# ---- pwr_btn_ctrl ----
Figure 1. M3 wires (pwr_btn_ctrl).
Bar = 20 µm.
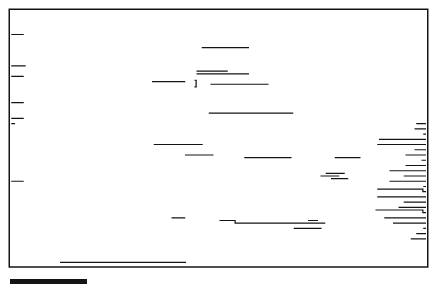

==> src/rtl/pwr_pkg.sv <==
`default_nettype none
// ============================================================================
//  Module      : pwr_pkg
//  Description : Shared definitions for the power-button controller and the
//                power controller: register addresses, register bit
//                positions and press-FSM state encodings.
//  Ports       : none (package)
//  Revision    : 1.0 - initial release
// ============================================================================
package pwr_pkg;

    // Register map
    localparam int unsigned ADDR_BTN_CTRL = 'h18;
    localparam int unsigned ADDR_BTN_STA  = 'h1A;

    // BTN_CTRL bit positions
    localparam int CTRL_BTN_EN_BIT = 0;
    localparam int CTRL_IRQ_EN_BIT = 1;

    // BTN_STA bit positions
    localparam int STA_DB_BIT      = 0;
    localparam int STA_SHORT_BIT   = 1;
    localparam int STA_LONG_BIT    = 2;
    localparam int STA_STATE_LSB   = 4;
    localparam int STA_STATE_MSB   = 6;

    // Press FSM, one-hot so the state field in BTN_STA is directly readable
    typedef enum logic [2:0] {
        ST_IDLE    = 3'b001,
        ST_HELD    = 3'b010,
        ST_LOCKOUT = 3'b100
    } btn_state_e;

endpackage : pwr_pkg
`default_nettype wire

==> src/rtl/btn_debounce.sv <==
`default_nettype none
// ============================================================================
//  Module      : btn_debounce
//  Description : 2-FF synchronizer and tick-sampled debounce filter for an
//                asynchronous active-low push button.
//  Ports       : clk_i      - system clock
//                rst_i      - synchronous active-high reset
//                tick_i     - 1-cycle sample strobe (1 ms)
//                btn_n_i    - raw asynchronous button, active-low
//                btn_db_o   - debounced level, 1 = pressed
//  Revision    : 1.0 - initial release
// ============================================================================
module btn_debounce #(
    parameter int DEBOUNCE_MS = 20
) (
    input  logic clk_i,
    input  logic rst_i,
    input  logic tick_i,
    input  logic btn_n_i,
    output logic btn_db_o
);

    localparam int CNT_W = $clog2(DEBOUNCE_MS + 1);
    localparam logic [CNT_W-1:0] c_CNT_LAST = CNT_W'(DEBOUNCE_MS - 1);

    logic [1:0]       sync_q;
    logic             db_q;
    logic [CNT_W-1:0] cnt_q;
    logic             w_raw;

    assign w_raw    = ~sync_q[1];
    assign btn_db_o = db_q;

    always_ff @(posedge clk_i) begin
        if (rst_i) begin
            sync_q <= 2'b11;            // released
            db_q   <= 1'b0;
            cnt_q  <= '0;
        end else begin
            sync_q <= {sync_q[0], btn_n_i};
            if (tick_i) begin
                if (w_raw == db_q) begin
                    cnt_q <= '0;
                end else if (cnt_q == c_CNT_LAST) begin
                    // This tick completes the run of differing samples
                    db_q  <= w_raw;
                    cnt_q <= '0;
                end else begin
                    cnt_q <= cnt_q + 1'b1;
                end
            end
        end
    end

endmodule : btn_debounce
`default_nettype wire

==> src/rtl/pwr_btn_ctrl.sv <==
`default_nettype none
// ============================================================================
//  Module      : pwr_btn_ctrl
//  Description : Front-panel power button controller. Debounces the button,
//                classifies short / long presses and issues power-on,
//                forced-off and shutdown-interrupt requests. Exposes
//                BTN_CTRL / BTN_STA through a memory-mapped slave.
//  Ports       : clk_sys_i, rst_i          - clock, sync active-high reset
//                mm_s_addr_i/wdata_i/we_i  - register write side
//                mm_s_rdata_o              - combinational read data
//                pwr_btn_n_i               - raw button, active-low, async
//                pwr_on_i                  - system-on status
//                pwr_btn_on_o/off_o        - 1-cycle power requests
//                pwr_btn_irq_o             - level shutdown interrupt
//  Revision    : 1.0 - initial release
// ============================================================================
module pwr_btn_ctrl
    import pwr_pkg::*;
#(
    parameter int          MM_ADDR_WIDTH     = 8,
    parameter int          MM_DATA_WIDTH     = 16,
    parameter int          TICK_CYCLES       = 25_000,
    parameter int          DEBOUNCE_MS       = 20,
    parameter int          LONG_PRESS_MS     = 4000,
    parameter int unsigned REG_ADDR_BTN_CTRL = ADDR_BTN_CTRL,
    parameter int unsigned REG_ADDR_BTN_STA  = ADDR_BTN_STA
) (
    input  logic                     clk_sys_i,
    input  logic                     rst_i,
    input  logic [MM_ADDR_WIDTH-1:0] mm_s_addr_i,
    input  logic [MM_DATA_WIDTH-1:0] mm_s_wdata_i,
    input  logic                     mm_s_we_i,
    output logic [MM_DATA_WIDTH-1:0] mm_s_rdata_o,
    input  logic                     pwr_btn_n_i,
    input  logic                     pwr_on_i,
    output logic                     pwr_btn_on_o,
    output logic                     pwr_btn_off_o,
    output logic                     pwr_btn_irq_o
);

    localparam int PRE_W  = $clog2(TICK_CYCLES);
    localparam int HOLD_W = $clog2(LONG_PRESS_MS + 1);
    localparam logic [PRE_W-1:0]         c_TICK_LAST = PRE_W'(TICK_CYCLES - 1);
    localparam logic [HOLD_W-1:0]        c_LONG      = HOLD_W'(LONG_PRESS_MS);
    localparam logic [MM_ADDR_WIDTH-1:0] c_A_CTRL    = MM_ADDR_WIDTH'(REG_ADDR_BTN_CTRL);
    localparam logic [MM_ADDR_WIDTH-1:0] c_A_STA     = MM_ADDR_WIDTH'(REG_ADDR_BTN_STA);

    logic [PRE_W-1:0]  pre_q;
    logic              w_tick;
    logic              w_db;
    logic              db_prev_q;
    btn_state_e        state_q, state_d;
    logic [HOLD_W-1:0] hold_q, hold_d;
    logic              on_q, on_d, off_q, off_d;
    logic              w_set_short, w_set_long;
    logic              btn_en_q, irq_en_q, short_q, long_q, irq_q;
    logic              w_wr_ctrl, w_wr_sta;
    logic              unused_wdata;

    // ------------------------------------------------------------ ms prescaler
    assign w_tick = (pre_q == c_TICK_LAST);

    always_ff @(posedge clk_sys_i) begin
        if (rst_i)       pre_q <= '0;
        else if (w_tick) pre_q <= '0;
        else             pre_q <= pre_q + 1'b1;
    end

    btn_debounce #(
        .DEBOUNCE_MS (DEBOUNCE_MS)
    ) u_debounce (
        .clk_i    (clk_sys_i),
        .rst_i    (rst_i),
        .tick_i   (w_tick),
        .btn_n_i  (pwr_btn_n_i),
        .btn_db_o (w_db)
    );

    // ---------------------------------------------------------------- press FSM
    always_comb begin
        state_d     = state_q;
        hold_d      = hold_q;
        on_d        = 1'b0;
        off_d       = 1'b0;
        w_set_short = 1'b0;
        w_set_long  = 1'b0;
        unique case (state_q)
            ST_IDLE: begin
                hold_d = '0;
                if (w_db && !db_prev_q) state_d = ST_HELD;
            end
            ST_HELD: begin
                // Long-press threshold takes precedence over a same-cycle release
                if (hold_q == c_LONG) begin
                    state_d = ST_LOCKOUT;
                    if (pwr_on_i && btn_en_q) begin
                        off_d      = 1'b1;
                        w_set_long = 1'b1;
                    end
                end else if (!w_db && db_prev_q) begin
                    state_d = ST_IDLE;
                    if (!pwr_on_i) on_d        = btn_en_q;
                    else           w_set_short = btn_en_q;
                end else if (w_tick) begin
                    hold_d = hold_q + 1'b1;
                end
            end
            ST_LOCKOUT: begin
                if (!w_db && db_prev_q) state_d = ST_IDLE;
            end
            default: state_d = ST_IDLE;
        endcase
    end

    // ------------------------------------------------------------- registers
    assign w_wr_ctrl    = mm_s_we_i && (mm_s_addr_i == c_A_CTRL);
    assign w_wr_sta     = mm_s_we_i && (mm_s_addr_i == c_A_STA);
    assign unused_wdata = ^mm_s_wdata_i;

    always_ff @(posedge clk_sys_i) begin
        if (rst_i) begin
            state_q   <= ST_IDLE;
            hold_q    <= '0;
            db_prev_q <= 1'b0;
            on_q      <= 1'b0;
            off_q     <= 1'b0;
            btn_en_q  <= 1'b1;
            irq_en_q  <= 1'b0;
            short_q   <= 1'b0;
            long_q    <= 1'b0;
            irq_q     <= 1'b0;
        end else begin
            state_q   <= state_d;
            hold_q    <= hold_d;
            db_prev_q <= w_db;
            on_q      <= on_d;
            off_q     <= off_d;
            if (w_wr_ctrl) begin
                btn_en_q <= mm_s_wdata_i[CTRL_BTN_EN_BIT];
                irq_en_q <= mm_s_wdata_i[CTRL_IRQ_EN_BIT];
            end
            // Set has priority over a coincident write-1-clear
            short_q <= w_set_short |
                       (short_q & ~(w_wr_sta & mm_s_wdata_i[STA_SHORT_BIT]));
            long_q  <= w_set_long |
                       (long_q & ~(w_wr_sta & mm_s_wdata_i[STA_LONG_BIT]));
            irq_q   <= short_q & irq_en_q;
        end
    end

    assign pwr_btn_on_o  = on_q;
    assign pwr_btn_off_o = off_q;
    assign pwr_btn_irq_o = irq_q;

    // ------------------------------------------------------------- read mux
    always_comb begin
        mm_s_rdata_o = '0;
        if (mm_s_addr_i == c_A_CTRL) begin
            mm_s_rdata_o[CTRL_BTN_EN_BIT] = btn_en_q;
            mm_s_rdata_o[CTRL_IRQ_EN_BIT] = irq_en_q;
        end else if (mm_s_addr_i == c_A_STA) begin
            mm_s_rdata_o[STA_DB_BIT]                    = w_db;
            mm_s_rdata_o[STA_SHORT_BIT]                 = short_q;
            mm_s_rdata_o[STA_LONG_BIT]                  = long_q;
            mm_s_rdata_o[STA_STATE_MSB:STA_STATE_LSB]   = state_q;
        end
    end

endmodule : pwr_btn_ctrl
`default_nettype wire

==> config.mk <==
export PLATFORM = sky130hd
export DESIGN_NAME = pwr_btn_ctrl
export DESIGN_NICKNAME = d
export VERILOG_FILES = /design/src/rtl/pwr_pkg.sv /design/src/rtl/btn_debounce.sv /design/src/rtl/pwr_btn_ctrl.sv
export SDC_FILE = /design/constraint.sdc
export NUM_CORES = 1
export LEC_CHECK = 0
export ABC_AREA = 1
export CORE_ASPECT_RATIO = 0.6
export CORE_MARGIN = 2
export CORE_UTILIZATION = 39
export CTS_CLUSTER_DIAMETER = 80
export CTS_CLUSTER_SIZE = 8
export DETAILED_ROUTE_END_ITERATION = 16
export GPL_ROUTABILITY_DRIVEN = 1
export PLACE_DENSITY = 0.63
export SLEW_MARGIN = 20
export SYNTH_ARGS = -nofsm -noshare
export SYNTH_HDL_FRONTEND = slang
export SYNTH_SLANG_ARGS = --single-unit
==> constraint.sdc <==
create_clock -name clk_sys_i -period 3.2 [get_ports clk_sys_i]
set_input_delay 0.32 -clock clk_sys_i [delete_from_list [all_inputs] [get_ports clk_sys_i]]
set_output_delay 0.32 -clock clk_sys_i [all_outputs]
set_load 0.02 [all_outputs]
# ---- pipelined_cla_addsub ----
[config.mk]
export PLATFORM = sky130hd
export DESIGN_NAME = pipelined_cla_addsub
export DESIGN_NICKNAME = d
export VERILOG_FILES = /design/src/rtl/pipelined_cla_addsub.sv
export SDC_FILE = /design/constraint.sdc
export NUM_CORES = 1
export LEC_CHECK = 0
export ABC_AREA = 1
export CORE_MARGIN = 8
export CORE_UTILIZATION = 45
export DETAILED_ROUTE_END_ITERATION = 6
export PLACE_DENSITY = 0.66
export SETUP_SLACK_MARGIN = 0.4
export SYNTH_ARGS = -nofsm -noshare
export SYNTH_HDL_FRONTEND = slang
export SYNTH_SLANG_ARGS = --single-unit
[constraint.sdc]
create_clock -name clk -period 2.1 [get_ports clk]
set_clock_uncertainty 0.15 [all_clocks]
set_input_delay 0.42 -clock clk [delete_from_list [all_inputs] [get_ports clk]]
set_output_delay 0.42 -clock clk [all_outputs]
set_load 0.02 [all_outputs]
[src/rtl/pipelined_cla_addsub.sv]
// Pipelined carry-lookahead adder/subtractor.
// The operands are split into GROUP-bit slices, and one slice is resolved per stage.
// Each stage passes on the operand bits it has not yet consumed, so the upper
// operand slices arrive skewed by one cycle per stage. It also passes on the sum
// bits resolved so far, so the full result comes out of the last stage aligned.
// A final output register adds the flags and holds everything under backpressure.
module pipelined_cla_addsub #(
    parameter int WIDTH = 32,
    parameter int GROUP = 8
) (
    input  logic             clk,
    input  logic             rst_n,
    input  logic             in_valid,
    output logic             in_ready,
    input  logic [WIDTH-1:0] a,
    input  logic [WIDTH-1:0] b,
    input  logic             cin,
    input  logic             sub,
    output logic             out_valid,
    input  logic             out_ready,
    output logic [WIDTH-1:0] s,
    output logic             cout,
    output logic             cin_msb,
    output logic             ovf,
    output logic             zero
);

    localparam int NSTG = WIDTH / GROUP;
    localparam int NGRP = GROUP / 4;

    if (GROUP < 4 || (GROUP % 4) != 0 || (WIDTH % GROUP) != 0) begin : g_bad_params
        $error("pipelined_cla_addsub: WIDTH must be a multiple of GROUP, GROUP a multiple of 4");
    end

    // One GROUP-bit lookahead slice. It returns {carry_out, sum}.
    // Group carries are flattened sum-of-products over the 4-bit group G/P terms.
    // The bit carries inside a group are likewise flattened from that group's carry-in.
    function automatic logic [GROUP:0] cla_slice(input logic [GROUP-1:0] x,
                                                 input logic [GROUP-1:0] y,
                                                 input logic             ci);
        logic [GROUP-1:0] g, p, c;
        logic [NGRP-1:0]  gg, gp;
        logic [NGRP:0]    gc;
        logic             term, prod;
        g = x & y;
        p = x ^ y;
        for (int j = 0; j < NGRP; j++) begin
            gg[j] = g[4*j+3] | (p[4*j+3] & g[4*j+2]) | (p[4*j+3] & p[4*j+2] & g[4*j+1])
                  | (p[4*j+3] & p[4*j+2] & p[4*j+1] & g[4*j]);
            gp[j] = &p[4*j +: 4];
        end
        for (int j = 0; j <= NGRP; j++) begin
            term = 1'b0;
            for (int i = 0; i < j; i++) begin
                prod = gg[i];
                for (int m = i + 1; m < j; m++) prod = prod & gp[m];
                term = term | prod;
            end
            prod = ci;
            for (int m = 0; m < j; m++) prod = prod & gp[m];
            gc[j] = term | prod;
        end
        for (int j = 0; j < NGRP; j++) begin
            c[4*j]   = gc[j];
            c[4*j+1] = g[4*j] | (p[4*j] & gc[j]);
            c[4*j+2] = g[4*j+1] | (p[4*j+1] & g[4*j]) | (p[4*j+1] & p[4*j] & gc[j]);
            c[4*j+3] = g[4*j+2] | (p[4*j+2] & g[4*j+1]) | (p[4*j+2] & p[4*j+1] & g[4*j])
                     | (p[4*j+2] & p[4*j+1] & p[4*j] & gc[j]);
        end
        return {gc[NGRP], p ^ c};
    endfunction

    // The whole pipe advances only when the output register is free or being drained.
    logic en;
    assign en       = out_ready | ~out_valid;
    assign in_ready = en & rst_n;

    for (genvar gi = 0; gi < NSTG; gi++) begin : g_stg
        localparam int RW = WIDTH - gi * GROUP;       // operand bits still to resolve
        localparam int LW = (gi + 1) * GROUP;         // sum bits resolved after this stage
        localparam int UW = WIDTH - (gi + 1) * GROUP; // operand bits passed onward

        logic [RW-1:0]    src_a, src_b;
        logic             src_c, src_v;
        logic [GROUP:0]   slice_res;
        logic [LW-1:0]    s_d, s_q;
        logic             c_d, c_q, v_d, v_q;

        if (gi == 0) begin : g_src
            // First stage takes the operands directly, with B inverted for subtraction.
            always_comb begin
                src_a = a;
                src_b = sub ? ~b : b;
                src_c = sub ? 1'b1 : cin;
                src_v = in_valid;
                s_d   = slice_res[GROUP-1:0];
            end
        end else begin : g_src
            // Later stages take the skewed operands and the carry from the previous stage.
            always_comb begin
                src_a = g_stg[gi-1].g_ops.a_q;
                src_b = g_stg[gi-1].g_ops.b_q;
                src_c = g_stg[gi-1].c_q;
                src_v = g_stg[gi-1].v_q;
                s_d   = {slice_res[GROUP-1:0], g_stg[gi-1].s_q};
            end
        end

        // Resolve this stage's slice.
        always_comb begin
            slice_res = cla_slice(src_a[GROUP-1:0], src_b[GROUP-1:0], src_c);
            c_d       = slice_res[GROUP];
            v_d       = src_v;
        end

        // Stage register: resolved sum bits, carry and valid bit.
        always_ff @(posedge clk or negedge rst_n) begin
            if (!rst_n) begin
                s_q <= '0;
                c_q <= 1'b0;
                v_q <= 1'b0;
            end else if (en) begin
                s_q <= s_d;
                c_q <= c_d;
                v_q <= v_d;
            end
        end

        if (UW > 0) begin : g_ops
            logic [UW-1:0] a_d, a_q, b_d, b_q;
            // Unresolved operand bits, delayed one more cycle toward their stage.
            always_comb begin
                a_d = src_a[RW-1:GROUP];
                b_d = src_b[RW-1:GROUP];
            end
            // Skew register for the remaining operand bits.
            always_ff @(posedge clk or negedge rst_n) begin
                if (!rst_n) begin
                    a_q <= '0;
                    b_q <= '0;
                end else if (en) begin
                    a_q <= a_d;
                    b_q <= b_d;
                end
            end
        end

        if (gi == NSTG - 1) begin : g_last
            logic cm_d, cm_q;
            // The carry into the MSB is recovered from the MSB sum bit and the operand bits.
            always_comb cm_d = slice_res[GROUP-1] ^ src_a[GROUP-1] ^ src_b[GROUP-1];
            // Register the carry into the MSB alongside the final slice.
            always_ff @(posedge clk or negedge rst_n) begin
                if (!rst_n)  cm_q <= 1'b0;
                else if (en) cm_q <= cm_d;
            end
        end
    end

    logic [WIDTH-1:0] res_s_d, res_s_q;
    logic             out_valid_d, out_valid_q;
    logic             cout_d, cout_q, cin_msb_d, cin_msb_q, ovf_d, ovf_q, zero_d, zero_q;

    // Derive the flags from the fully resolved result.
    always_comb begin
        out_valid_d = g_stg[NSTG-1].v_q;
        res_s_d     = g_stg[NSTG-1].s_q;
        cout_d      = g_stg[NSTG-1].c_q;
        cin_msb_d   = g_stg[NSTG-1].g_last.cm_q;
        ovf_d       = cout_d ^ cin_msb_d;
        zero_d      = ~|res_s_d;
    end

    // Output register: holds the presented result while downstream stalls.
    always_ff @(posedge clk or negedge rst_n) begin
        if (!rst_n) begin
            out_valid_q <= 1'b0;
            res_s_q     <= '0;
            cout_q      <= 1'b0;
            cin_msb_q   <= 1'b0;
            ovf_q       <= 1'b0;
            zero_q      <= 1'b0;
        end else if (en) begin
            out_valid_q <= out_valid_d;
            res_s_q     <= res_s_d;
            cout_q      <= cout_d;
            cin_msb_q   <= cin_msb_d;
            ovf_q       <= ovf_d;
            zero_q      <= zero_d;
        end
    end

    assign out_valid = out_valid_q;
    assign s         = res_s_q;
    assign cout      = cout_q;
    assign cin_msb   = cin_msb_q;
    assign ovf       = ovf_q;
    assign zero      = zero_q;

endmodule

# ---- spi_slave_frame_rx ----
===== config.mk =====
export PLATFORM = sky130hd
export DESIGN_NAME = spi_slave_frame_rx
export DESIGN_NICKNAME = d
export VERILOG_FILES = /design/src/rtl/spi_pkg.sv /design/src/rtl/spi_sync.sv /design/src/rtl/spi_slave_frame_rx.sv
export SDC_FILE = /design/constraint.sdc
export NUM_CORES = 1
export LEC_CHECK = 0
export ABC_AREA = 1
export CORE_MARGIN = 2
export CORE_UTILIZATION = 45
export CTS_BUF_LIST = sky130_fd_sc_hd__clkbuf_2 sky130_fd_sc_hd__clkbuf_4 sky130_fd_sc_hd__clkbuf_8
export DETAILED_ROUTE_END_ITERATION = 7
export GPL_TIMING_DRIVEN = 0
export PLACE_DENSITY = 0.69
export SYNTH_ARGS = -nofsm -noshare
export SYNTH_HDL_FRONTEND = slang
export SYNTH_SLANG_ARGS = --single-unit

===== constraint.sdc =====
create_clock -name clk -period 3.7 [get_ports clk]
set_input_delay 0.74 -clock clk [delete_from_list [all_inputs] [get_ports clk]]
set_output_delay 0.74 -clock clk [all_outputs]
set_load 0.01 [all_outputs]

===== src/rtl/spi_pkg.sv =====
// rtl/spi_pkg.sv - shared types and edge-selection helper for the SPI slave receive stage
package spi_pkg;

    typedef enum logic {
        IDLE   = 1'b0,
        ACTIVE = 1'b1
    } spi_rx_state_t;

    typedef struct packed {
        logic cpol;
        logic cpha;
    } spi_mode_t;

    // Leading edge is rising for cpol=0 and falling for cpol=1; cpha picks
    // whether data is sampled on the leading or the trailing edge.
    function automatic logic sample_edge(input spi_mode_t mode, input logic rise, input logic fall);
        logic lead;
        logic trail;
        lead  = mode.cpol ? fall : rise;
        trail = mode.cpol ? rise : fall;
        return mode.cpha ? trail : lead;
    endfunction

endpackage


===== src/rtl/spi_sync.sv =====
// rtl/spi_sync.sv - single-bit multi-flop synchronizer with selectable reset value
// Ports:
//   clk    system clock
//   reset  asynchronous active-high reset; loads RESET_VAL into every stage
//   d      asynchronous input
//   q      synchronized output
module spi_sync #(
    parameter int   SYNC_STAGES = 2,
    parameter logic RESET_VAL   = 1'b0
) (
    input  logic clk,
    input  logic reset,
    input  logic d,
    output logic q
);

    logic [SYNC_STAGES-1:0] chain;

    always_ff @(posedge clk or posedge reset) begin
        if (reset) begin
            chain <= {SYNC_STAGES{RESET_VAL}};
        end else begin
            chain <= {chain[SYNC_STAGES-2:0], d};
        end
    end

    assign q = chain[SYNC_STAGES-1];

endmodule


===== src/rtl/spi_slave_frame_rx.sv =====
// rtl/spi_slave_frame_rx.sv - oversampling SPI slave that assembles MSB-first bytes into frames
// Ports:
//   clk, reset          system clock, asynchronous active-high reset
//   cpol, cpha          SPI mode, latched when ssn falls
//   sclk, mosi, ssn     SPI pins from the master (asynchronous to clk)
//   miso                SPI data out, 0 while not selected
//   tx_data             byte shifted out on miso, loaded at each byte start
//   byte_data/valid     last completed byte, one-cycle pulse on update
//   frame_data/valid    last completed frame (first byte in MSBs), one-cycle pulse
//   frame_err           one-cycle pulse when ssn rises on a partial frame
module spi_slave_frame_rx
    import spi_pkg::*;
#(
    parameter int DATA_W      = 8,
    parameter int FRAME_BYTES = 2,
    parameter int SYNC_STAGES = 2
) (
    input  logic                          clk,
    input  logic                          reset,
    input  logic                          cpol,
    input  logic                          cpha,
    input  logic                          sclk,
    input  logic                          mosi,
    input  logic                          ssn,
    output logic                          miso,
    input  logic [DATA_W-1:0]             tx_data,
    output logic [DATA_W-1:0]             byte_data,
    output logic                          byte_valid,
    output logic [DATA_W*FRAME_BYTES-1:0] frame_data,
    output logic                          frame_valid,
    output logic                          frame_err
);

    localparam int FRAME_W = DATA_W * FRAME_BYTES;
    localparam int BIT_CW  = $clog2(DATA_W + 1);
    localparam int BYTE_CW = $clog2(FRAME_BYTES + 1);

    logic sclk_s, mosi_s, ssn_s;

    spi_sync #(.SYNC_STAGES(SYNC_STAGES), .RESET_VAL(1'b0)) u_sync_sclk (
        .clk(clk), .reset(reset), .d(sclk), .q(sclk_s)
    );
    spi_sync #(.SYNC_STAGES(SYNC_STAGES), .RESET_VAL(1'b0)) u_sync_mosi (
        .clk(clk), .reset(reset), .d(mosi), .q(mosi_s)
    );
    spi_sync #(.SYNC_STAGES(SYNC_STAGES), .RESET_VAL(1'b1)) u_sync_ssn (
        .clk(clk), .reset(reset), .d(ssn), .q(ssn_s)
    );

    // One register after the synchronizers plus a delayed copy for edge
    // detection. mosi and ssn ride the same pipeline as sclk so that data and
    // select stay aligned with the clock edge that qualifies them.
    logic sclk_r, sclk_rr, mosi_r, ssn_r, ssn_rr;

    always_ff @(posedge clk or posedge reset) begin
        if (reset) begin
            sclk_r  <= 1'b0;
            sclk_rr <= 1'b0;
            mosi_r  <= 1'b0;
            ssn_r   <= 1'b1;
            ssn_rr  <= 1'b1;
        end else begin
            sclk_r  <= sclk_s;
            sclk_rr <= sclk_r;
            mosi_r  <= mosi_s;
            ssn_r   <= ssn_s;
            ssn_rr  <= ssn_r;
        end
    end

    logic sclk_rise, sclk_fall, ssn_fall, ssn_rise;
    assign sclk_rise = sclk_r & ~sclk_rr;
    assign sclk_fall = ~sclk_r & sclk_rr;
    assign ssn_fall  = ~ssn_r & ssn_rr;
    assign ssn_rise  = ssn_r & ~ssn_rr;

    spi_rx_state_t state, state_next;
    spi_mode_t     mode_q, shift_mode;
    logic          sample_ev, shift_ev;
    logic          start, stop, do_sample, do_shift;

    // The shift edge is simply the sample edge of the opposite phase.
    always_comb begin
        shift_mode      = mode_q;
        shift_mode.cpha = ~mode_q.cpha;
        sample_ev       = sample_edge(mode_q, sclk_rise, sclk_fall);
        shift_ev        = sample_edge(shift_mode, sclk_rise, sclk_fall);
    end

    always_ff @(posedge clk or posedge reset) begin
        if (reset) begin
            state <= IDLE;
        end else begin
            state <= state_next;
        end
    end

    // ssn rising has priority: a sample edge in the same cycle is dropped.
    always_comb begin
        state_next = state;
        start      = 1'b0;
        stop       = 1'b0;
        do_sample  = 1'b0;
        do_shift   = 1'b0;
        case (state)
            IDLE: begin
                if (ssn_fall) begin
                    state_next = ACTIVE;
                    start      = 1'b1;
                end
            end
            ACTIVE: begin
                if (ssn_rise) begin
                    state_next = IDLE;
                    stop       = 1'b1;
                end else begin
                    do_sample = sample_ev;
                    do_shift  = shift_ev;
                end
            end
            default: state_next = IDLE;
        endcase
    end

    logic [BIT_CW-1:0]  bit_cnt;
    logic [BYTE_CW-1:0] byte_cnt;
    logic [DATA_W-1:0]  rx_shift, tx_shift, new_byte;
    logic [FRAME_W-1:0] frame_shift, frame_next;
    logic               byte_last, frame_last;

    assign new_byte   = {rx_shift[DATA_W-2:0], mosi_r};
    assign frame_next = FRAME_W'({frame_shift, new_byte});
    assign byte_last  = (bit_cnt == BIT_CW'(DATA_W - 1));
    assign frame_last = (byte_cnt == BYTE_CW'(FRAME_BYTES - 1));

    always_ff @(posedge clk or posedge reset) begin
        if (reset) begin
            mode_q      <= '0;
            bit_cnt     <= '0;
            byte_cnt    <= '0;
            rx_shift    <= '0;
            tx_shift    <= '0;
            frame_shift <= '0;
            miso        <= 1'b0;
            byte_data   <= '0;
            byte_valid  <= 1'b0;
            frame_data  <= '0;
            frame_valid <= 1'b0;
            frame_err   <= 1'b0;
        end else begin
            byte_valid  <= 1'b0;
            frame_valid <= 1'b0;
            frame_err   <= 1'b0;

            if (start) begin
                bit_cnt     <= '0;
                byte_cnt    <= '0;
                mode_q.cpol <= cpol;
                mode_q.cpha <= cpha;
                // cpha=0 drives the MSB immediately, so the register keeps
                // only the bits still to come; cpha=1 waits for the first
                // shift edge to present the MSB.
                if (cpha) begin
                    tx_shift <= tx_data;
                    miso     <= 1'b0;
                end else begin
                    tx_shift <= {tx_data[DATA_W-2:0], 1'b0};
                    miso     <= tx_data[DATA_W-1];
                end
            end

            if (stop) begin
                miso     <= 1'b0;
                bit_cnt  <= '0;
                byte_cnt <= '0;
                if ((bit_cnt != '0) || (byte_cnt != '0)) begin
                    frame_err <= 1'b1;
                end
            end

            if (do_shift) begin
                miso     <= tx_shift[DATA_W-1];
                tx_shift <= {tx_shift[DATA_W-2:0], 1'b0};
            end

            if (do_sample) begin
                rx_shift <= new_byte;
                if (byte_last) begin
                    bit_cnt    <= '0;
                    byte_data  <= new_byte;
                    byte_valid <= 1'b1;
                    tx_shift   <= tx_data;
                    if (frame_last) begin
                        byte_cnt    <= '0;
                        frame_data  <= frame_next;
                        frame_valid <= 1'b1;
                    end else begin
                        byte_cnt <= byte_cnt + 1'b1;
                    end
                    frame_shift <= frame_next;
                end else begin
                    bit_cnt <= bit_cnt + 1'b1;
                end
            end
        end
    end

endmodule


Figure 2. Logic cells by family (pipelined_cla_addsub).
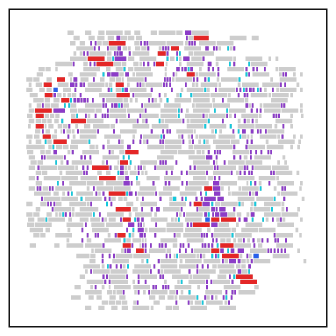
Cyan shows inv cells, cells 91, most used inv_1. Red shows fa/ha/maj cells, cells 40, most used ha_1. Purple shows nand cells, cells 458, most used nand2_1. Blue shows non-inverting ao/oa cells, cells 3, most used a21o_1.
highest-count logic cell in the final layout: nand2_1
Comb/total area: 0.332
final cell count without fillers: 1554

==> results_slide.txt, pipelined_cla_addsub <==
Run Summary

Die
  • Die Width: ~170 µm
  • FP Rows: 54
  • Core ar.: about 22000 µm²

Layout
  • Comb_multi_in: roughly 750
  • Fillers: 1964
  • Fin nets: approximately 1400
  • Most numerous logic cells after layout: nand2_1 (393), dfrtp_1 (222), o21ai_0 (109)
  • Number of clock buffers in the layout: 30

Final timing
  • Hold slack: -0.173 ns
  • Pins Over Slew Limit: 0
  • Final hold viol count: between 150 and 200

Synth
  • Synth Instances: around 1100
  • Post-synth top cells: nand2_1 (418), dfrtp_1 (222), o21ai_0 (120)
  • Synth cell types: 36
  • Seq cells post-synth: between 200 and 250
  • Top-count cell post-synth: nand2_1

Power and ir drop
  • Sequential Power: about 7.3 mW
  • Clock power share: 0.212
  • Psw: roughly 7.3 mW

Status
  • Status: complete, but fails checks
  • Failing checks: hold timing

Setup path
  • Crit path DRT: ~2.4 ns
  • Worst reg2reg path startpoint: g_stg[0].g_ops.b_q[3]
  • CP arrival: between 2 and 2.5 ns

Global route
  • Initial antenna violation count: 0

Route
  • Routed WL per cell: about 14 µm
  • WL final: about 21000 µm
==> pipelined_cla_addsub: cell families (layout without fill, tap and decap cells) <==
logic type	count (synthesis)	count (layout)	share of synthesized area
and+or+nand+nor	496	496	0.195
DFF	222	222	0.551
AOI/OAI and AO/OA	169	169	0.0895
buffers and inverters	143	306	0.0731
xor gates and xnor gates	41	41	0.0356
adders and majority gates	40	40	0.0556
==> pipelined_cla_addsub: worst max-delay path by stage <==
| stage | from | endpoint | cells after the start |
|---|---|---|---|
| 2_1_floorplan | sub | g_stg[0].s_q[4] | 10 |
| 3_3_place_gp | b[1] | g_stg[0].s_q[4] | 10 |
| 3_5_place_dp | b[1] | g_stg[0].s_q[5] | 11 |
| 4_1_cts | out_valid | in_ready | 4 |
| 5_1_grt | g_stg[0].g_ops.b_q[2] | g_stg[1].s_q[12] | 8 |
| 6_report | g_stg[0].g_ops.b_q[3] | g_stg[1].s_q[12] | 8 |
==> pipelined_cla_addsub: state kept, by name, indices dropped and copies added (netlist names), 3 cells and up <==
register,count
g_stg.v_q,4
s,32
g_stg.c_q,3
g_stg.g_ops.b_q,48
g_stg.g_ops.a_q,48
g_stg.s_q,80
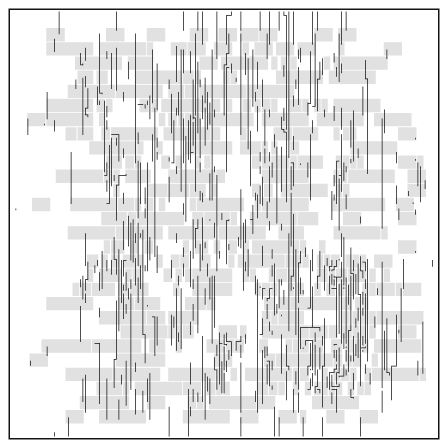
Figure 3: spi_slave_frame_rx, the metal 2 layer.
Cells faint in the background.
The wires run mostly vertical. 294 nets have wire on it. The layer holds 45% of the routed length. The longest straight run is 28.9 µm. The layer carries 2450 µm of wire.

==> results_slide.txt, spi_slave_frame_rx <==
Run Summary

Status
  • Status: finished clean

Global route
  • Global-route wire length before repair: between 8000 and 9000 µm
  • All-Layer GR Usage: 0.179
  • Vias in the first global route: about 1900
  • Grt ovf: 0

Synth
  • Cell type with the largest total area: dfrtp_1
  • Syn Nets: 313
  • Syn Area/Cell: approximately 9.3 µm²
  • Top cell area share: 0.535

Clocking
  • Postcts setup bufs: 0
  • TritonCTS clock tree: built

Placed design
  • HPWL after detailed placement: ~3800 µm
  • Port bufs: around 41
  • GPL Wtd Cong: slightly below 0.8

Setup path
  • RR Endpoint: tx_shift[1]
  • Critical-path cell list: clkdlybuf4s50_1

Route
  • Met2 routed WL: ~2500 µm
  • Met3 WL: between 200 and 250 µm

Layout
  • Final cell count without fillers: 429

Final timing
  • Pins Over Slew Limit: 0

Power and ir drop
  • Max rail drop VDD: around 0.25 mV
  • PD cells: 527 nW/µm²
==> spi_slave_frame_rx: cell families (layout without fill, tap and decap cells) <==
kind of cell	count (synthesis)	in the layout	share of synthesized area
compound gates	43	43	0.0976
xor+xnor	1	1	0.00318
flops	63	63	0.574
simple gates	136	136	0.232
fa+ha+maj	2	2	0.00907
buf+inv	51	109	0.0848
==> spi_slave_frame_rx: registers in the layout, summed over array words and instances (netlist names), 4 cells and up <==
name,count
tx_shift,8
rx_shift,7
bit_cnt,4
frame_data,16
frame_shift,8
==> spi_slave_frame_rx: power by group <==
| part | internal [mW] | leakage (nW) | switching, mW | total, mW |
|---|---|---|---|---|
| Clock | 0.337 | 0.103 | 0.266 | 0.603 |
| Sequential | 0.792 | 0.814 | 0.0491 | 0.841 |
| Combinational | 0.147 | 0.772 | 0.244 | 0.391 |
==> spi_slave_frame_rx: final cells by class <==
class,instances,share of cell area
Timing Repair Buffer,42,0.124
Inverter,42,0.0456
Multi-Input combinational cell,182,0.270
Clock buffer,11,0.0417
Sequential cell,63,0.454
Clock inverter,5,0.0162
Buffer,9,0.0216
Tap cell,75,0.0269
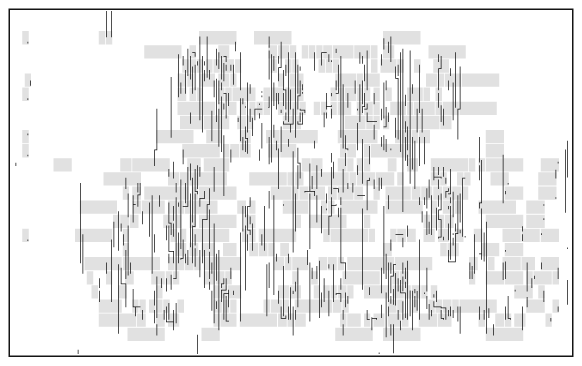
Figure 4: pwr_btn_ctrl, the metal 2 layer.
Cells faint in the background.
The layer carries 2040 µm of wire. The wires run mostly vertical. The longest straight run is 31.3 µm. 298 nets have wire on it. The layer holds 37% of the routed length.
WL final: 5520 µm
routed vias: 2255
grt met2 use: 0.238

## Picture notes: Figure 1
The longest straight run is 32.4 µm. 47 nets have wire on it. The layer carries 367 µm of wire.

==> results_slide.txt, pwr_btn_ctrl <==
Run Summary

Route
  • Met2 routed WL: 2040 µm
  • Routed WL per cell: 11.8 µm
  • Initial DRT Pass Iterations: 5
  • Length of routed wiring on met1: 3080 µm

Clocking
  • Skew-Pair Late Insertion Delay: roughly 0.29 ns
  • H-tree depth: 2
  • Root Driver: clkbuf_8

Setup path
  • Crit path launch type: input pin
  • Highest-delay cell along the critical path: clkdlybuf4s50_1
  • Most used cell, CP: clkdlybuf4s50_1
  • CP arrival: about 2.1 ns
  • Worst reg2reg path startpoint: pre_q[0]

Global route
  • Initial antenna violation count: 0
  • Largest net degree at the start of global routing: 24
  • All-Layer GR Usage: 0.163
  • Global-route wire length before repair: around 9300 µm

Die
  • N_taps: roughly 84

Power and ir drop
  • Comb pwr share: 0.103
  • Leak pwr: about 1.1 nW
  • Clock power share: 0.348
  • Combinational power: about 0.11 mW

Worst hold path
  • Hold Startpoint: u_debounce.sync_q[0]

Flow run
  • Max Cap Viol: 0

Placed design
  • Port bufs: 24
  • GPL Wtd Cong: between 0.8 and 0.9

Synth
  • Yosys chip area: between 2000 and 3000 µm²
  • Number of enable flip-flop cells: 0

Final timing
  • Final setup margin: 0.805 ns
  • Final hold viol count: 0
  • Final period util: 0.748
  • Max-Slew Margin vs Limit: 0.642
  • RSZ-0062 raised after global routing: no

Layout
  • Non-clk bufs: 25
  • Flops: 46

Status
  • Status: finished clean
## pwr_btn_ctrl: path summary, 6_finish.rpt
check | cells past startpoint | end
min reg2reg | 1 | u_debounce.sync_q[1]
min | 1 | u_debounce.sync_q[1]
max | 7 | mm_s_rdata_o[0]
max reg2reg | 9 | pre_q[12]
## pwr_btn_ctrl: state kept, by name (all words and copies together) (netlist names)
| name | count |
|---|---|
| pwr_btn_on_o | 1 |
| short_q | 1 |
| hold_q | 12 |
| u_debounce.btn_db_o | 1 |
| u_debounce.cnt_q | 5 |
| state_q | 3 |
| btn_en_q | 1 |
| u_debounce.sync_q | 2 |
| pre_q | 15 |
| db_prev_q | 1 |
| irq_en_q | 1 |
| long_q | 1 |
| pwr_btn_off_o | 1 |
| pwr_btn_irq_o | 1 |
## pwr_btn_ctrl: logic make-up (layout without fill, tap and decap cells)
logic type | Yosys count | in the layout | share of synthesized area
xor+xnor | 6 | 6 | 0.0207
flops | 46 | 46 | 0.362
buf+inv | 60 | 77 | 0.110
other cells | 1 | 10 | 0.00147
compound gates | 48 | 48 | 0.115
simple gates | 194 | 194 | 0.371
fa+ha+maj | 4 | 4 | 0.0197

# ---- fu_divsqrt_q_accum ----
Figure 5. Register map, names as in the netlist (fu_divsqrt_q_accum).
Other sequential cells in the stronger gray, the rest of the logic in the fainter gray.
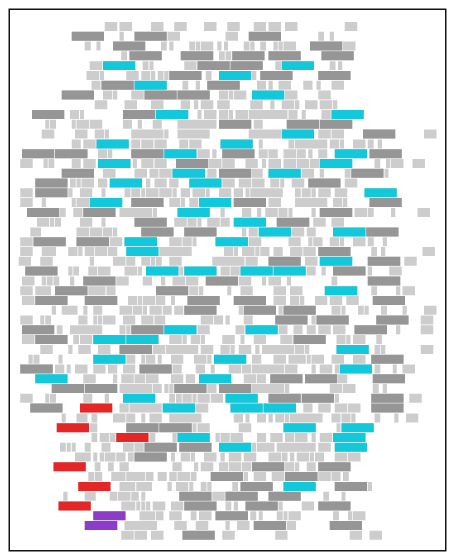

==> src/rtl/fu_divsqrt_q_accum.sv <==
// SRT radix-2 quotient accumulator: on-the-fly Q/QM conversion, digit count, remainder-sign fix.
// Optional macro FU_DIVSQRT_QACC_PARITY_EN adds the res_par even-parity output.
//
// state  | meaning
// S_IDLE | waiting for start
// S_RUN  | consuming quotient digits
// S_FIX  | select Q or QM from the remainder sign
// S_DONE | result presented, waiting for res_rdy

module fu_divsqrt_q_accum #(
   parameter int WIDTH = 56,
   parameter int ITER  = 56,
   parameter int CNT_W = 6
) (
   input  logic             nclk,
   input  logic             rst,
   input  logic             start,
   input  logic             flush,
   input  logic             digit_vld,
   input  logic             q_pos,
   input  logic             q_neg,
   input  logic             rem_neg,
   output logic             busy,
   output logic             res_vld,
   input  logic             res_rdy,
   output logic [0:WIDTH-1] res_q,
   output logic             res_err
`ifdef FU_DIVSQRT_QACC_PARITY_EN
   ,
   output logic             res_par
`endif
);

   typedef enum logic [1:0] {S_IDLE, S_RUN, S_FIX, S_DONE} state_t;

   localparam logic [CNT_W-1:0] CNT_LAST = CNT_W'(ITER - 1);

   state_t           state;
   state_t           state_nxt;
   logic [0:WIDTH-1] q;
   logic [0:WIDTH-1] qm;
   logic [CNT_W-1:0] cnt;
   logic             err;
   logic             d_pos;
   logic             d_neg;
   logic             take;
   logic [0:WIDTH-1] sel_q;

   assign d_pos = q_pos & ~q_neg;
   assign d_neg = q_neg & ~q_pos;
   assign take  = (state == S_RUN) && digit_vld;
   assign sel_q = rem_neg ? qm : q;

   assign busy    = (state != S_IDLE);
   assign res_vld = (state == S_DONE);

   always_ff @(posedge nclk or posedge rst) begin
      if (rst) state <= S_IDLE;
      else     state <= state_nxt;
   end

   always_comb begin
      state_nxt = state;
      if (flush) begin
         state_nxt = S_IDLE;
      end else begin
         case (state)
            S_IDLE:  if (start) state_nxt = S_RUN;
            S_RUN:   if (digit_vld && (cnt == CNT_LAST)) state_nxt = S_FIX;
            S_FIX:   state_nxt = S_DONE;
            S_DONE:  if (res_rdy) state_nxt = S_IDLE;
            default: state_nxt = S_IDLE;
         endcase
      end
   end

   // QM tracks Q-1, so a -1 digit borrows by switching to QM instead of subtracting.
   always_ff @(posedge nclk or posedge rst) begin
      if (rst) begin
         q       <= '0;
         qm      <= '0;
         cnt     <= '0;
         err     <= 1'b0;
         res_q   <= '0;
         res_err <= 1'b0;
      end else begin
         if ((state == S_IDLE) && start) begin
            q   <= '0;
            qm  <= '1;
            cnt <= '0;
            err <= 1'b0;
         end else if (take) begin
            cnt <= cnt + 1'b1;
            if (d_pos) begin
               q  <= {q[1:WIDTH-1], 1'b1};
               qm <= {q[1:WIDTH-1], 1'b0};
            end else if (d_neg) begin
               q  <= {qm[1:WIDTH-1], 1'b1};
               qm <= {qm[1:WIDTH-1], 1'b0};
            end else begin
               q  <= {q[1:WIDTH-1], 1'b0};
               qm <= {qm[1:WIDTH-1], 1'b1};
            end
            if (q_pos && q_neg) err <= 1'b1;
         end
         if (state == S_FIX) begin
            res_q   <= sel_q;
            res_err <= err;
         end
      end
   end

`ifdef FU_DIVSQRT_QACC_PARITY_EN
   always_ff @(posedge nclk or posedge rst) begin
      if (rst)                 res_par <= 1'b0;
      else if (state == S_FIX) res_par <= ^sel_q;
   end
`endif

endmodule

==> config.mk <==
export PLATFORM = sky130hd
export DESIGN_NAME = fu_divsqrt_q_accum
export DESIGN_NICKNAME = d
export VERILOG_FILES = /design/src/rtl/fu_divsqrt_q_accum.sv
export SDC_FILE = /design/constraint.sdc
export NUM_CORES = 1
export LEC_CHECK = 0
export CORE_ASPECT_RATIO = 1.25
export CORE_MARGIN = 2
export CORE_UTILIZATION = 50
export DETAILED_ROUTE_END_ITERATION = 8
export MAX_ROUTING_LAYER = met4
export PLACE_DENSITY = 0.75
export SYNTH_ARGS = -nofsm -noshare
export SYNTH_HDL_FRONTEND = slang
export SYNTH_SLANG_ARGS = --single-unit
==> constraint.sdc <==
create_clock -name nclk -period 13.59 [get_ports nclk]
set_input_delay 1.359 -clock nclk [delete_from_list [all_inputs] [get_ports nclk]]
set_output_delay 1.359 -clock nclk [all_outputs]
set_load 0.005 [all_outputs]
# ---- gate_sweep_unit ----
[src/rtl/gate_sweep_pkg.sv]
// Shared constants for the gate sweep unit and its reduction gate.
// Mode codes, FSM encoding and the hold counter width helper.
package gate_sweep_pkg;

    localparam logic [2:0] MODE_OR   = 3'd0;
    localparam logic [2:0] MODE_AND  = 3'd1;
    localparam logic [2:0] MODE_XOR  = 3'd2;
    localparam logic [2:0] MODE_NOR  = 3'd3;
    localparam logic [2:0] MODE_NAND = 3'd4;
    localparam logic [2:0] MODE_XNOR = 3'd5;

    localparam logic [1:0] ST_IDLE  = 2'd0;
    localparam logic [1:0] ST_SWEEP = 2'd1;
    localparam logic [1:0] ST_DONE  = 2'd2;

    // Counter only needs to reach HOLD_CYCLES-1; keep at least one bit.
    function automatic int hold_w(input int hold);
        return (hold <= 1) ? 1 : $clog2(hold);
    endfunction

endpackage

[src/rtl/nway_reduce.sv]
// Combinational N-input reduction gate selected by a 3-bit mode.
// Reserved modes evaluate to 0.
module nway_reduce
    import gate_sweep_pkg::*;
#(
    parameter int N_IN = 4
) (
    input  logic [N_IN-1:0] vec,
    input  logic [2:0]      mode,
    output logic            result
);

    always_comb begin
        result = 1'b0;
        case (mode)
            MODE_OR:   result = |vec;
            MODE_AND:  result = &vec;
            MODE_XOR:  result = ^vec;
            MODE_NOR:  result = ~|vec;
            MODE_NAND: result = ~&vec;
            MODE_XNOR: result = ~^vec;
            default:   result = 1'b0;
        endcase
    end

endmodule

[src/rtl/gate_sweep_unit.sv]
// Exhaustive truth-table sweep of an N-input reduction gate.
// Each input value is held HOLD_CYCLES clocks; results held in DONE.
module gate_sweep_unit
    import gate_sweep_pkg::*;
#(
    parameter int N_IN        = 4,
    parameter int HOLD_CYCLES = 1
) (
    input  logic                 clk,
    input  logic                 rst,
    input  logic                 start,
    input  logic [2:0]           mode,
    output logic                 busy,
    output logic                 done,
    output logic [N_IN-1:0]      in_vec,
    output logic                 gate_out,
    output logic [(1<<N_IN)-1:0] truth_table,
    output logic [N_IN:0]        ones_count
);

    localparam int HW = hold_w(HOLD_CYCLES);
    localparam logic [HW-1:0]   HOLD_LAST = HW'(HOLD_CYCLES - 1);
    localparam logic [N_IN-1:0] VEC_LAST  = '1;

    logic [1:0]    state;
    logic [2:0]    mode_q;
    logic [HW-1:0] hold_cnt;
    logic          r;

    nway_reduce #(.N_IN(N_IN)) u_reduce (
        .vec    (in_vec),
        .mode   (mode_q),
        .result (r)
    );

    always_ff @(posedge clk or posedge rst) begin
        if (rst) begin
            state       <= ST_IDLE;
            mode_q      <= '0;
            hold_cnt    <= '0;
            busy        <= 1'b0;
            done        <= 1'b0;
            in_vec      <= '0;
            gate_out    <= 1'b0;
            truth_table <= '0;
            ones_count  <= '0;
        end else begin
            case (state)
                ST_SWEEP: begin
                    gate_out <= r;
                    if (hold_cnt == HOLD_LAST) begin
                        truth_table[in_vec] <= r;
                        ones_count <= ones_count + {{N_IN{1'b0}}, r};
                        hold_cnt   <= '0;
                        if (in_vec == VEC_LAST) begin
                            state  <= ST_DONE;
                            busy   <= 1'b0;
                            done   <= 1'b1;
                            in_vec <= '0;
                        end else begin
                            in_vec <= in_vec + N_IN'(1);
                        end
                    end else begin
                        hold_cnt <= hold_cnt + HW'(1);
                    end
                end
                default: begin
                    // IDLE and DONE both wait for start; DONE keeps results
                    gate_out <= 1'b0;
                    if (start) begin
                        state       <= ST_SWEEP;
                        mode_q      <= mode;
                        hold_cnt    <= '0;
                        in_vec      <= '0;
                        truth_table <= '0;
                        ones_count  <= '0;
                        busy        <= 1'b1;
                        done        <= 1'b0;
                    end
                end
            endcase
        end
    end

endmodule

[config.mk]
export PLATFORM = sky130hd
export DESIGN_NAME = gate_sweep_unit
export DESIGN_NICKNAME = d
export VERILOG_FILES = /design/src/rtl/gate_sweep_pkg.sv /design/src/rtl/nway_reduce.sv /design/src/rtl/gate_sweep_unit.sv
export SDC_FILE = /design/constraint.sdc
export NUM_CORES = 1
export LEC_CHECK = 0
export CELL_PAD_IN_SITES_DETAIL_PLACEMENT = 0
export CELL_PAD_IN_SITES_GLOBAL_PLACEMENT = 1
export CORE_MARGIN = 2
export CORE_UTILIZATION = 38
export CTS_CLUSTER_SIZE = 14
export DETAILED_ROUTE_END_ITERATION = 12
export GPL_TIMING_DRIVEN = 0
export PLACE_DENSITY_LB_ADDON = 0.15
export SYNTH_ARGS = -nofsm -noshare
export SYNTH_HDL_FRONTEND = slang
export SYNTH_SLANG_ARGS = --single-unit
[constraint.sdc]
create_clock -name clk -period 3.55 [get_ports clk]
set_input_delay 0.5325 -clock clk [delete_from_list [all_inputs] [get_ports clk]]
set_output_delay 0.5325 -clock clk [all_outputs]
set_load 0.02 [all_outputs]
# ---- ntt_stream_fifo ----
==> src/rtl/ntt_stream_fifo.sv <==
// First-word-fall-through stream FIFO carrying 65-bit {eot, coefficient} words between NTT stages.
// Latency: a written word is visible on dout/peek one edge later; a pop exposes the next head immediately.
// Backpressure: full_n drops at DEPTH entries, and a write while full is dropped even if a pop is accepted in the same cycle.
module ntt_stream_fifo #(
    parameter int WIDTH = 65,
    parameter int DEPTH = 16,
    parameter int AW    = $clog2(DEPTH)
) (
    input  logic             clk,
    input  logic             reset,
    input  logic [WIDTH-1:0] if_din,
    input  logic             if_write,
    output logic             if_full_n,
    output logic [WIDTH-1:0] if_dout,
    output logic             if_empty_n,
    input  logic             if_read,
    output logic [WIDTH-1:0] if_peek,
    output logic [AW:0]      if_count,
    output logic             if_eot_seen
);

    localparam logic [AW:0] CNT_FULL = (AW+1)'(DEPTH);

    logic [WIDTH-1:0] mem [DEPTH];
    logic [AW-1:0]    wp;
    logic [AW-1:0]    rp;
    logic [AW:0]      cnt;
    logic             eot_seen;
    logic             wr_acc;
    logic             rd_acc;
    logic [WIDTH-1:0] head;

    // Status is decoded from registered occupancy only, so the request inputs never reach an output.
    assign if_full_n  = (cnt != CNT_FULL);
    assign if_empty_n = (cnt != '0);
    assign if_count   = cnt;
    assign if_eot_seen = eot_seen;

    assign wr_acc = if_write && if_full_n;
    assign rd_acc = if_read  && if_empty_n;

    always_comb begin
        head = '0;
        if (if_empty_n) begin
            head = mem[rp];
        end
    end

    assign if_dout = head;
    assign if_peek = head;

    // Storage is not reset; stale entries are masked by empty_n and the pointers.
    always_ff @(posedge clk) begin
        if (!reset && wr_acc) begin
            mem[wp] <= if_din;
        end
    end

    always_ff @(posedge clk) begin
        if (reset) begin
            wp       <= '0;
            rp       <= '0;
            cnt      <= '0;
            eot_seen <= 1'b0;
        end else begin
            if (wr_acc) begin
                wp <= wp + AW'(1);
                if (if_din[WIDTH-1]) begin
                    eot_seen <= 1'b1;
                end
            end
            if (rd_acc) begin
                rp <= rp + AW'(1);
            end
            case ({wr_acc, rd_acc})
                2'b10:   cnt <= cnt + (AW+1)'(1);
                2'b01:   cnt <= cnt - (AW+1)'(1);
                default: cnt <= cnt;
            endcase
        end
    end

endmodule

==> config.mk <==
export PLATFORM = sky130hd
export DESIGN_NAME = ntt_stream_fifo
export DESIGN_NICKNAME = d
export VERILOG_FILES = /design/src/rtl/ntt_stream_fifo.sv
export SDC_FILE = /design/constraint.sdc
export NUM_CORES = 1
export LEC_CHECK = 0
export ABC_CLOCK_PERIOD_IN_PS = 7980
export CORE_MARGIN = 5
export CORE_UTILIZATION = 35
export DETAILED_ROUTE_END_ITERATION = 10
export PLACE_DENSITY = 0.49
export SYNTH_ARGS = -nofsm -noshare
export SYNTH_HDL_FRONTEND = slang
export SYNTH_SLANG_ARGS = --single-unit
==> constraint.sdc <==
create_clock -name clk -period 7.98 [get_ports clk]
set_input_delay 1.596 -clock clk [delete_from_list [all_inputs] [get_ports clk]]
set_output_delay 1.596 -clock clk [all_outputs]
set_load 0.02 [all_outputs]
# ---- oled_text_engine ----
### src/rtl/oled_text_engine.sv
// rtl/oled_text_engine.sv - character framebuffer with dirty-page OLED renderer
//
// Holds PAGES x COLS character codes and re-renders only the pages whose dirty bit
// is set. Each page is sent as the command bytes 22/page/00/10 followed by
// COLS*FONT_W font bytes fetched from an external font ROM.
//
// Ports:
//   clk_i, rst_ni            clock, asynchronous active-low reset
//   en_i                     rendering enable (current page always completes)
//   full_refresh_i           pulse: mark every page dirty
//   invert_i                 XOR data bytes with 8'hFF, sampled once per page
//   wr_en_i/wr_page_i/wr_col_i/wr_data_i   framebuffer write port
//   rom_en_o/rom_addr_o/rom_data_i         font ROM, address {code, column}, 1-cycle latency
//   spi_en_o/spi_data_o/spi_fin_i/dc_o     byte request handshake to SPI controller
//   busy_o                   engine not idle
//   frame_done_o             pulse when the last dirty page completes
module oled_text_engine #(
  parameter int PAGES  = 4,
  parameter int COLS   = 16,
  parameter int FONT_W = 8,
  parameter int CODE_W = 8
) (
  input  logic                                 clk_i,
  input  logic                                 rst_ni,
  input  logic                                 en_i,
  input  logic                                 full_refresh_i,
  input  logic                                 invert_i,
  input  logic                                 wr_en_i,
  input  logic [$clog2(PAGES)-1:0]             wr_page_i,
  input  logic [$clog2(COLS)-1:0]              wr_col_i,
  input  logic [CODE_W-1:0]                    wr_data_i,
  output logic                                 rom_en_o,
  output logic [CODE_W+$clog2(FONT_W)-1:0]     rom_addr_o,
  input  logic [7:0]                           rom_data_i,
  output logic                                 spi_en_o,
  output logic [7:0]                           spi_data_o,
  input  logic                                 spi_fin_i,
  output logic                                 dc_o,
  output logic                                 busy_o,
  output logic                                 frame_done_o
);

  localparam int PW = $clog2(PAGES);
  localparam int CW = $clog2(COLS);
  localparam int FW = $clog2(FONT_W);
  localparam int AW = CODE_W + FW;
  localparam logic [FW-1:0] LAST_CLM = FW'(FONT_W - 1);
  localparam logic [CW-1:0] LAST_IND = CW'(COLS - 1);

  typedef enum logic [3:0] {
    S_IDLE, S_SCAN, S_CMD, S_CMD_WAIT, S_FETCH,
    S_ROM_WAIT, S_DATA, S_DATA_WAIT, S_GAP, S_NEXT
  } state_e;

  state_e              state_q, state_d;
  state_e              ret_q, ret_d;
  logic [PW-1:0]       page_q, page_d;
  logic [1:0]          cmd_q, cmd_d;
  logic [CW-1:0]       ind_q, ind_d;
  logic [FW-1:0]       clm_q, clm_d;
  logic                inv_q, inv_d;
  logic                spi_en_q, spi_en_d;
  logic [7:0]          spi_data_q, spi_data_d;
  logic                dc_q, dc_d;
  logic                rom_en_q, rom_en_d;
  logic [AW-1:0]       rom_addr_q, rom_addr_d;
  logic                frame_done_q, frame_done_d;
  logic [PAGES-1:0]    dirty_q, dirty_d;
  logic [CODE_W-1:0]   fb_q [PAGES][COLS];

  logic                wr_ok;
  logic [PW-1:0]       scan_page;

  // Indices are only out of range when PAGES or COLS is not a power of two.
  assign wr_ok = wr_en_i && (int'(wr_page_i) < PAGES) && (int'(wr_col_i) < COLS);

  always_ff @(posedge clk_i or negedge rst_ni) begin
    if (!rst_ni) begin
      for (int p = 0; p < PAGES; p++) begin
        for (int c = 0; c < COLS; c++) begin
          fb_q[p][c] <= '0;
        end
      end
    end else if (wr_ok) begin
      fb_q[wr_page_i][wr_col_i] <= wr_data_i;
    end
  end

  always_ff @(posedge clk_i or negedge rst_ni) begin
    if (!rst_ni) begin
      state_q      <= S_IDLE;
      ret_q        <= S_CMD;
      page_q       <= '0;
      cmd_q        <= '0;
      ind_q        <= '0;
      clm_q        <= '0;
      inv_q        <= 1'b0;
      spi_en_q     <= 1'b0;
      spi_data_q   <= '0;
      dc_q         <= 1'b1;
      rom_en_q     <= 1'b0;
      rom_addr_q   <= '0;
      frame_done_q <= 1'b0;
      dirty_q      <= '1;
    end else begin
      state_q      <= state_d;
      ret_q        <= ret_d;
      page_q       <= page_d;
      cmd_q        <= cmd_d;
      ind_q        <= ind_d;
      clm_q        <= clm_d;
      inv_q        <= inv_d;
      spi_en_q     <= spi_en_d;
      spi_data_q   <= spi_data_d;
      dc_q         <= dc_d;
      rom_en_q     <= rom_en_d;
      rom_addr_q   <= rom_addr_d;
      frame_done_q <= frame_done_d;
      dirty_q      <= dirty_d;
    end
  end

  always_comb begin
    state_d      = state_q;
    ret_d        = ret_q;
    page_d       = page_q;
    cmd_d        = cmd_q;
    ind_d        = ind_q;
    clm_d        = clm_q;
    inv_d        = inv_q;
    spi_en_d     = spi_en_q;
    spi_data_d   = spi_data_q;
    dc_d         = dc_q;
    rom_en_d     = 1'b0;
    rom_addr_d   = rom_addr_q;
    frame_done_d = 1'b0;
    dirty_d      = dirty_q;

    // Descending scan so the lowest dirty index is the one left standing.
    scan_page = '0;
    for (int p = PAGES - 1; p >= 0; p--) begin
      if (dirty_q[p]) scan_page = PW'(p);
    end

    case (state_q)
      S_IDLE: begin
        if (en_i && |dirty_q) state_d = S_SCAN;
      end
      S_SCAN: begin
        page_d             = scan_page;
        dirty_d[scan_page] = 1'b0;
        inv_d              = invert_i;
        cmd_d              = '0;
        ind_d              = '0;
        clm_d              = '0;
        state_d            = S_CMD;
      end
      S_CMD: begin
        dc_d     = 1'b0;
        spi_en_d = 1'b1;
        case (cmd_q)
          2'd0:    spi_data_d = 8'h22;
          2'd1:    spi_data_d = 8'(page_q);
          2'd2:    spi_data_d = 8'h00;
          default: spi_data_d = 8'h10;
        endcase
        state_d = S_CMD_WAIT;
      end
      S_CMD_WAIT: begin
        if (spi_fin_i) begin
          spi_en_d = 1'b0;
          state_d  = S_GAP;
          if (cmd_q != 2'd3) begin
            cmd_d = cmd_q + 2'd1;
            ret_d = S_CMD;
          end else begin
            ret_d = S_FETCH;
          end
        end
      end
      S_FETCH: begin
        rom_addr_d = {fb_q[page_q][ind_q], clm_q};
        rom_en_d   = 1'b1;
        state_d    = S_ROM_WAIT;
      end
      S_ROM_WAIT: begin
        state_d = S_DATA;
      end
      S_DATA: begin
        spi_data_d = rom_data_i ^ {8{inv_q}};
        dc_d       = 1'b1;
        spi_en_d   = 1'b1;
        state_d    = S_DATA_WAIT;
      end
      S_DATA_WAIT: begin
        if (spi_fin_i) begin
          spi_en_d = 1'b0;
          ret_d    = S_NEXT;
          state_d  = S_GAP;
        end
      end
      S_GAP: begin
        // Holding off until fin falls keeps the next request from overlapping it.
        if (!spi_fin_i) state_d = ret_q;
      end
      S_NEXT: begin
        if (clm_q != LAST_CLM) begin
          clm_d   = clm_q + 1'b1;
          state_d = S_FETCH;
        end else begin
          clm_d = '0;
          if (ind_q != LAST_IND) begin
            ind_d   = ind_q + 1'b1;
            state_d = S_FETCH;
          end else if (en_i && |dirty_q) begin
            state_d = S_SCAN;
          end else begin
            frame_done_d = ~|dirty_q;
            state_d      = S_IDLE;
          end
        end
      end
      default: state_d = S_IDLE;
    endcase

    // Sets are applied after the render clear so a same-cycle set wins.
    if (full_refresh_i) dirty_d = '1;
    if (wr_ok) dirty_d[wr_page_i] = 1'b1;
  end

  assign rom_en_o     = rom_en_q;
  assign rom_addr_o   = rom_addr_q;
  assign spi_en_o     = spi_en_q;
  assign spi_data_o   = spi_data_q;
  assign dc_o         = dc_q;
  assign busy_o       = (state_q != S_IDLE);
  assign frame_done_o = frame_done_q;

endmodule

### config.mk
export PLATFORM = sky130hd
export DESIGN_NAME = oled_text_engine
export DESIGN_NICKNAME = d
export VERILOG_FILES = /design/src/rtl/oled_text_engine.sv
export SDC_FILE = /design/constraint.sdc
export NUM_CORES = 1
export LEC_CHECK = 0
export CORE_ASPECT_RATIO = 0.6
export CORE_MARGIN = 2
export CORE_UTILIZATION = 45
export DETAILED_ROUTE_END_ITERATION = 12
export GPL_ROUTABILITY_DRIVEN = 1
export GPL_TIMING_DRIVEN = 1
export PLACE_DENSITY_LB_ADDON = 0.15
export SYNTH_ARGS = -nofsm -noshare
export SYNTH_HDL_FRONTEND = slang
export SYNTH_SLANG_ARGS = --single-unit
### constraint.sdc
create_clock -name clk_i -period 4.8 [get_ports clk_i]
set_input_delay 1.2 -clock clk_i [delete_from_list [all_inputs] [get_ports clk_i]]
set_output_delay 1.2 -clock clk_i [all_outputs]
set_load 0.02 [all_outputs]
# ---- rpi_serial_ctrl_flat ----
File: src/rtl/rpi_serial_ctrl_if.sv
// RPi-side serial bus of the TIPI control bridge: shift clock, data, latch, register select and readback data.
interface rpi_serial_ctrl_if;
  logic       rpi_sclk;
  logic       rpi_sdata;
  logic       rpi_le;
  logic [1:0] rpi_regsel;
  logic       rpi_sdo;

  modport master (output rpi_sclk, rpi_sdata, rpi_le, rpi_regsel, input rpi_sdo);
  modport slave  (input rpi_sclk, rpi_sdata, rpi_le, rpi_regsel, output rpi_sdo);
endinterface

File: src/rtl/rpi_serial_ctrl.sv
// RPi serial bridge: shifts 8-bit frames into rd_q/rc_q and serialises TI readback on rpi_sdo (option TIPI_TC_CHANGE_EN adds tc_changed).
// Latency: 3 clk from pin edge to state/register/strobe update; rpi_sdo follows the readback snapshot 1 clk later.
// No backpressure: the RPi must hold sclk/le phases for at least 4 clk; malformed frames only raise frame_err.
module rpi_serial_ctrl (
  input  logic             clk,
  input  logic             rst,
  rpi_serial_ctrl_if.slave rpi,
  input  logic [7:0]       ti_td,
  input  logic [7:0]       ti_tc,
  output logic [7:0]       rd_q,
  output logic [7:0]       rc_q,
  output logic             rd_strobe,
  output logic             rc_strobe,
  output logic             busy,
`ifdef TIPI_TC_CHANGE_EN
  output logic             tc_changed,
`endif
  output logic             frame_err
);

  typedef enum logic [1:0] {
    ST_IDLE    = 2'd0,
    ST_SHIFT   = 2'd1,
    ST_FULL    = 2'd2,
    ST_OVERRUN = 2'd3
  } state_t;

  state_t     state;
  state_t     state_nxt;

  logic [1:0] sclk_sync;
  logic [1:0] sdata_sync;
  logic [1:0] le_sync;
  logic [1:0] regsel_s1;
  logic [1:0] regsel_s2;
  logic       sclk_d;
  logic       le_d;

  logic       sclk_rise;
  logic       le_rise;
  logic       sdata_s;

  logic [2:0] bit_cnt;
  logic [7:0] shift_q;
  logic [7:0] snap_q;
  logic [7:0] rb_sel;

  logic       shift_en;
  logic       commit;
  logic       le_err;
  logic       overrun_set;

  // Two-flop synchronisers plus one delay stage for edge detection.
  always_ff @(posedge clk or posedge rst) begin
    if (rst) begin
      sclk_sync  <= 2'b00;
      sdata_sync <= 2'b00;
      le_sync    <= 2'b00;
      regsel_s1  <= 2'b00;
      regsel_s2  <= 2'b00;
      sclk_d     <= 1'b0;
      le_d       <= 1'b0;
    end else begin
      sclk_sync  <= {sclk_sync[0], rpi.rpi_sclk};
      sdata_sync <= {sdata_sync[0], rpi.rpi_sdata};
      le_sync    <= {le_sync[0], rpi.rpi_le};
      regsel_s1  <= rpi.rpi_regsel;
      regsel_s2  <= regsel_s1;
      sclk_d     <= sclk_sync[1];
      le_d       <= le_sync[1];
    end
  end

  assign sclk_rise = sclk_sync[1] & ~sclk_d;
  assign le_rise   = le_sync[1] & ~le_d;
  assign sdata_s   = sdata_sync[1];

  always_ff @(posedge clk or posedge rst) begin
    if (rst) begin
      state <= ST_IDLE;
    end else begin
      state <= state_nxt;
    end
  end

  // A latch edge always wins over a coincident shift edge.
  always_comb begin
    state_nxt = state;
    if (le_rise) begin
      state_nxt = ST_IDLE;
    end else if (sclk_rise) begin
      case (state)
        ST_IDLE:  state_nxt = ST_SHIFT;
        ST_SHIFT: if (bit_cnt == 3'd7) state_nxt = ST_FULL;
        ST_FULL:  state_nxt = ST_OVERRUN;
        default:  state_nxt = state;
      endcase
    end
  end

  always_comb begin
    busy        = (state != ST_IDLE);
    shift_en    = sclk_rise & ~le_rise & ((state == ST_IDLE) | (state == ST_SHIFT));
    overrun_set = sclk_rise & ~le_rise & (state == ST_FULL);
    commit      = le_rise & (state == ST_FULL);
    le_err      = le_rise & ((state == ST_IDLE) | (state == ST_SHIFT));
  end

  always_comb begin
    rb_sel = rd_q;
    case (regsel_s2)
      2'b00:   rb_sel = rd_q;
      2'b01:   rb_sel = rc_q;
      2'b10:   rb_sel = ti_td;
      default: rb_sel = ti_tc;
    endcase
  end

  always_ff @(posedge clk or posedge rst) begin
    if (rst) begin
      bit_cnt     <= 3'd0;
      shift_q     <= 8'h00;
      snap_q      <= 8'h00;
      rpi.rpi_sdo <= 1'b0;
    end else begin
      if (le_rise) begin
        bit_cnt <= 3'd0;
      end else if (shift_en) begin
        bit_cnt <= bit_cnt + 3'd1;
      end

      if (shift_en) begin
        shift_q <= {shift_q[6:0], sdata_s};
      end

      // Snapshot tracks the selected register while idle, then freezes and drains MSB first.
      if (shift_en) begin
        snap_q <= {snap_q[6:0], 1'b0};
      end else if (state == ST_IDLE) begin
        snap_q <= rb_sel;
      end

      rpi.rpi_sdo <= snap_q[7];
    end
  end

  always_ff @(posedge clk or posedge rst) begin
    if (rst) begin
      rd_q      <= 8'h00;
      rc_q      <= 8'h00;
      rd_strobe <= 1'b0;
      rc_strobe <= 1'b0;
      frame_err <= 1'b0;
    end else begin
      rd_strobe <= commit & (regsel_s2 == 2'b00);
      rc_strobe <= commit & (regsel_s2 == 2'b01);

      if (commit && (regsel_s2 == 2'b00)) begin
        rd_q <= shift_q;
      end
      if (commit && (regsel_s2 == 2'b01)) begin
        rc_q <= shift_q;
      end

      if (commit) begin
        frame_err <= 1'b0;
      end else if (le_err || overrun_set) begin
        frame_err <= 1'b1;
      end
    end
  end

`ifdef TIPI_TC_CHANGE_EN
  logic [7:0] tc_prev;

  // A fresh change outranks a coincident TC readback commit.
  always_ff @(posedge clk or posedge rst) begin
    if (rst) begin
      tc_prev    <= 8'h00;
      tc_changed <= 1'b0;
    end else begin
      tc_prev <= ti_tc;
      if (ti_tc != tc_prev) begin
        tc_changed <= 1'b1;
      end else if (commit && (regsel_s2 == 2'b11)) begin
        tc_changed <= 1'b0;
      end
    end
  end
`endif

endmodule
File: src/flat_wrapper.sv
// flat-port wrapper written by rule: the top's interface ports become plain ports
module rpi_serial_ctrl_flat 
  (clk, rst, ti_td, ti_tc, rd_q, rc_q, rd_strobe, rc_strobe, busy, frame_err, rpi_rpi_sclk, rpi_rpi_sdata, rpi_rpi_le, rpi_rpi_regsel, rpi_rpi_sdo);
  rpi_serial_ctrl_if rpi_i ();
  input  logic clk;
  input  logic rst;
  input  logic [7:0] ti_td;
  input  logic [7:0] ti_tc;
  output logic [7:0] rd_q;
  output logic [7:0] rc_q;
  output logic rd_strobe;
  output logic rc_strobe;
  output logic busy;
  output logic frame_err;
  input wire logic [$bits(rpi_i.rpi_sclk)-1:0] rpi_rpi_sclk;
  input wire logic [$bits(rpi_i.rpi_sdata)-1:0] rpi_rpi_sdata;
  input wire logic [$bits(rpi_i.rpi_le)-1:0] rpi_rpi_le;
  input wire logic [$bits(rpi_i.rpi_regsel)-1:0] rpi_rpi_regsel;
  output wire logic [$bits(rpi_i.rpi_sdo)-1:0] rpi_rpi_sdo;
  assign rpi_i.rpi_sclk = rpi_rpi_sclk;
  assign rpi_i.rpi_sdata = rpi_rpi_sdata;
  assign rpi_i.rpi_le = rpi_rpi_le;
  assign rpi_i.rpi_regsel = rpi_rpi_regsel;
  assign rpi_rpi_sdo = rpi_i.rpi_sdo;
  rpi_serial_ctrl u_core (.clk(clk), .rst(rst), .rpi(rpi_i), .ti_td(ti_td), .ti_tc(ti_tc), .rd_q(rd_q), .rc_q(rc_q), .rd_strobe(rd_strobe), .rc_strobe(rc_strobe), .busy(busy), .frame_err(frame_err));
endmodule
File: config.mk
export PLATFORM = sky130hd
export DESIGN_NAME = rpi_serial_ctrl_flat
export DESIGN_NICKNAME = d
export VERILOG_FILES = /design/src/rtl/rpi_serial_ctrl_if.sv /design/src/rtl/rpi_serial_ctrl.sv /design/src/flat_wrapper.sv
export SDC_FILE = /design/constraint.sdc
export NUM_CORES = 1
export LEC_CHECK = 0
export ABC_AREA = 1
export ABC_CLOCK_PERIOD_IN_PS = 2700
export CORE_ASPECT_RATIO = 0.7
export CORE_UTILIZATION = 55
export CTS_CLUSTER_DIAMETER = 50
export DETAILED_ROUTE_END_ITERATION = 8
export PLACE_DENSITY = 0.87
export RECOVER_POWER = 100
export SYNTH_ARGS = -nofsm -noshare
export SYNTH_HDL_FRONTEND = slang
export SYNTH_SLANG_ARGS = --single-unit
File: constraint.sdc
create_clock -name clk -period 2.7 [get_ports clk]
set_input_delay 0.675 -clock clk [delete_from_list [all_inputs] [get_ports clk]]
set_output_delay 0.675 -clock clk [all_outputs]
set_load 0.05 [all_outputs]
Figure 6. Register map, names as in the netlist (oled_text_engine).
Other sequential cells in the stronger gray, the rest of the logic in the fainter gray.
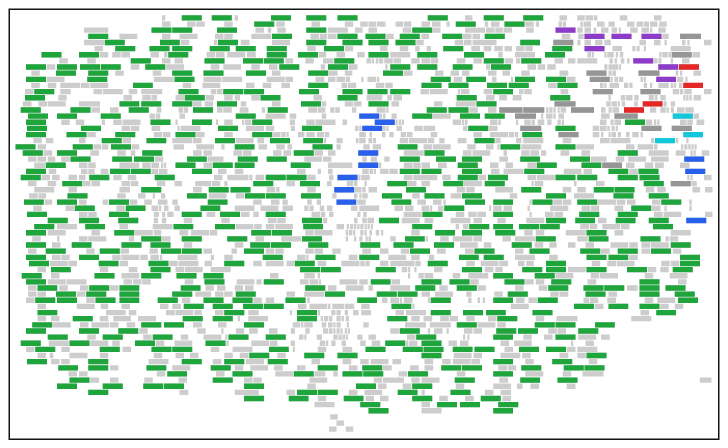
Blue shows `rom_addr_o`, placed flops 11. Cyan shows `clm_q`, placed flops 3. Green shows `fb_q`, placed flops 512, where all over the die. Red shows `state_q`, placed flops 4, where north-east. Purple shows `spi_data_o`, placed flops 8, where north-east.
Another 20 sequential cells are not colored.

==> results_slide.txt, oled_text_engine <==
Run Summary

Status
  • Status: finished clean

Layout
  • Gate Area: 11200 µm²
  • Fin nets: 1834
  • Highest-count logic cell in the final layout: dfrtp_1

Route
  • Met3 WL: around 3900 µm
  • Length of routed wiring on met1: 34500 µm

Final timing
  • Tmin final: roughly 3.3 ns
  • Pins Over Slew Limit: 0

Synth
  • Seq cells post-synth: 558
  • Syn Area/Cell: approximately 15 µm²

Power and ir drop
  • Max rail drop VDD: ~0.3 mV
  • Cell Int Power: 9.37 mW
  • Comb pwr share: 0.201
  • Sequential Power: about 5.8 mW

Setup path
  • RR Endpoint: rom_addr_o[7]
  • Number of cells on the worst reg-to-reg path: 5
  • Worst Setup SP: state_q[3]

Placed design
  • HPWL after detailed placement: about 45000 µm

Global route
  • Grt met2 use: 0.326
-- oled_text_engine: sequential cells by signal, indices dropped and copies added, names as in the netlist --
| name | count |
|---|---|
| state_q | 4 |
| clm_q | 3 |
| rom_addr_o | 11 |
| ind_q | 4 |
| inv_q | 1 |
| dc_o | 1 |
| spi_en_o | 1 |
| cmd_q | 2 |
| dirty_q | 4 |
| ret_q | 3 |
| rom_en_o | 1 |
| page_q | 2 |
| frame_done_o | 1 |
| fb_q | 512 |
| spi_data_o | 8 |
-- oled_text_engine: worst register-to-register path: cells and delay by family (launching register included) --
kind / cells / cell delay, ns
muxes: 1 / 0.40
buffers and inverters: 1 / 0.49
DFF: 1 / 1.01
AOI/OAI and AO/OA: 3 / 1.08
-- oled_text_engine: per-stage QoR --
| stage | cells | utilization | worst slack [ns] | cell area [µm²] |
|---|---|---|---|---|
| 2_1_floorplan | 1782 | - | 2.04 | 25900 |
| 4_1_cts | 2612 | 0.506 | 1.44 | 29000 |
| 6_report | 2612 | 0.506 | 1.46 | 29000 |
| 5_1_grt | 2612 | 0.506 | 1.33 | 29000 |
| 3_3_place_gp | 2514 | 0.474 | 1.04 | 27100 |
| 3_5_place_dp | 2514 | 0.474 | 1.02 | 27100 |
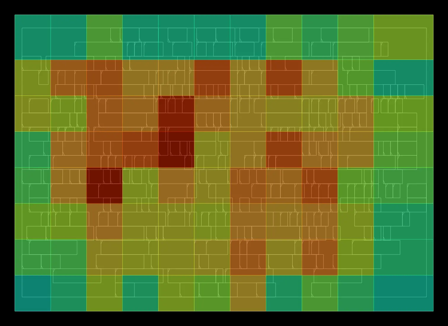
Figure 7: rpi_serial_ctrl_flat, routing congestion.
met1 routing resource usage after global routing: 0.354
layer carrying the most global-route usage: met2
Routed WL per cell: 14.2 µm

==> results_slide.txt, rpi_serial_ctrl_flat <==
Run Summary

Power and ir drop
  • Max rail drop VDD: about 0.64 mV
  • Switching share of power: 0.430
  • Final Total Pwr: between 2 and 3 mW

Status
  • Status: finished clean

Die
  • Die Width: between 80 and 90 µm
  • Chip area: between 4000 and 5000 µm²

Clocking
  • H-tree depth: 2
  • Maximum buffer depth of the clock tree: 2
  • Postcts setup bufs: 0

Synth
  • Syn Nets: 279
  • Syn Area/Cell: around 9.4 µm²
  • Post-synth top cells: nand2_1 (62), dfrtp_1 (53), nand3_1 (30)

Final timing
  • Max Clk Rate: ~0.42 GHz
  • RSZ-0062 raised after global routing: no
  • Final hold viol count: 0

Route
  • Initial DRT Pass Iterations: 4
  • Remaining DRCs: 0
  • Length of routed wiring on met1: around 2300 µm
  • Met3 WL: ~370 µm

Layout
  • P&R area growth vs syn: 18.5%
  • Layout cells sized above 1: 0.0640
  • Max-area cell class: flip-flops and latches

Global route
  • All-Layer GR Usage: 0.244
## rpi_serial_ctrl_flat: worst max-delay path, stage by stage (launching register included)
cell	delay, ns
dfrtp_1	0.38
inv_1	0.07
ha_1	0.21
inv_1	0.24
clkbuf_1	0.51
## rpi_serial_ctrl_flat: cells by family after synthesis
kind of cell,share of synthesized area
buffers and inverters,0.0702
AOI/OAI and AO/OA,0.0882
and+or+nand+nor,0.256
DFF,0.560
adders and majority gates,0.0264
## rpi_serial_ctrl_flat: flip-flops by register name, indices dropped and copies added (netlist names), 3 cells and up
name,count
u_core.shift_q,8
u_core.snap_q,8
u_core.rc_q,8
u_core.bit_cnt,3
u_core.rd_q,8
## rpi_serial_ctrl_flat: worst paths after layout
| path | endpoint | slack, ns |
|---|---|---|
| min in group asynchronous | u_core.rc_q[6] | 0.88 |
| max in group asynchronous | u_core.bit_cnt[0] | 0.66 |
| worst min-delay path | u_core.le_sync[1] | 0.35 |
| worst max-delay path | busy | 0.31 |
| worst max register to register | u_core.rc_q[2] | 0.55 |
| worst min register to register | u_core.le_sync[1] | 0.35 |
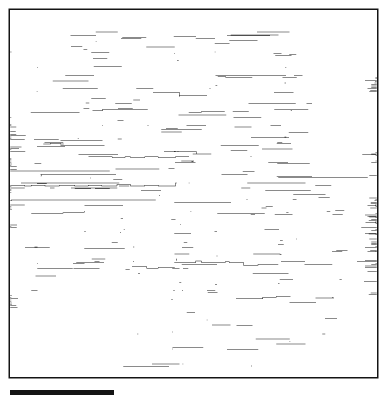
Figure 8: ntt_stream_fifo, M3 wires.
Bar = 100 µm.
183 nets have wire on it. The layer holds 4.8% of the routed length. The wires run mostly horizontal. The longest straight run is 139 µm. The layer carries 4640 µm of wire.

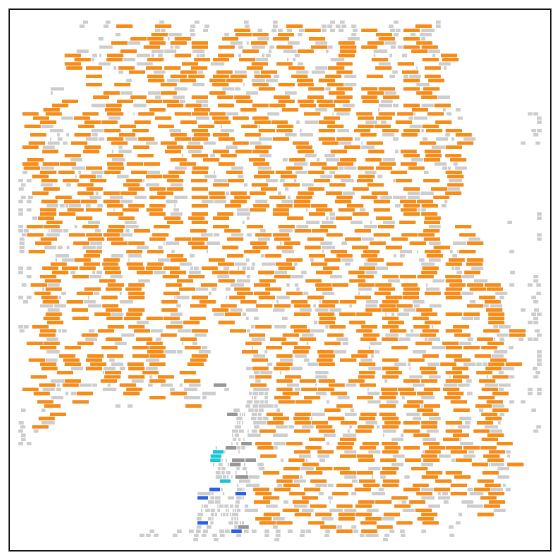
Figure 9: ntt_stream_fifo, register map, names as in the netlist.
Other sequential cells in the stronger gray, the rest of the logic in the fainter gray.
Blue shows `if_count`, placed flops 5. Orange shows `mem`, placed flops 1040, where all over the die. Cyan shows `rp`, placed flops 4, where south.
Another 9 sequential cells are not colored.
flop share of the area: 0.660
fin util: 0.412
flip-flop and latch area: 31600 µm²
Sequential Power: 6.28 mW

==> results_slide.txt, ntt_stream_fifo <==
Run Summary

Setup path
  • Highest-delay cell along the critical path: o211ai_4
  • Crit path DRT: roughly 6.4 ns
  • CP arrival: ~4.4 ns
  • Family with the most delay on the worst path: AND-OR/OR-AND gates

Global route
  • Layer carrying the most global-route usage: met2
  • Vias in the first global route: 20100

Clocking
  • Cts repair resizes: 0
  • Worst-path clk slew: roughly 0.05 ns
  • H-tree depth: 3

Final timing
  • Total negative setup slack: 0 ns
  • Finish-stage setup viols: 0
  • Max Clk Rate: roughly 0.17 GHz
  • Pins Over Slew Limit: 0

Die
  • Starting density of the core: 0.352
  • N_taps: about 1500

Synth
  • Ys async rst share: 0
  • Netlist Area Pre-Place: ~41000 µm²
  • Ys flop type: edfxtp_1
  • Post-synth top cells: edfxtp_1 (1040), mux4_2 (260), buf_4 (70)

Status
  • Status: finished clean

Layout
  • Most numerous logic cells after layout: edfxtp_1 (1040), mux4_2 (260), clkdlybuf4s50_1 (206)
  • Non-clk bufs: 251
  • Number of non-clock inverters: 9

Placed design
  • Area after DPL: 44400 µm²
  • HPWL after detailed placement: a little over 50000 µm

Route
  • Initial DRC count: around 1200
  • Initial DRT Pass Iterations: 5
ntt_stream_fifo: logic make-up after synthesis:
group                    Yosys count  synth area share
AND/OR/NAND/NOR                  127            0.0173
AND-OR/OR-AND                     84            0.0192
flip-flops                      1058             0.772
multiplexers                     329             0.162
XOR/XNOR                           8           0.00171
adder cells (fa/ha/maj)            8           0.00245
buffers and inverters            171            0.0255
ntt_stream_fifo: power breakdown:
part           switching (mW)  internal [mW]  total, mW
combinational            1.83           1.49       3.32
sequential             0.0736           6.20       6.28
clock                    2.11           2.69       4.80
ntt_stream_fifo: final timing paths:
check | from | to | slack, ns | depth (start not counted)
setup / recovery | if_count[1] | if_peek[13] | 2.03 | 6
hold / removal | if_eot_seen | if_eot_seen | 0.47 | 2
setup reg to reg | if_count[1] | if_count[4] | 4.60 | 10
hold reg to reg | if_eot_seen | if_eot_seen | 0.47 | 2
ntt_stream_fifo: registers in the layout (all words and copies together) (netlist names), named ones only:
register and flops:
if_count 5, if_eot_seen 1, mem 1040, rp 4, wp 4
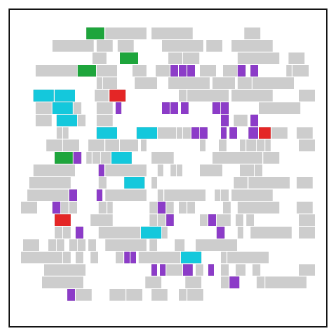
Figure 10: gate_sweep_unit, logic cells by family.
Red shows non-inverting ao/oa cells, cells 3. Purple shows nand cells, cells 36, most used nand3_1. Cyan shows fa/ha/maj cells, cells 10, most used ha_1. Green shows mux cells, cells 4, most used mux2_2, where north-west.
Comb/total area: 0.350
final cell count without fillers: 256
highest-count logic cell in the final layout: clkdlybuf4s50_1

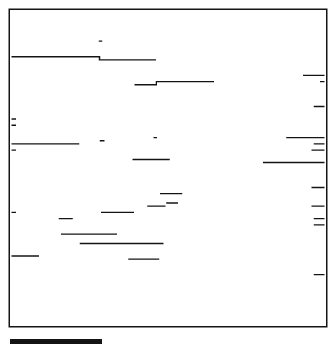
Figure 11: gate_sweep_unit, M3 wires.
Bar = 20 µm.
The layer holds 4.6% of the routed length. The wires run mostly horizontal. The longest straight run is 19.1 µm. The layer carries 182 µm of wire. 27 nets have wire on it.
WL final: 3970 µm
routed vias: 1378
M3 GR Usage: 0.0541

==> results_slide.txt, gate_sweep_unit <==
Run Summary

Synth
  • Post-synth top cells: dfrtp_1 (31), o21ai_0 (28), nand3_1 (24)
  • Xor+xnor area frac: 0.00545

Setup path
  • Family with the most delay on the worst path: adder cells
  • Critical-path cell list: inv_1, ha_1, xor2_1, o2111ai_1, nor3b_2, buf_6, inv_1, ha_1, ha_1, a31oi_1, o21ai_0, o21ai_0

Clocking
  • # clock sinks: 31

Final timing
  • RSZ-0062 raised after global routing: no
  • Final hold viol count: 0
  • Max-Slew Margin vs Limit: 0.222

Global route
  • Initial antenna violation count: 0
  • Vias in the first global route: 1397

Route
  • Length of routed wiring on met1: ~1800 µm
  • Remaining DRCs: 0
  • Met3 WL: 182 µm

Status
  • Status: finished clean

Placed design
  • GPL Wtd Cong: 0.826

Power and ir drop
  • Psw: approximately 0.99 mW
  • Clock Power: 0.344 mW
[gate_sweep_unit: final timing paths]
check,end,start
worst max register to register,ones_count[4],in_vec[0]
min in group asynchronous,truth_table[15],rst
max in group asynchronous,mode_q[2],rst
worst min register to register,ones_count[4],ones_count[4]
worst min-delay path,ones_count[4],ones_count[4]
worst max-delay path,ones_count[4],in_vec[0]
[gate_sweep_unit: area by class of cell]
type                            instances  share of cell area
Timing Repair Buffer                   33               0.156
Tap cell                               50              0.0296
Inverter                                9              0.0160
Clock buffer                            5              0.0326
Multi-Input combinational cell        114               0.350
Clock inverter                          3              0.0207
Buffer                                 11              0.0278
Sequential cell                        31               0.367
[gate_sweep_unit: metrics by stage]
stage               hold slack, ns   util  std cells
floorplan                    0.505      -        165
global placement             0.472  0.496        248
detailed placement           0.481  0.496        248
CTS                          0.490  0.524        256
global route                 0.524  0.524        256
finish                       0.480  0.524        256
[gate_sweep_unit: sequential cells by signal (all words and copies together) (netlist names)]
name         cells
in_vec           4
gate_out         1
truth_table     16
mode_q           3
ones_count       5
state            2
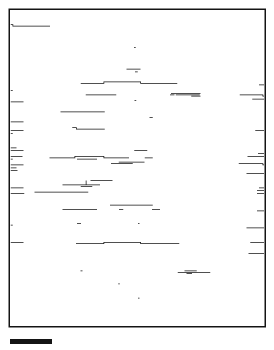
Figure 12: fu_divsqrt_q_accum, M3 wires.
Bar = 20 µm.
The layer holds 3.2% of the routed length. The longest straight run is 25.3 µm. The wires run mostly horizontal.
routed vias: 5986
WL final: 17300 µm
M3 GR Usage: 0.0383

About Figure 5:
Cyan shows `q`, placed flops 56. Purple shows `state`, placed flops 2. Red shows `cnt`, placed flops 6, where south-west.
Another 114 sequential cells are not colored.
flop share of the area: 0.451
fin util: 0.589
Sequential Power: 0.883 mW
flip-flop and latch area: 4450 µm²

==> results_slide.txt, fu_divsqrt_q_accum <==
Run Summary

Setup path
  • CP arrival: between 3 and 4 ns

Power and ir drop
  • Sequential Power Share: 0.420
  • Clock power share: 0.240
  • Switching share of power: 0.350

Synth
  • Ys async rst share: 1.00
  • Ys flop type: dfrtp_1

Route
  • Length of routed wiring on met1: between 8000 and 9000 µm
  • DR vias/cell: 5.66
  • Initial DRC count: about 340
  • Final ANT Viol Nets: 0
  • Routed WL per cell: 16.4 µm
  • Remaining DRCs: 0

Clocking
  • H-tree depth: 4
  • Root Driver: clkbuf_16

Die
  • FP Rows: between 50 and 60
  • Ports: between 60 and 70

Worst hold path
  • Hold Crit Class: flip-flop to flip-flop

Layout
  • Antenna cells: 0

Status
  • Status: finished clean
fu_divsqrt_q_accum: metrics by stage:
step	utilization	hold slack, ns	worst slack, ns	area, µm²
floorplan	-	0.457	7.40	8540
global placement	0.552	0.500	9.61	9270
detailed placement	0.552	0.496	9.56	9270
CTS	0.589	0.524	9.94	9880
global route	0.589	0.535	9.82	9880
finish	0.589	0.514	9.95	9880
fu_divsqrt_q_accum: final timing paths:
check	slack (ns)	endpoint	cells past startpoint	from
max	9.95	q[5]	7	q_neg
min in group asynchronous	1.51	res_err	2	rst
min	0.51	err	2	err
max in group asynchronous	10.56	qm[35]	3	rst
min reg2reg	0.51	err	2	err
max reg2reg	11.16	q[32]	6	state[1]
fu_divsqrt_q_accum: cell usage after synthesis (all sizes together), types with 3 or more instances:
library cell and number:
nand2 63, clkbuf 26, nor2 116, ha 8
inv 6, a21oi 62, dfrtp 178, a211oi 55
buf 42, o211ai 55, nor2b 3, mux2i 167
fu_divsqrt_q_accum: critical path: stages:
cell,delay [ns]
clkdlybuf4s50_1,0.51
inv_1,0.08
ha_4,0.46
nor2b_4,0.20
buf_4,0.77
mux2i_1,0.21
a211oi_1,0.31

# ---- simp_sequencer ----
## config.mk

```make
export PLATFORM = sky130hd
export DESIGN_NAME = simp_sequencer
export DESIGN_NICKNAME = d
export VERILOG_FILES = /design/src/rtl/simp_pkg.sv /design/src/rtl/simp_decode.sv /design/src/rtl/simp_sequencer.sv
export SDC_FILE = /design/constraint.sdc
export NUM_CORES = 1
export LEC_CHECK = 0
export CAP_MARGIN = 5
export CORE_UTILIZATION = 41
export CTS_BUF_LIST = sky130_fd_sc_hd__clkbuf_8
export DETAILED_ROUTE_END_ITERATION = 8
export PLACE_DENSITY = 0.82
export SYNTH_ARGS = -nofsm -noshare
export SYNTH_HDL_FRONTEND = slang
export SYNTH_HIERARCHICAL = 1
export SYNTH_SLANG_ARGS = --single-unit
```

## constraint.sdc

```tcl
create_clock -name ck -period 2.9 [get_ports ck]
set_clock_uncertainty 0.15 [all_clocks]
set_input_delay 0.58 -clock ck [delete_from_list [all_inputs] [get_ports ck]]
set_output_delay 0.58 -clock ck [all_outputs]
set_load 0.02 [all_outputs]
```

## src/rtl/simp_pkg.sv

```systemverilog
// Shared definitions for the SIMP sequencer: FSM states, opcode classes,
// instruction field constants and LD register-select codes.
package simp_pkg;

    typedef enum logic [2:0] {
        FETCH,
        IRLD,
        EXEC,
        LDWB,
        HLT
    } state_t;

    typedef enum logic [3:0] {
        OP_NOP,
        OP_ALU,
        OP_NIB,
        OP_JMP,
        OP_JN,
        OP_LD,
        OP_ST,
        OP_GET,
        OP_PUT,
        OP_HALT
    } op_class_t;

    // Upper-nibble opcodes for the non-ALU, non-NIB instructions
    localparam logic [3:0] OPC_MISC = 4'b0000;
    localparam logic [3:0] OPC_ST   = 4'b0001;
    localparam logic [3:0] OPC_GET  = 4'b0010;
    localparam logic [3:0] OPC_PUT  = 4'b0011;
    localparam logic [3:0] OPC_JMP  = 4'b0110;
    localparam logic [3:0] OPC_JN   = 4'b0111;

    // NIB is identified by its top three bits; bit 4 picks the nibble
    localparam logic [2:0] OPC_NIB  = 3'b010;

    // Full encoding of HALT inside the 0000_xxxx group
    localparam logic [7:0] IR_HALT  = 8'h0F;

    // LD destination register codes (IR[1:0])
    localparam logic [1:0] RR_A = 2'b00;
    localparam logic [1:0] RR_B = 2'b01;
    localparam logic [1:0] RR_V = 2'b10;
    localparam logic [1:0] RR_X = 2'b11;

endpackage

```

## src/rtl/simp_decode.sv

```systemverilog
// Combinational instruction decoder: classifies the IR into an opcode class
// and extracts the LD register select and the compare-op flag.
module simp_decode
    import simp_pkg::*;
(
    input  logic [7:0] ir,
    output op_class_t  op_class,
    output logic [1:0] rr,
    output logic       les_leq
);

    assign rr      = ir[1:0];
    assign les_leq = ir[7] & (ir[6:5] == 2'b11);

    // Priority decode: ALU on bit 7, then NIB on the top three bits, then the upper nibble
    always_comb begin
        op_class = OP_NOP;
        if (ir[7]) begin
            op_class = OP_ALU;
        end else if (ir[7:5] == OPC_NIB) begin
            op_class = OP_NIB;
        end else begin
            case (ir[7:4])
                OPC_JMP: op_class = OP_JMP;
                OPC_JN:  op_class = OP_JN;
                OPC_ST:  op_class = OP_ST;
                OPC_GET: op_class = OP_GET;
                OPC_PUT: op_class = OP_PUT;
                OPC_MISC: begin
                    if (ir == IR_HALT) begin
                        op_class = OP_HALT;
                    end else if (ir[3:2] == 2'b00) begin
                        op_class = OP_LD;
                    end else begin
                        op_class = OP_NOP;
                    end
                end
                default: op_class = OP_NOP;
            endcase
        end
    end

endmodule

```

## src/rtl/simp_sequencer.sv

```systemverilog
// SIMP fetch/decode/execute controller: owns PC, IR and the FSM, and drives
// the register unit enables/selects, memory strobes and IN/OUT handshakes.
module simp_sequencer
    import simp_pkg::*;
(
    input  logic       ck,
    input  logic       rst,
    input  logic [7:0] mem_rdata,
    input  logic [7:0] V,
    input  logic       N,
    input  logic       in_valid,
    input  logic       out_ready,
    output logic [7:0] mem_addr,
    output logic       mem_rd,
    output logic       mem_wr,
    output logic       in_ack,
    output logic       out_valid,
    output logic       set_A,
    output logic       set_B,
    output logic       set_V,
    output logic       set_X,
    output logic       iget,
    output logic       hi_lo_V,
    output logic       les_leq,
    output logic       i4,
    output logic       i7,
    output logic [3:0] V_nibble,
    output logic [2:0] alu_op,
    output logic       halted
);

    state_t    state;
    state_t    state_nxt;
    logic [7:0] pc;
    logic [7:0] ir;
    op_class_t op_class;
    logic [1:0] rr;

    simp_decode u_decode (
        .ir       (ir),
        .op_class (op_class),
        .rr       (rr),
        .les_leq  (les_leq)
    );

    assign i4       = ir[4];
    assign i7       = ir[7];
    assign V_nibble = ir[3:0];
    assign alu_op   = ir[6:4];
    assign in_ack   = iget;

    // State, PC and IR registers; IR loads in IRLD, jumps retarget PC at the end of EXEC
    always_ff @(posedge ck) begin
        if (rst) begin
            state <= FETCH;
            pc    <= 8'h00;
            ir    <= 8'h00;
        end else begin
            state <= state_nxt;
            if (state == IRLD) begin
                ir <= mem_rdata;
                pc <= pc + 8'd1;
            end
            if (state == EXEC && (op_class == OP_JMP || (op_class == OP_JN && N))) begin
                pc <= V;
            end
        end
    end

    // Next-state and control strobes; every strobe is forced low while rst is high
    always_comb begin
        state_nxt = state;
        mem_addr  = pc;
        mem_rd    = 1'b0;
        mem_wr    = 1'b0;
        out_valid = 1'b0;
        set_A     = 1'b0;
        set_B     = 1'b0;
        set_V     = 1'b0;
        set_X     = 1'b0;
        iget      = 1'b0;
        hi_lo_V   = 1'b0;
        halted    = 1'b0;
        case (state)
            FETCH: begin
                mem_rd    = 1'b1;
                state_nxt = IRLD;
            end
            IRLD: begin
                state_nxt = EXEC;
            end
            EXEC: begin
                state_nxt = FETCH;
                case (op_class)
                    OP_ALU: set_X = 1'b1;
                    OP_NIB: begin
                        set_V   = 1'b1;
                        hi_lo_V = 1'b1;
                    end
                    OP_ST: begin
                        mem_addr = V;
                        mem_wr   = 1'b1;
                    end
                    OP_LD: begin
                        mem_addr  = V;
                        mem_rd    = 1'b1;
                        state_nxt = LDWB;
                    end
                    OP_GET: begin
                        iget  = in_valid;
                        set_A = in_valid;
                        if (!in_valid) state_nxt = EXEC;
                    end
                    OP_PUT: begin
                        out_valid = 1'b1;
                        if (!out_ready) state_nxt = EXEC;
                    end
                    OP_HALT: state_nxt = HLT;
                    default: state_nxt = FETCH;
                endcase
            end
            LDWB: begin
                state_nxt = FETCH;
                case (rr)
                    RR_A:    set_A = 1'b1;
                    RR_B:    set_B = 1'b1;
                    RR_V:    set_V = 1'b1;
                    default: set_X = 1'b1;
                endcase
            end
            HLT: begin
                halted    = 1'b1;
                state_nxt = HLT;
            end
            default: state_nxt = FETCH;
        endcase
        if (rst) begin
            mem_rd    = 1'b0;
            mem_wr    = 1'b0;
            out_valid = 1'b0;
            set_A     = 1'b0;
            set_B     = 1'b0;
            set_V     = 1'b0;
            set_X     = 1'b0;
            iget      = 1'b0;
            hi_lo_V   = 1'b0;
        end
    end

endmodule

```

# ---- queue_push_arbiter ----
### src/rtl/queue_push_arbiter.sv
// rtl/queue_push_arbiter.sv - round-robin push arbiter and occupancy controller for a shared circular_queue
// Drives all push/pop/reset inputs of an external queue that has no full/empty or flush of its own.
module queue_push_arbiter #(
  parameter int  NUM_REQ = 4,
  parameter int  DEPTH   = 8,
  parameter int  W       = 32,
  localparam int IDW     = $clog2(NUM_REQ),
  localparam int CW      = $clog2(DEPTH + 1)
) (
  input  logic                 clk,
  input  logic                 rst,
  input  logic                 flush,
  input  logic [NUM_REQ-1:0]   req_valid,
  input  logic [NUM_REQ*W-1:0] req_data,
  output logic [NUM_REQ-1:0]   req_grant,
  output logic                 q_push,
  output logic [IDW+W-1:0]     q_in,
  output logic                 q_pop,
  output logic                 q_n_rst,
  input  logic [IDW+W-1:0]     q_out,
  output logic                 deq_valid,
  input  logic                 deq_ready,
  output logic [W-1:0]         deq_data,
  output logic [IDW-1:0]       deq_src,
  output logic [CW-1:0]        count,
  output logic                 full,
  output logic                 empty
);

  logic [CW-1:0]      r_count;
  logic [IDW-1:0]     r_rr_ptr;

  logic               w_clear;
  logic               w_push_ok;
  logic               w_found;
  logic [IDW-1:0]     w_gnt_idx;
  logic [NUM_REQ-1:0] w_grant;
  logic [W-1:0]       w_gnt_data;
  logic               w_push;
  logic               w_pop;
  logic               w_full;
  logic               w_empty;
  logic               w_deq_valid;

  function automatic logic [IDW-1:0] wrap_add(input logic [IDW-1:0] base, input int off);
    int s;
    s = int'(base) + off;
    if (s >= NUM_REQ) s = s - NUM_REQ;
    return IDW'(s);
  endfunction

  assign w_clear     = rst | flush;
  assign w_full      = (r_count == CW'(DEPTH));
  assign w_empty     = (r_count == '0);
  // Gating on full alone (not full-minus-pop) keeps deq_ready off the grant path.
  assign w_push_ok   = ~w_full & ~w_clear;
  assign w_deq_valid = ~w_empty & ~w_clear;
  assign w_pop       = w_deq_valid & deq_ready;

  always_comb begin
    w_found   = 1'b0;
    w_gnt_idx = '0;
    for (int k = 0; k < NUM_REQ; k++) begin
      if (w_push_ok && !w_found && req_valid[wrap_add(r_rr_ptr, k)]) begin
        w_found   = 1'b1;
        w_gnt_idx = wrap_add(r_rr_ptr, k);
      end
    end
  end

  always_comb begin
    w_grant    = '0;
    w_gnt_data = '0;
    if (w_found) w_grant[w_gnt_idx] = 1'b1;
    for (int k = 0; k < NUM_REQ; k++) begin
      if (w_found && (IDW'(k) == w_gnt_idx)) w_gnt_data = req_data[k*W +: W];
    end
  end

  assign w_push = w_found;

  always_ff @(posedge clk) begin
    if (w_clear) begin
      r_count  <= '0;
      r_rr_ptr <= '0;
    end else begin
      if (w_push && !w_pop)      r_count <= r_count + CW'(1);
      else if (w_pop && !w_push) r_count <= r_count - CW'(1);
      if (w_push) r_rr_ptr <= wrap_add(w_gnt_idx, 1);
    end
  end

  assign req_grant = w_grant;
  assign q_push    = w_push;
  assign q_in      = {w_gnt_idx, w_gnt_data};
  assign q_pop     = w_pop;
  assign q_n_rst   = ~w_clear;
  assign deq_valid = w_deq_valid;
  assign deq_data  = q_out[W-1:0];
  assign deq_src   = q_out[IDW+W-1:W];
  assign count     = r_count;
  assign full      = w_full;
  assign empty     = w_empty;

endmodule

### config.mk
export PLATFORM = sky130hd
export DESIGN_NAME = queue_push_arbiter
export DESIGN_NICKNAME = d
export VERILOG_FILES = /design/src/rtl/queue_push_arbiter.sv
export SDC_FILE = /design/constraint.sdc
export NUM_CORES = 1
export LEC_CHECK = 0
export ABC_AREA = 1
export ABC_CLOCK_PERIOD_IN_PS = 6600
export CAP_MARGIN = 5
export CORE_AREA = 2 2 105 117
export CTS_BUF_LIST = sky130_fd_sc_hd__clkbuf_2
export DETAILED_ROUTE_END_ITERATION = 6
export DIE_AREA = 0 0 107 119
export DONT_BUFFER_PORTS = 1
export PLACE_DENSITY = 0.38
export SLEW_MARGIN = 10
export SYNTH_ARGS = -nofsm -noshare
export SYNTH_HDL_FRONTEND = slang
export SYNTH_SLANG_ARGS = --single-unit
### constraint.sdc
create_clock -name clk -period 6.6 [get_ports clk]
set_clock_uncertainty 0.15 [all_clocks]
set_input_delay 0.99 -clock clk [delete_from_list [all_inputs] [get_ports clk]]
set_output_delay 0.99 -clock clk [all_outputs]
set_load 0.005 [all_outputs]
Figure 13. Routing congestion (simp_sequencer).
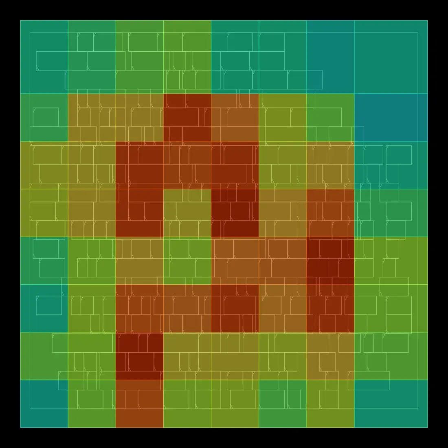
All-Layer GR Usage: 0.263
Routed WL per cell: 15.6 µm

==> results_slide.txt, simp_sequencer <==
Run Summary

Final timing
  • Finish-stage setup viols: 9
  • Final setup margin: -0.0867 ns
  • Slew @ Worst Pin: just under 0.7 ns
  • Hold slack: about 0.39 ns

Layout
  • Highest-count logic cell in the final layout: buf_4

Status
  • Failing checks: setup timing
  • Status: complete, but fails checks

Setup path
  • Crit path launch type: flip-flop
  • Number of cells on the worst reg-to-reg path: 11
  • CP arrival: around 2.3 ns

Power and ir drop
  • Sequential Power: approximately 0.32 mW
  • PD cells: approximately 440 nW/µm²
  • Clock power share: 0.200
  • Pwr top: combinational logic

Route
  • Initial DRC count: 99
  • Remaining DRCs: 0
  • Routed vias: 1633
  • Length of routed wiring on met1: between 1500 and 2000 µm

Synth
  • Syn Area/Cell: 7.95 µm²
  • Synth Instances: around 170

Flow run
  • Max Cap Viol: 0

Clocking
  • # hold bufs at CTS: 0
[simp_sequencer: layout make-up]
class                   count  area share
inverters                   2     0.00340
well taps                  44      0.0250
multi-input cells         134       0.442
clock buffers               3      0.0187
flip-flops and latches     19       0.179
clock inverters             1     0.00340
repair buffers             82       0.328
[simp_sequencer: worst max-delay path: stages, from the launching register on]
cell and delay [ns]:
dfxtp_2 0.35, nand4_1 0.13, or3_4 0.35, a211oi_2 0.20
and4bb_2 0.28, o21ai_4 0.08, buf_6 0.16, mux2_4 0.31
buf_6 0.13
[simp_sequencer: state kept, by name, indices dropped and copies added, names as in the netlist]
register	flops
ir	8
pc	8
state	3
[simp_sequencer: what timing repair did]
action                                  4_1_cts  5_1_grt
setup buffers                                 4        0
resized                                      97       26
endpoints found under the setup margin       17       17
pin swaps                                     4        4
cloned                                        0        0
[simp_sequencer: kinds of logic after synthesis]
| group | share of synthesized area |
|---|---|
| AND/OR/NAND/NOR | 0.344 |
| buffers and inverters | 0.0631 |
| flip-flops | 0.287 |
| multiplexers | 0.0679 |
| adder cells (fa/ha/maj) | 0.00942 |
| AND-OR/OR-AND | 0.229 |
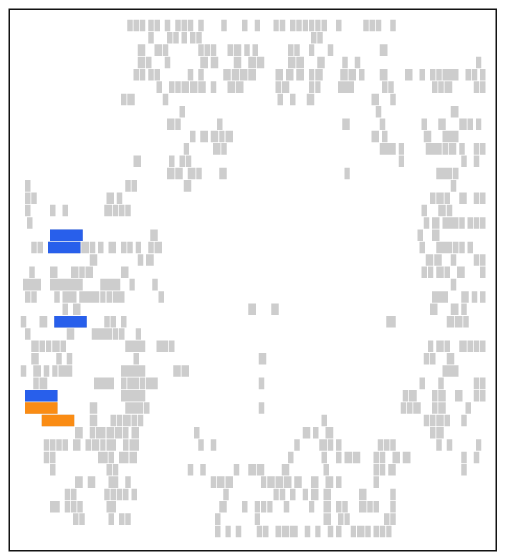
Figure 14: queue_push_arbiter, register map, names as in the netlist.
Other cells in gray.
Blue shows `count`, placed flops 4, where west. Orange shows `r_rr_ptr`, placed flops 2.
flop share of the area: 0.0465
Sequential Power: 0.0440 mW
fin util: 0.220
flip-flop and latch area: 120 µm²

==> results_slide.txt, queue_push_arbiter <==
Run Summary

Route
  • Initial DRT Pass Iterations: 6
  • Routed vias: approximately 3000
  • Routed WL per cell: 13.0 µm
  • Remaining DRCs: 0

Layout
  • Highest-count logic cell in the final layout: nand2_1
  • Number of clock buffers in the layout: 3
  • Gate Area: approximately 1800 µm²
  • Flops: 6
  • Buffer share of cell area: 0.00872

Synth
  • Synth cell types: 25
  • Cells in synth_stat.txt: 572
  • Syn. warnings: 0
  • And+or+nand+nor area frac: 0.556
  • AO/OA Area Share: 0.0294
  • Number of enable flip-flop cells: 0
  • Xor+xnor area frac: 0.00312

Power and ir drop
  • Leak pwr: 1.63 nW
  • PD cells: between 100 and 150 nW/µm²

Clocking
  • Postcts setup bufs: 0
  • Worst-path clk slew: 0.05 ns

Global route
  • Global-route wire length before repair: roughly 13000 µm

Placed design
  • GPL Wtd Cong: 0.802

Final timing
  • Finish-stage setup viols: 0
  • Hold slack: slightly below 0.4 ns

Die
  • N_taps: between 150 and 200

Flow run
  • OpenROAD warning count: 31
  • Max Cap Viol: 0

Status
  • Status: finished clean
queue_push_arbiter: synthesized netlist by cell type, types with 4 or more instances:
cell      count
nand2_2       5
buf_4        40
buf_2        14
nand3_2      10
clkbuf_1     12
inv_1       117
dfxtp_1       6
ha_1          7
inv_2         4
nand2_1     159
nand3_1     128
a21oi_1       6
o21ai_0       6
nor2_1       44
queue_push_arbiter: path summary, 6_finish.rpt:
check	endpoint	slack (ns)	cells past startpoint
setup / recovery	q_in[29]	1.65	12
hold / removal	count[3]	0.40	2
setup reg to reg	count[3]	2.80	20
hold reg to reg	count[3]	0.40	2
queue_push_arbiter: registers in the layout, indices dropped and copies added (netlist names):
register,count
count,4
r_rr_ptr,2
queue_push_arbiter: where the power goes:
| part | switching, mW | leakage (nW) | internal, mW |
|---|---|---|---|
| clock | 0.0120 | 0.0125 | 0.0123 |
| sequential | 0.00483 | 0.0489 | 0.0392 |
| combinational | 0.163 | 1.57 | 0.0657 |
| total | 0.180 | 1.63 | 0.117 |
queue_push_arbiter: routing by layer:
metal  GRT usage  part of all wire
met1       0.154              0.44
met2       0.218              0.47
met3      0.0246             0.072
met4      0.0317             0.019
met5           0                 0

# ---- alu_dispatch ----
Figure 15. M3 wires (alu_dispatch).
Bar = 50 µm.
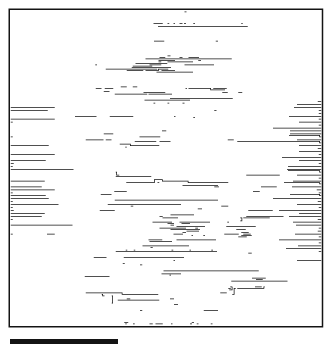

==> src/rtl/alu_pkg.sv <==
// Shared types for the decode/issue stage: ALU opcodes, RV32I opcodes,
// the issued micro-op record and the output buffer states.
package alu_pkg;

  typedef enum logic [3:0] {
    ALU_ADD = 4'd0,
    ALU_SUB = 4'd1,
    ALU_SLT = 4'd2,
    ALU_XOR = 4'd3,
    ALU_AND = 4'd4,
    ALU_OR  = 4'd5,
    ALU_SLL = 4'd6,
    ALU_SRL = 4'd7,
    ALU_SRA = 4'd8,
    ALU_NEQ = 4'd9,
    ALU_BLT = 4'd10,
    ALU_BGE = 4'd11
  } aluop_t;

  localparam logic [6:0] OPC_OP     = 7'b0110011;
  localparam logic [6:0] OPC_OP_IMM = 7'b0010011;
  localparam logic [6:0] OPC_LUI    = 7'b0110111;
  localparam logic [6:0] OPC_AUIPC  = 7'b0010111;
  localparam logic [6:0] OPC_BRANCH = 7'b1100011;

  localparam logic [6:0] F7_ZERO = 7'b0000000;
  localparam logic [6:0] F7_ALT  = 7'b0100000;

  typedef struct packed {
    aluop_t      aluop;
    logic [31:0] src0;
    logic [31:0] src1;
    logic [4:0]  rd;
    logic        wen;
    logic        branch;
    logic [31:0] target;
    logic        illegal;
  } dispatch_uop_t;

  typedef enum logic [1:0] {
    BUF_EMPTY = 2'd0,
    BUF_ONE   = 2'd1,
    BUF_TWO   = 2'd2
  } buf_state_t;

endpackage

==> src/rtl/alu_dispatch_decode.sv <==
// Combinational RV32I decoder: instruction, PC and operands to one micro-op.
// Unsupported encodings yield an all-zero micro-op with only illegal set.
module alu_dispatch_decode
  import alu_pkg::*;
(
  input  logic [31:0]   instr,
  input  logic [31:0]   pc,
  input  logic [31:0]   rs1,
  input  logic [31:0]   rs2,
  output dispatch_uop_t uop
);

  logic [6:0]  opcode;
  logic [6:0]  funct7;
  logic [2:0]  funct3;
  logic [4:0]  rd;
  logic [31:0] imm_i;
  logic [31:0] imm_u;
  logic [31:0] imm_b;
  logic [31:0] shamt;
  logic        f7_ok;

  assign opcode = instr[6:0];
  assign rd     = instr[11:7];
  assign funct3 = instr[14:12];
  assign funct7 = instr[31:25];
  assign imm_i  = {{20{instr[31]}}, instr[31:20]};
  assign imm_u  = {instr[31:12], 12'b0};
  assign imm_b  = {{20{instr[31]}}, instr[7], instr[30:25], instr[11:8], 1'b0};
  assign shamt  = {27'b0, instr[24:20]};
  // Only ADD/SUB and SRL/SRA slots may carry the alternate funct7.
  assign f7_ok  = (funct7 == F7_ZERO) ||
                  ((funct7 == F7_ALT) && ((funct3 == 3'b000) || (funct3 == 3'b101)));

  aluop_t      aluop;
  logic [31:0] src0;
  logic [31:0] src1;
  logic        writes;
  logic        branch;
  logic        bad;

  always_comb begin
    aluop  = ALU_ADD;
    src0   = rs1;
    src1   = rs2;
    writes = 1'b0;
    branch = 1'b0;
    bad    = 1'b0;
    case (opcode)
      OPC_OP: begin
        writes = 1'b1;
        bad    = !f7_ok;
        case (funct3)
          3'b000:  aluop = (funct7 == F7_ALT) ? ALU_SUB : ALU_ADD;
          3'b001:  aluop = ALU_SLL;
          3'b010:  aluop = ALU_SLT;
          3'b011:  bad   = 1'b1;
          3'b100:  aluop = ALU_XOR;
          3'b101:  aluop = (funct7 == F7_ALT) ? ALU_SRA : ALU_SRL;
          3'b110:  aluop = ALU_OR;
          default: aluop = ALU_AND;
        endcase
      end
      OPC_OP_IMM: begin
        writes = 1'b1;
        src1   = imm_i;
        case (funct3)
          3'b000:  aluop = ALU_ADD;
          3'b010:  aluop = ALU_SLT;
          3'b011:  bad   = 1'b1;
          3'b100:  aluop = ALU_XOR;
          3'b110:  aluop = ALU_OR;
          3'b111:  aluop = ALU_AND;
          3'b001: begin
            src1  = shamt;
            aluop = ALU_SLL;
            bad   = (funct7 != F7_ZERO);
          end
          default: begin
            src1  = shamt;
            aluop = (funct7 == F7_ALT) ? ALU_SRA : ALU_SRL;
            bad   = !f7_ok;
          end
        endcase
      end
      OPC_LUI: begin
        writes = 1'b1;
        src0   = '0;
        src1   = imm_u;
      end
      OPC_AUIPC: begin
        writes = 1'b1;
        src0   = pc;
        src1   = imm_u;
      end
      OPC_BRANCH: begin
        branch = 1'b1;
        case (funct3)
          3'b000:  aluop = ALU_SUB;
          3'b001:  aluop = ALU_NEQ;
          3'b100:  aluop = ALU_BLT;
          3'b101:  aluop = ALU_BGE;
          default: bad   = 1'b1;
        endcase
      end
      default: bad = 1'b1;
    endcase
  end

  always_comb begin
    uop         = '0;
    uop.illegal = bad;
    if (!bad) begin
      uop.aluop  = aluop;
      uop.src0   = src0;
      uop.src1   = src1;
      uop.branch = branch;
      uop.rd     = writes ? rd : 5'd0;
      uop.wen    = writes && (rd != 5'd0);
      uop.target = branch ? (pc + imm_b) : 32'd0;
    end
  end

endmodule

==> src/rtl/alu_dispatch.sv <==
// Decode-and-issue stage with valid/ready handshake toward the ALU.
// Define ALU_DISPATCH_SKID_EN for a two-entry skid buffer with registered in_ready.
module alu_dispatch
  import alu_pkg::*;
#(
  parameter int XLEN = 32
) (
  input  logic            clk,
  input  logic            rstn,
  input  logic            flush,
  input  logic            in_valid,
  output logic            in_ready,
  input  logic [31:0]     in_instr,
  input  logic [XLEN-1:0] in_pc,
  input  logic [XLEN-1:0] in_rs1,
  input  logic [XLEN-1:0] in_rs2,
  output logic            out_valid,
  input  logic            out_ready,
  output logic [3:0]      out_aluop,
  output logic [XLEN-1:0] out_src0,
  output logic [XLEN-1:0] out_src1,
  output logic [4:0]      out_rd,
  output logic            out_wen,
  output logic            out_branch,
  output logic [XLEN-1:0] out_target,
  output logic            out_illegal
);

  dispatch_uop_t dec_uop;
  dispatch_uop_t head_q, head_d;
  buf_state_t    state_q, state_d;
  logic          push;
  logic          pop;

  alu_dispatch_decode u_decode (
    .instr (in_instr),
    .pc    (in_pc),
    .rs1   (in_rs1),
    .rs2   (in_rs2),
    .uop   (dec_uop)
  );

  assign out_valid = (state_q != BUF_EMPTY);
  assign pop       = out_valid && out_ready;
  assign push      = in_valid && in_ready && !flush;

`ifdef ALU_DISPATCH_SKID_EN
  dispatch_uop_t tail_q, tail_d;
  logic          rdy_q, rdy_d;

  assign in_ready = rdy_q && rstn;

  always_comb begin
    state_d = state_q;
    head_d  = head_q;
    tail_d  = tail_q;
    case (state_q)
      BUF_EMPTY: begin
        if (push) begin
          head_d  = dec_uop;
          state_d = BUF_ONE;
        end
      end
      BUF_ONE: begin
        if (push && pop) begin
          head_d = dec_uop;
        end else if (push) begin
          tail_d  = dec_uop;
          state_d = BUF_TWO;
        end else if (pop) begin
          state_d = BUF_EMPTY;
        end
      end
      default: begin
        if (pop) begin
          head_d  = tail_q;
          state_d = BUF_ONE;
        end
      end
    endcase
    if (flush) state_d = BUF_EMPTY;
    rdy_d = (state_d != BUF_TWO);
  end

  always_ff @(posedge clk) begin
    if (!rstn) begin
      state_q <= BUF_EMPTY;
      head_q  <= '0;
      tail_q  <= '0;
      rdy_q   <= 1'b1;
    end else begin
      state_q <= state_d;
      head_q  <= head_d;
      tail_q  <= tail_d;
      rdy_q   <= rdy_d;
    end
  end
`else
  assign in_ready = rstn && (!out_valid || out_ready);

  always_comb begin
    state_d = state_q;
    head_d  = head_q;
    if (push) begin
      head_d  = dec_uop;
      state_d = BUF_ONE;
    end else if (pop) begin
      state_d = BUF_EMPTY;
    end
    if (flush) state_d = BUF_EMPTY;
  end

  always_ff @(posedge clk) begin
    if (!rstn) begin
      state_q <= BUF_EMPTY;
      head_q  <= '0;
    end else begin
      state_q <= state_d;
      head_q  <= head_d;
    end
  end
`endif

  assign out_aluop   = head_q.aluop;
  assign out_src0    = head_q.src0;
  assign out_src1    = head_q.src1;
  assign out_rd      = head_q.rd;
  assign out_wen     = head_q.wen;
  assign out_branch  = head_q.branch;
  assign out_target  = head_q.target;
  assign out_illegal = head_q.illegal;

endmodule

==> config.mk <==
export PLATFORM = sky130hd
export DESIGN_NAME = alu_dispatch
export DESIGN_NICKNAME = d
export VERILOG_FILES = /design/src/rtl/alu_pkg.sv /design/src/rtl/alu_dispatch_decode.sv /design/src/rtl/alu_dispatch.sv
export SDC_FILE = /design/constraint.sdc
export NUM_CORES = 1
export LEC_CHECK = 0
export CORE_AREA = 10 10 134 136
export DETAILED_ROUTE_END_ITERATION = 16
export DIE_AREA = 0 0 144 146
export PLACE_DENSITY = 0.91
export SLEW_MARGIN = 20
export SYNTH_ARGS = -nofsm -noshare
export SYNTH_HDL_FRONTEND = slang
export SYNTH_SLANG_ARGS = --single-unit
==> constraint.sdc <==
create_clock -name clk -period 6.2 [get_ports clk]
set_input_delay 1.24 -clock clk [delete_from_list [all_inputs] [get_ports clk]]
set_output_delay 1.24 -clock clk [all_outputs]
set_load 0.01 [all_outputs]
# ---- shift_collector ----
`src/rtl/shift_collector.sv`:
```
// Serial-to-parallel collector: rebuilds WIDTH-bit words from a qualified bit stream, word registered 1 cycle after last bit.
// Single output slot with valid/ready; a word completing into an occupied slot is dropped and flags sticky overrun.
module shift_collector #(
    parameter int WIDTH = 8
) (
    input  logic             clk,
    input  logic             rst_n,
    input  logic             start,
    input  logic             LR,
    input  logic             bit_in,
    input  logic             bit_valid,
    output logic [WIDTH-1:0] Y,
    output logic             y_valid,
    input  logic             y_ready,
    output logic             busy,
    output logic             overrun,
    input  logic             clr_ovr
);
    localparam int CW = $clog2(WIDTH + 1);

    typedef enum logic {IDLE = 1'b0, COLLECT = 1'b1} state_t;

    state_t           r_state;
    state_t           w_state_nxt;
    logic [WIDTH-1:0] r_sr;
    logic [WIDTH-1:0] w_sr_shift;
    logic [CW-1:0]    r_cnt;
    logic             r_lr;
    logic [WIDTH-1:0] r_y;
    logic             r_y_valid;
    logic             r_overrun;
    logic             w_accept;
    logic             w_done;
    logic             w_slot_free;

    // start takes priority over bit_valid in every state
    assign w_accept    = (r_state == COLLECT) && !start && bit_valid;
    assign w_done      = w_accept && (r_cnt == CW'(WIDTH - 1));
    assign w_slot_free = !r_y_valid || y_ready;
    assign w_sr_shift  = r_lr ? {bit_in, r_sr[WIDTH-1:1]} : {r_sr[WIDTH-2:0], bit_in};

    always_ff @(posedge clk or negedge rst_n) begin
        if (!rst_n) begin
            r_state <= IDLE;
        end else begin
            r_state <= w_state_nxt;
        end
    end

    always_comb begin
        w_state_nxt = r_state;
        case (r_state)
            IDLE:    if (start) w_state_nxt = COLLECT;
            COLLECT: begin
                if (start)       w_state_nxt = COLLECT;
                else if (w_done) w_state_nxt = IDLE;
            end
            default: w_state_nxt = IDLE;
        endcase
    end

    always_comb begin
        busy    = (r_state == COLLECT);
        Y       = r_y;
        y_valid = r_y_valid;
        overrun = r_overrun;
    end

    always_ff @(posedge clk or negedge rst_n) begin
        if (!rst_n) begin
            r_sr  <= '0;
            r_cnt <= '0;
            r_lr  <= 1'b0;
        end else if (start) begin
            r_sr  <= '0;
            r_cnt <= '0;
            r_lr  <= LR;
        end else if (w_accept) begin
            r_sr  <= w_sr_shift;
            r_cnt <= r_cnt + CW'(1);
        end
    end

    always_ff @(posedge clk or negedge rst_n) begin
        if (!rst_n) begin
            r_y       <= '0;
            r_y_valid <= 1'b0;
            r_overrun <= 1'b0;
        end else begin
            if (w_done && w_slot_free) begin
                r_y       <= w_sr_shift;
                r_y_valid <= 1'b1;
            end else if (r_y_valid && y_ready) begin
                r_y_valid <= 1'b0;
            end
            if (w_done && !w_slot_free) begin
                r_overrun <= 1'b1;
            end else if (clr_ovr) begin
                r_overrun <= 1'b0;
            end
        end
    end
endmodule
```
`config.mk`:
```
export PLATFORM = sky130hd
export DESIGN_NAME = shift_collector
export DESIGN_NICKNAME = d
export VERILOG_FILES = /design/src/rtl/shift_collector.sv
export SDC_FILE = /design/constraint.sdc
export NUM_CORES = 1
export LEC_CHECK = 0
export CELL_PAD_IN_SITES_DETAIL_PLACEMENT = 1
export CELL_PAD_IN_SITES_GLOBAL_PLACEMENT = 1
export CORE_MARGIN = 4
export CORE_UTILIZATION = 40
export CTS_BUF_LIST = sky130_fd_sc_hd__clkbuf_16
export DETAILED_ROUTE_END_ITERATION = 7
export PLACE_DENSITY = 0.74
export SLEW_MARGIN = 20
export SYNTH_ARGS = -nofsm -noshare
export SYNTH_HDL_FRONTEND = slang
export SYNTH_SLANG_ARGS = --single-unit
```
`constraint.sdc`:
```
create_clock -name clk -period 4.1 [get_ports clk]
set_input_delay 0.615 -clock clk [delete_from_list [all_inputs] [get_ports clk]]
set_output_delay 0.615 -clock clk [all_outputs]
set_load 0.005 [all_outputs]
```
Figure 16. Routing congestion (shift_collector).
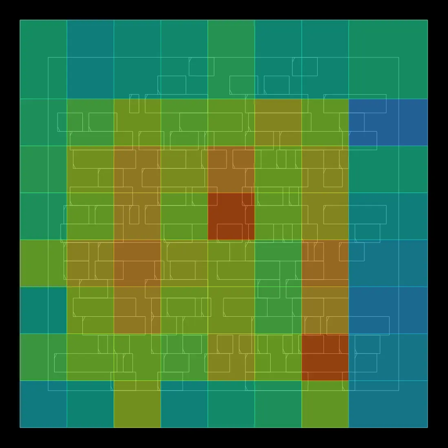
All-Layer GR Usage: 0.147
fin util: 0.534
M3 GR Usage: 0.0497
grt met2 use: 0.231

==> results_slide.txt, shift_collector <==
Run Summary

Synth
  • Post-synth top cells: dfrtp_1 (24), mux2_2 (16), nor2_1 (12)
  • Register share after synthesis: 0.557
  • Cell type with the largest total area: dfrtp_1
  • Netlist Area Pre-Place: 1080 µm²

Setup path
  • Crit path DRT: 4.24 ns
  • Critical path peak fanout: 14
  • Buf/Inv on CP: 1
  • Number of cells on the worst reg-to-reg path: 3
  • Critical Path End Type: flip-flop
  • CP arrival: between 2 and 2.5 ns

Layout
  • Number of clock buffers in the layout: 3

Global route
  • Largest net degree at the start of global routing: 25

Route
  • Final ANT Viol Nets: 0
  • Remaining DRCs: 0

Status
  • Status: finished clean

Clocking
  • Skew-Pair Late Insertion Delay: roughly 0.25 ns
  • Worst-path clk slew: about 0.060 ns
  • TritonCTS clock tree: built

Power and ir drop
  • Max rail drop VDD: between 0.2 and 0.3 mV

Flow run
  • Max Cap Viol: 0

Final timing
  • Max-Slew Margin vs Limit: 0.492
shift_collector: report_power, final:
| group | internal (mW) | leakage [nW] | switching [mW] |
|---|---|---|---|
| combinational | 0.0172 | 0.286 | 0.0163 |
| clock | 0.130 | 0.0385 | 0.0763 |
| sequential | 0.242 | 0.320 | 0.00641 |
| total | 0.389 | 0.644 | 0.0990 |
shift_collector: metal layers:
layer	track usage	part of all wire	vias to the layer above	wire length (µm)
li1	-	-	322	-
met1	0.186	0.46	345	941
met5	0	0	-	0
met4	0.0570	0.011	0	23
met2	0.231	0.48	13	974
met3	0.0497	0.052	2	107
shift_collector: state kept, by name, indices dropped and copies added (netlist names):
register	cells
overrun	1
r_sr	8
Y	8
y_valid	1
r_cnt	4
r_lr	1
busy	1
shift_collector: worst max-delay path by stage:
stage / endpoint / slack [ns] / cells after the start
after CTS: Y[1] / 1.87 / 4
after global placement: Y[6] / 1.64 / 4
after detailed placement: Y[1] / 1.59 / 4
after global routing: Y[6] / 1.76 / 4
after floorplan: Y[0] / 2.64 / 4
final: Y[1] / 1.89 / 4
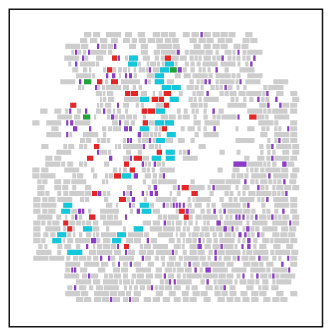
Figure 17: alu_dispatch, logic cells by family.
Cyan shows fa/ha/maj cells, cells 31, most used ha_1. Green shows mux cells, cells 3, most used mux2i_1. Purple shows nand cells, cells 156, most used nand2_1. Red shows non-inverting ao/oa cells, cells 34, most used a21o_1.
highest-count logic cell in the final layout: clkdlybuf4s50_1
Comb/total area: 0.449
final cell count without fillers: 1285

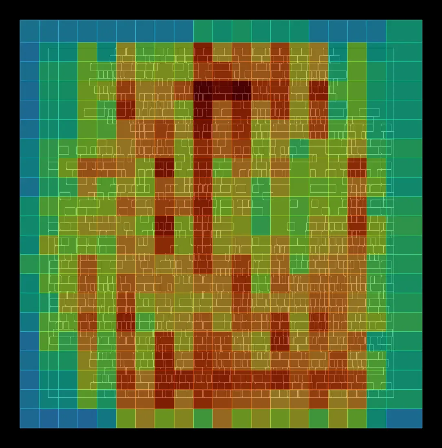
Figure 18: alu_dispatch, routing congestion.
fin util: 0.615
Routed WL per cell: 20.9 µm
layer carrying the most global-route usage: met2
M3 GR Usage: 0.0424
met1 routing resource usage after global routing: 0.307

## Picture notes: Figure 15
The layer holds 7.5% of the routed length. 191 nets have wire on it. The longest straight run is 47.4 µm. The wires run mostly horizontal. The layer carries 2020 µm of wire.
WL final: 26800 µm
routed vias: 7599

==> results_slide.txt, alu_dispatch <==
Run Summary

Power and ir drop
  • Leak pwr: around 3.7 nW
  • Combinational power: roughly 0.36 mW
  • Sequential Power Share: 0.430
  • PD cells: between 150 and 200 nW/µm²
  • Max rail drop VDD: ~0.12 mV

Layout
  • Layout cells sized above 1: 0.0321
  • Max-area cell class: multi-input combinational cells
  • Most numerous logic cells after layout: clkdlybuf4s50_1 (241), nand2_1 (125), dfxtp_1 (109)
  • Flop share of the area: 0.229

Setup path
  • Crit path launch type: input pin
  • Worst reg2reg path startpoint: state_q[0]
  • Critical path peak fanout: approximately 50
  • Flop2flop setup slack: around 4 ns

Synth
  • Register share after synthesis: 0.323
  • Ys flop type: dfxtp_1
  • Cell area leaders: dfxtp_1 (32%), and2_1 (7.4%), o21ai_0 (7.4%)
  • Cell type with the largest total area: dfxtp_1
  • Post-synth top cells: nand2_1 (126), dfxtp_1 (109), o21ai_0 (100)
  • Top-count cell post-synth: nand2_1
  • AO/OA Area Share: 0.279
  • Seq cells post-synth: 109
  • Xor+xnor area frac: 0.0181

Clocking
  • Skew-Pair Late Insertion Delay: between 0.3 and 0.4 ns
  • Postcts setup bufs: 0

Status
  • Status: finished clean

Placed design
  • GPL Wtd Cong: 0.927
  • HPWL after detailed placement: roughly 21000 µm

Final timing
  • Pins Over Slew Limit: 0
  • Final hold viol count: 0
  • Hold slack: about 0.46 ns
  • Total negative setup slack: 0 ns
  • Max-Slew Margin vs Limit: 0.270

Worst hold path
  • Hold Startpoint: out_target[3]

Global route
  • Grt ovf: 0

Route
  • Initial DRT Pass Iterations: 5
==> alu_dispatch: sequential cells by signal (all words and copies together) (netlist names) <==
register     count
out_branch       1
out_target      32
out_wen          1
out_aluop        4
out_src1        32
out_src0        32
state_q          1
out_rd           5
out_illegal      1
==> alu_dispatch: worst max-delay path, cell delays in order <==
cell	delay, ns
clkdlybuf4s50_1	0.74
inv_1	0.55
a2111oi_0	0.63
a311oi_2	0.15
o21ai_4	0.24
buf_4	0.49
nor2_1	0.13
a32o_1	0.26
==> alu_dispatch: metal layers <==
layer,track usage,vias to the layer above,share of wire
li1,-,3587,-
met1,0.307,3605,0.42
met2,0.389,342,0.47
met3,0.0424,65,0.075
met4,0.116,0,0.039
met5,0,-,0
==> alu_dispatch: how the worst max path moves through the flow <==
stage                          end         start  cells after the start  slack [ns]
global route        out_target[28]  in_instr[25]                      9        1.76
CTS                   out_aluop[3]   in_instr[5]                      8        2.09
detailed placement    out_aluop[3]   in_instr[5]                      8        1.72
global placement    out_target[28]  in_instr[30]                      9        1.81
finish                out_aluop[3]   in_instr[5]                      8        2.00
floorplan           out_target[28]   in_instr[7]                      9        2.71

==> layout pictures side by side <==
The metal 2 layer.
Cells faint in the background.
Plate I
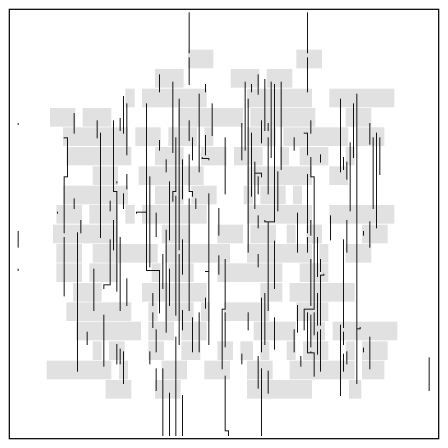
Plate II
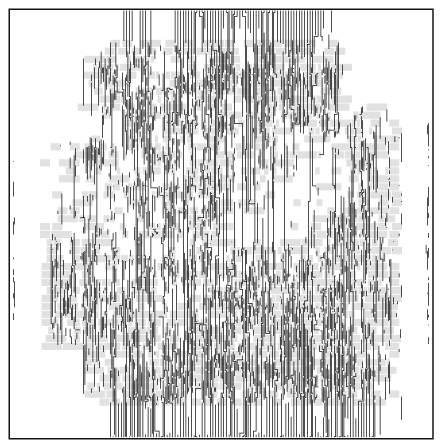
- shift_collector = Plate I
- alu_dispatch = Plate II



==> layout pictures side by side <==
M3 wires.
(a)
Bar = 20 µm.
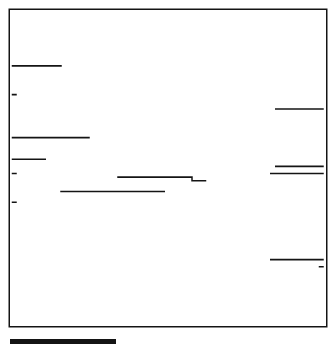
(b)
Bar = 50 µm.
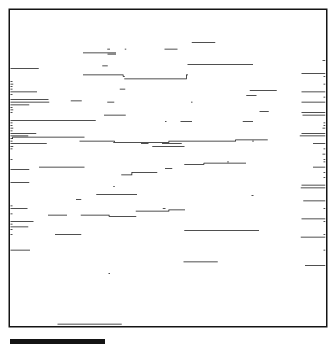
(c)
Bar = 20 µm.
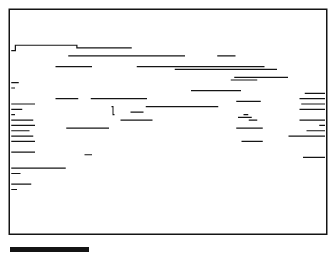
(d)
Bar = 20 µm.
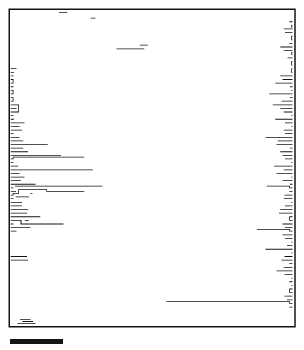
(e)
Bar = 20 µm.
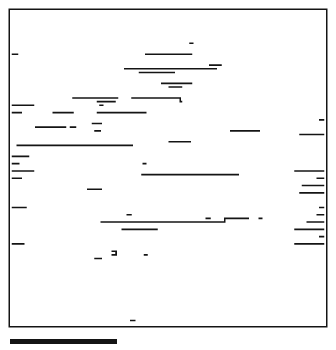
(f)
Bar = 100 µm.
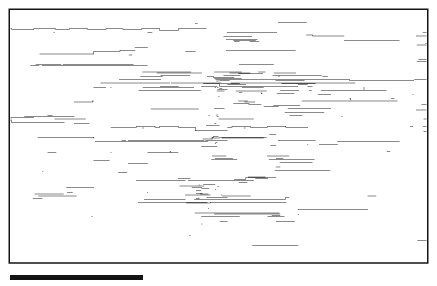
- largest die: (f)
rpi_serial_ctrl_flat is (c).
pipelined_cla_addsub is (b).
oled_text_engine is (f).
queue_push_arbiter is (d).
simp_sequencer is (e).
shift_collector is (a).

Key to (a):
The layer carries 107 µm of wire. The layer holds 5.2% of the routed length.


==> gallery <==
Register map, names as in the netlist.
Other sequential cells in the stronger gray, the rest of the logic in the fainter gray.
panel A
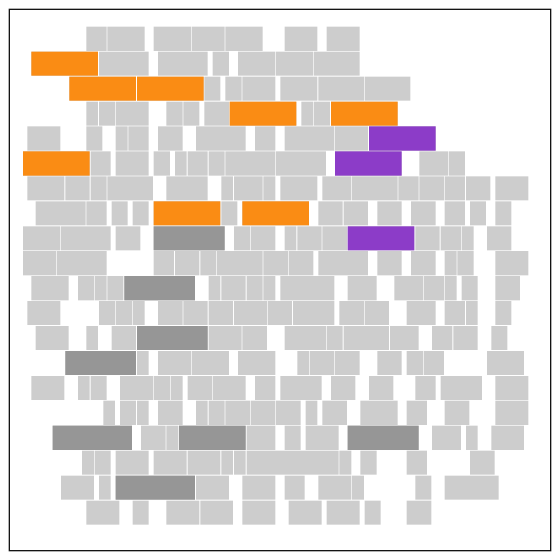
panel B
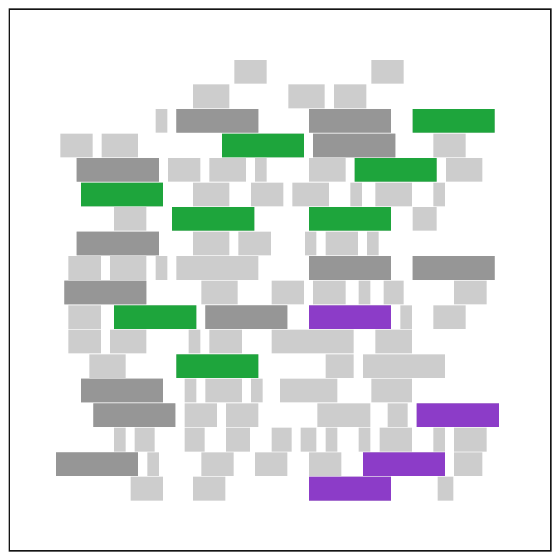
panel C
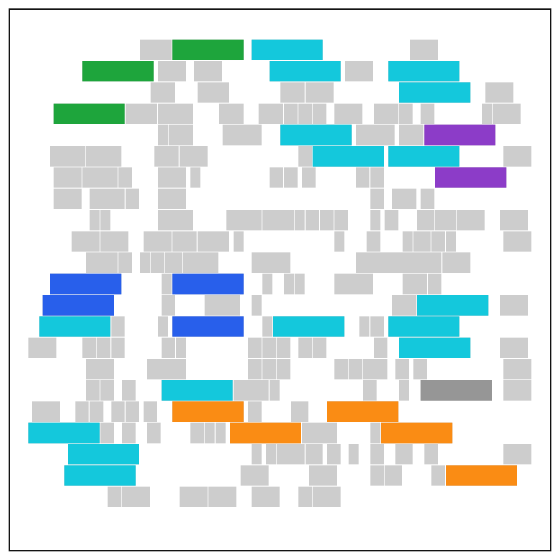
panel D
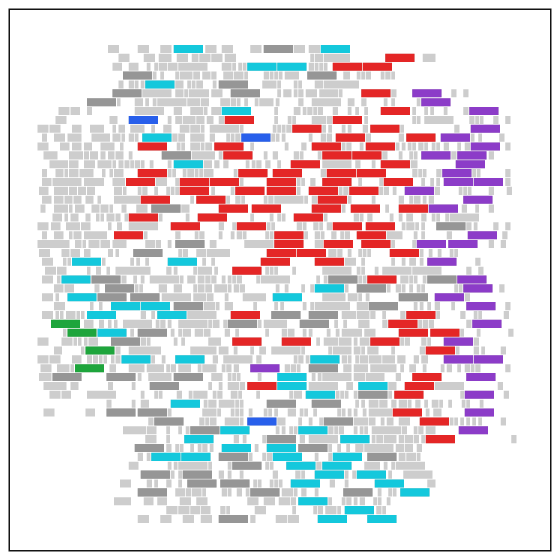
panel E
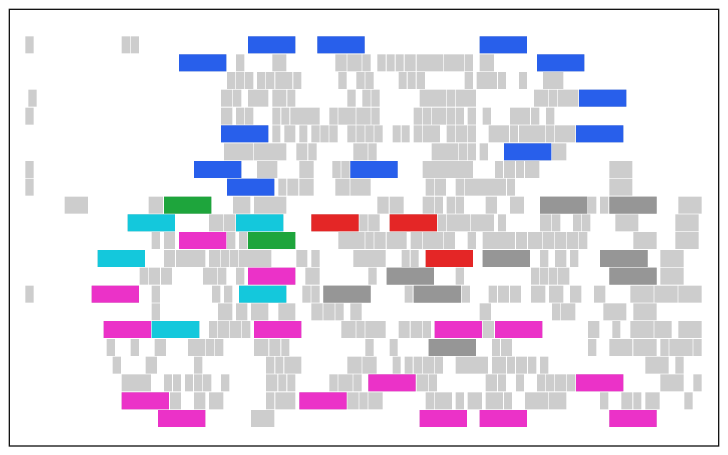
panel F
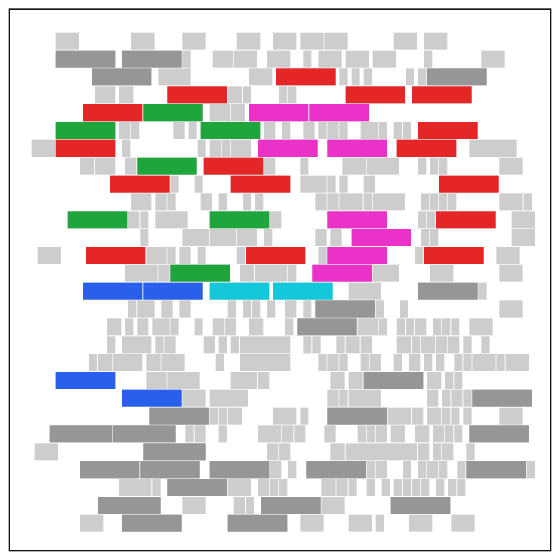
gate_sweep_unit -> panel C
pipelined_cla_addsub -> panel D
shift_collector -> panel B
pwr_btn_ctrl -> panel E
simp_sequencer -> panel A
spi_slave_frame_rx -> panel F
The one with the most sequential cells is panel D.

Power and IR drop assume default switching activity.
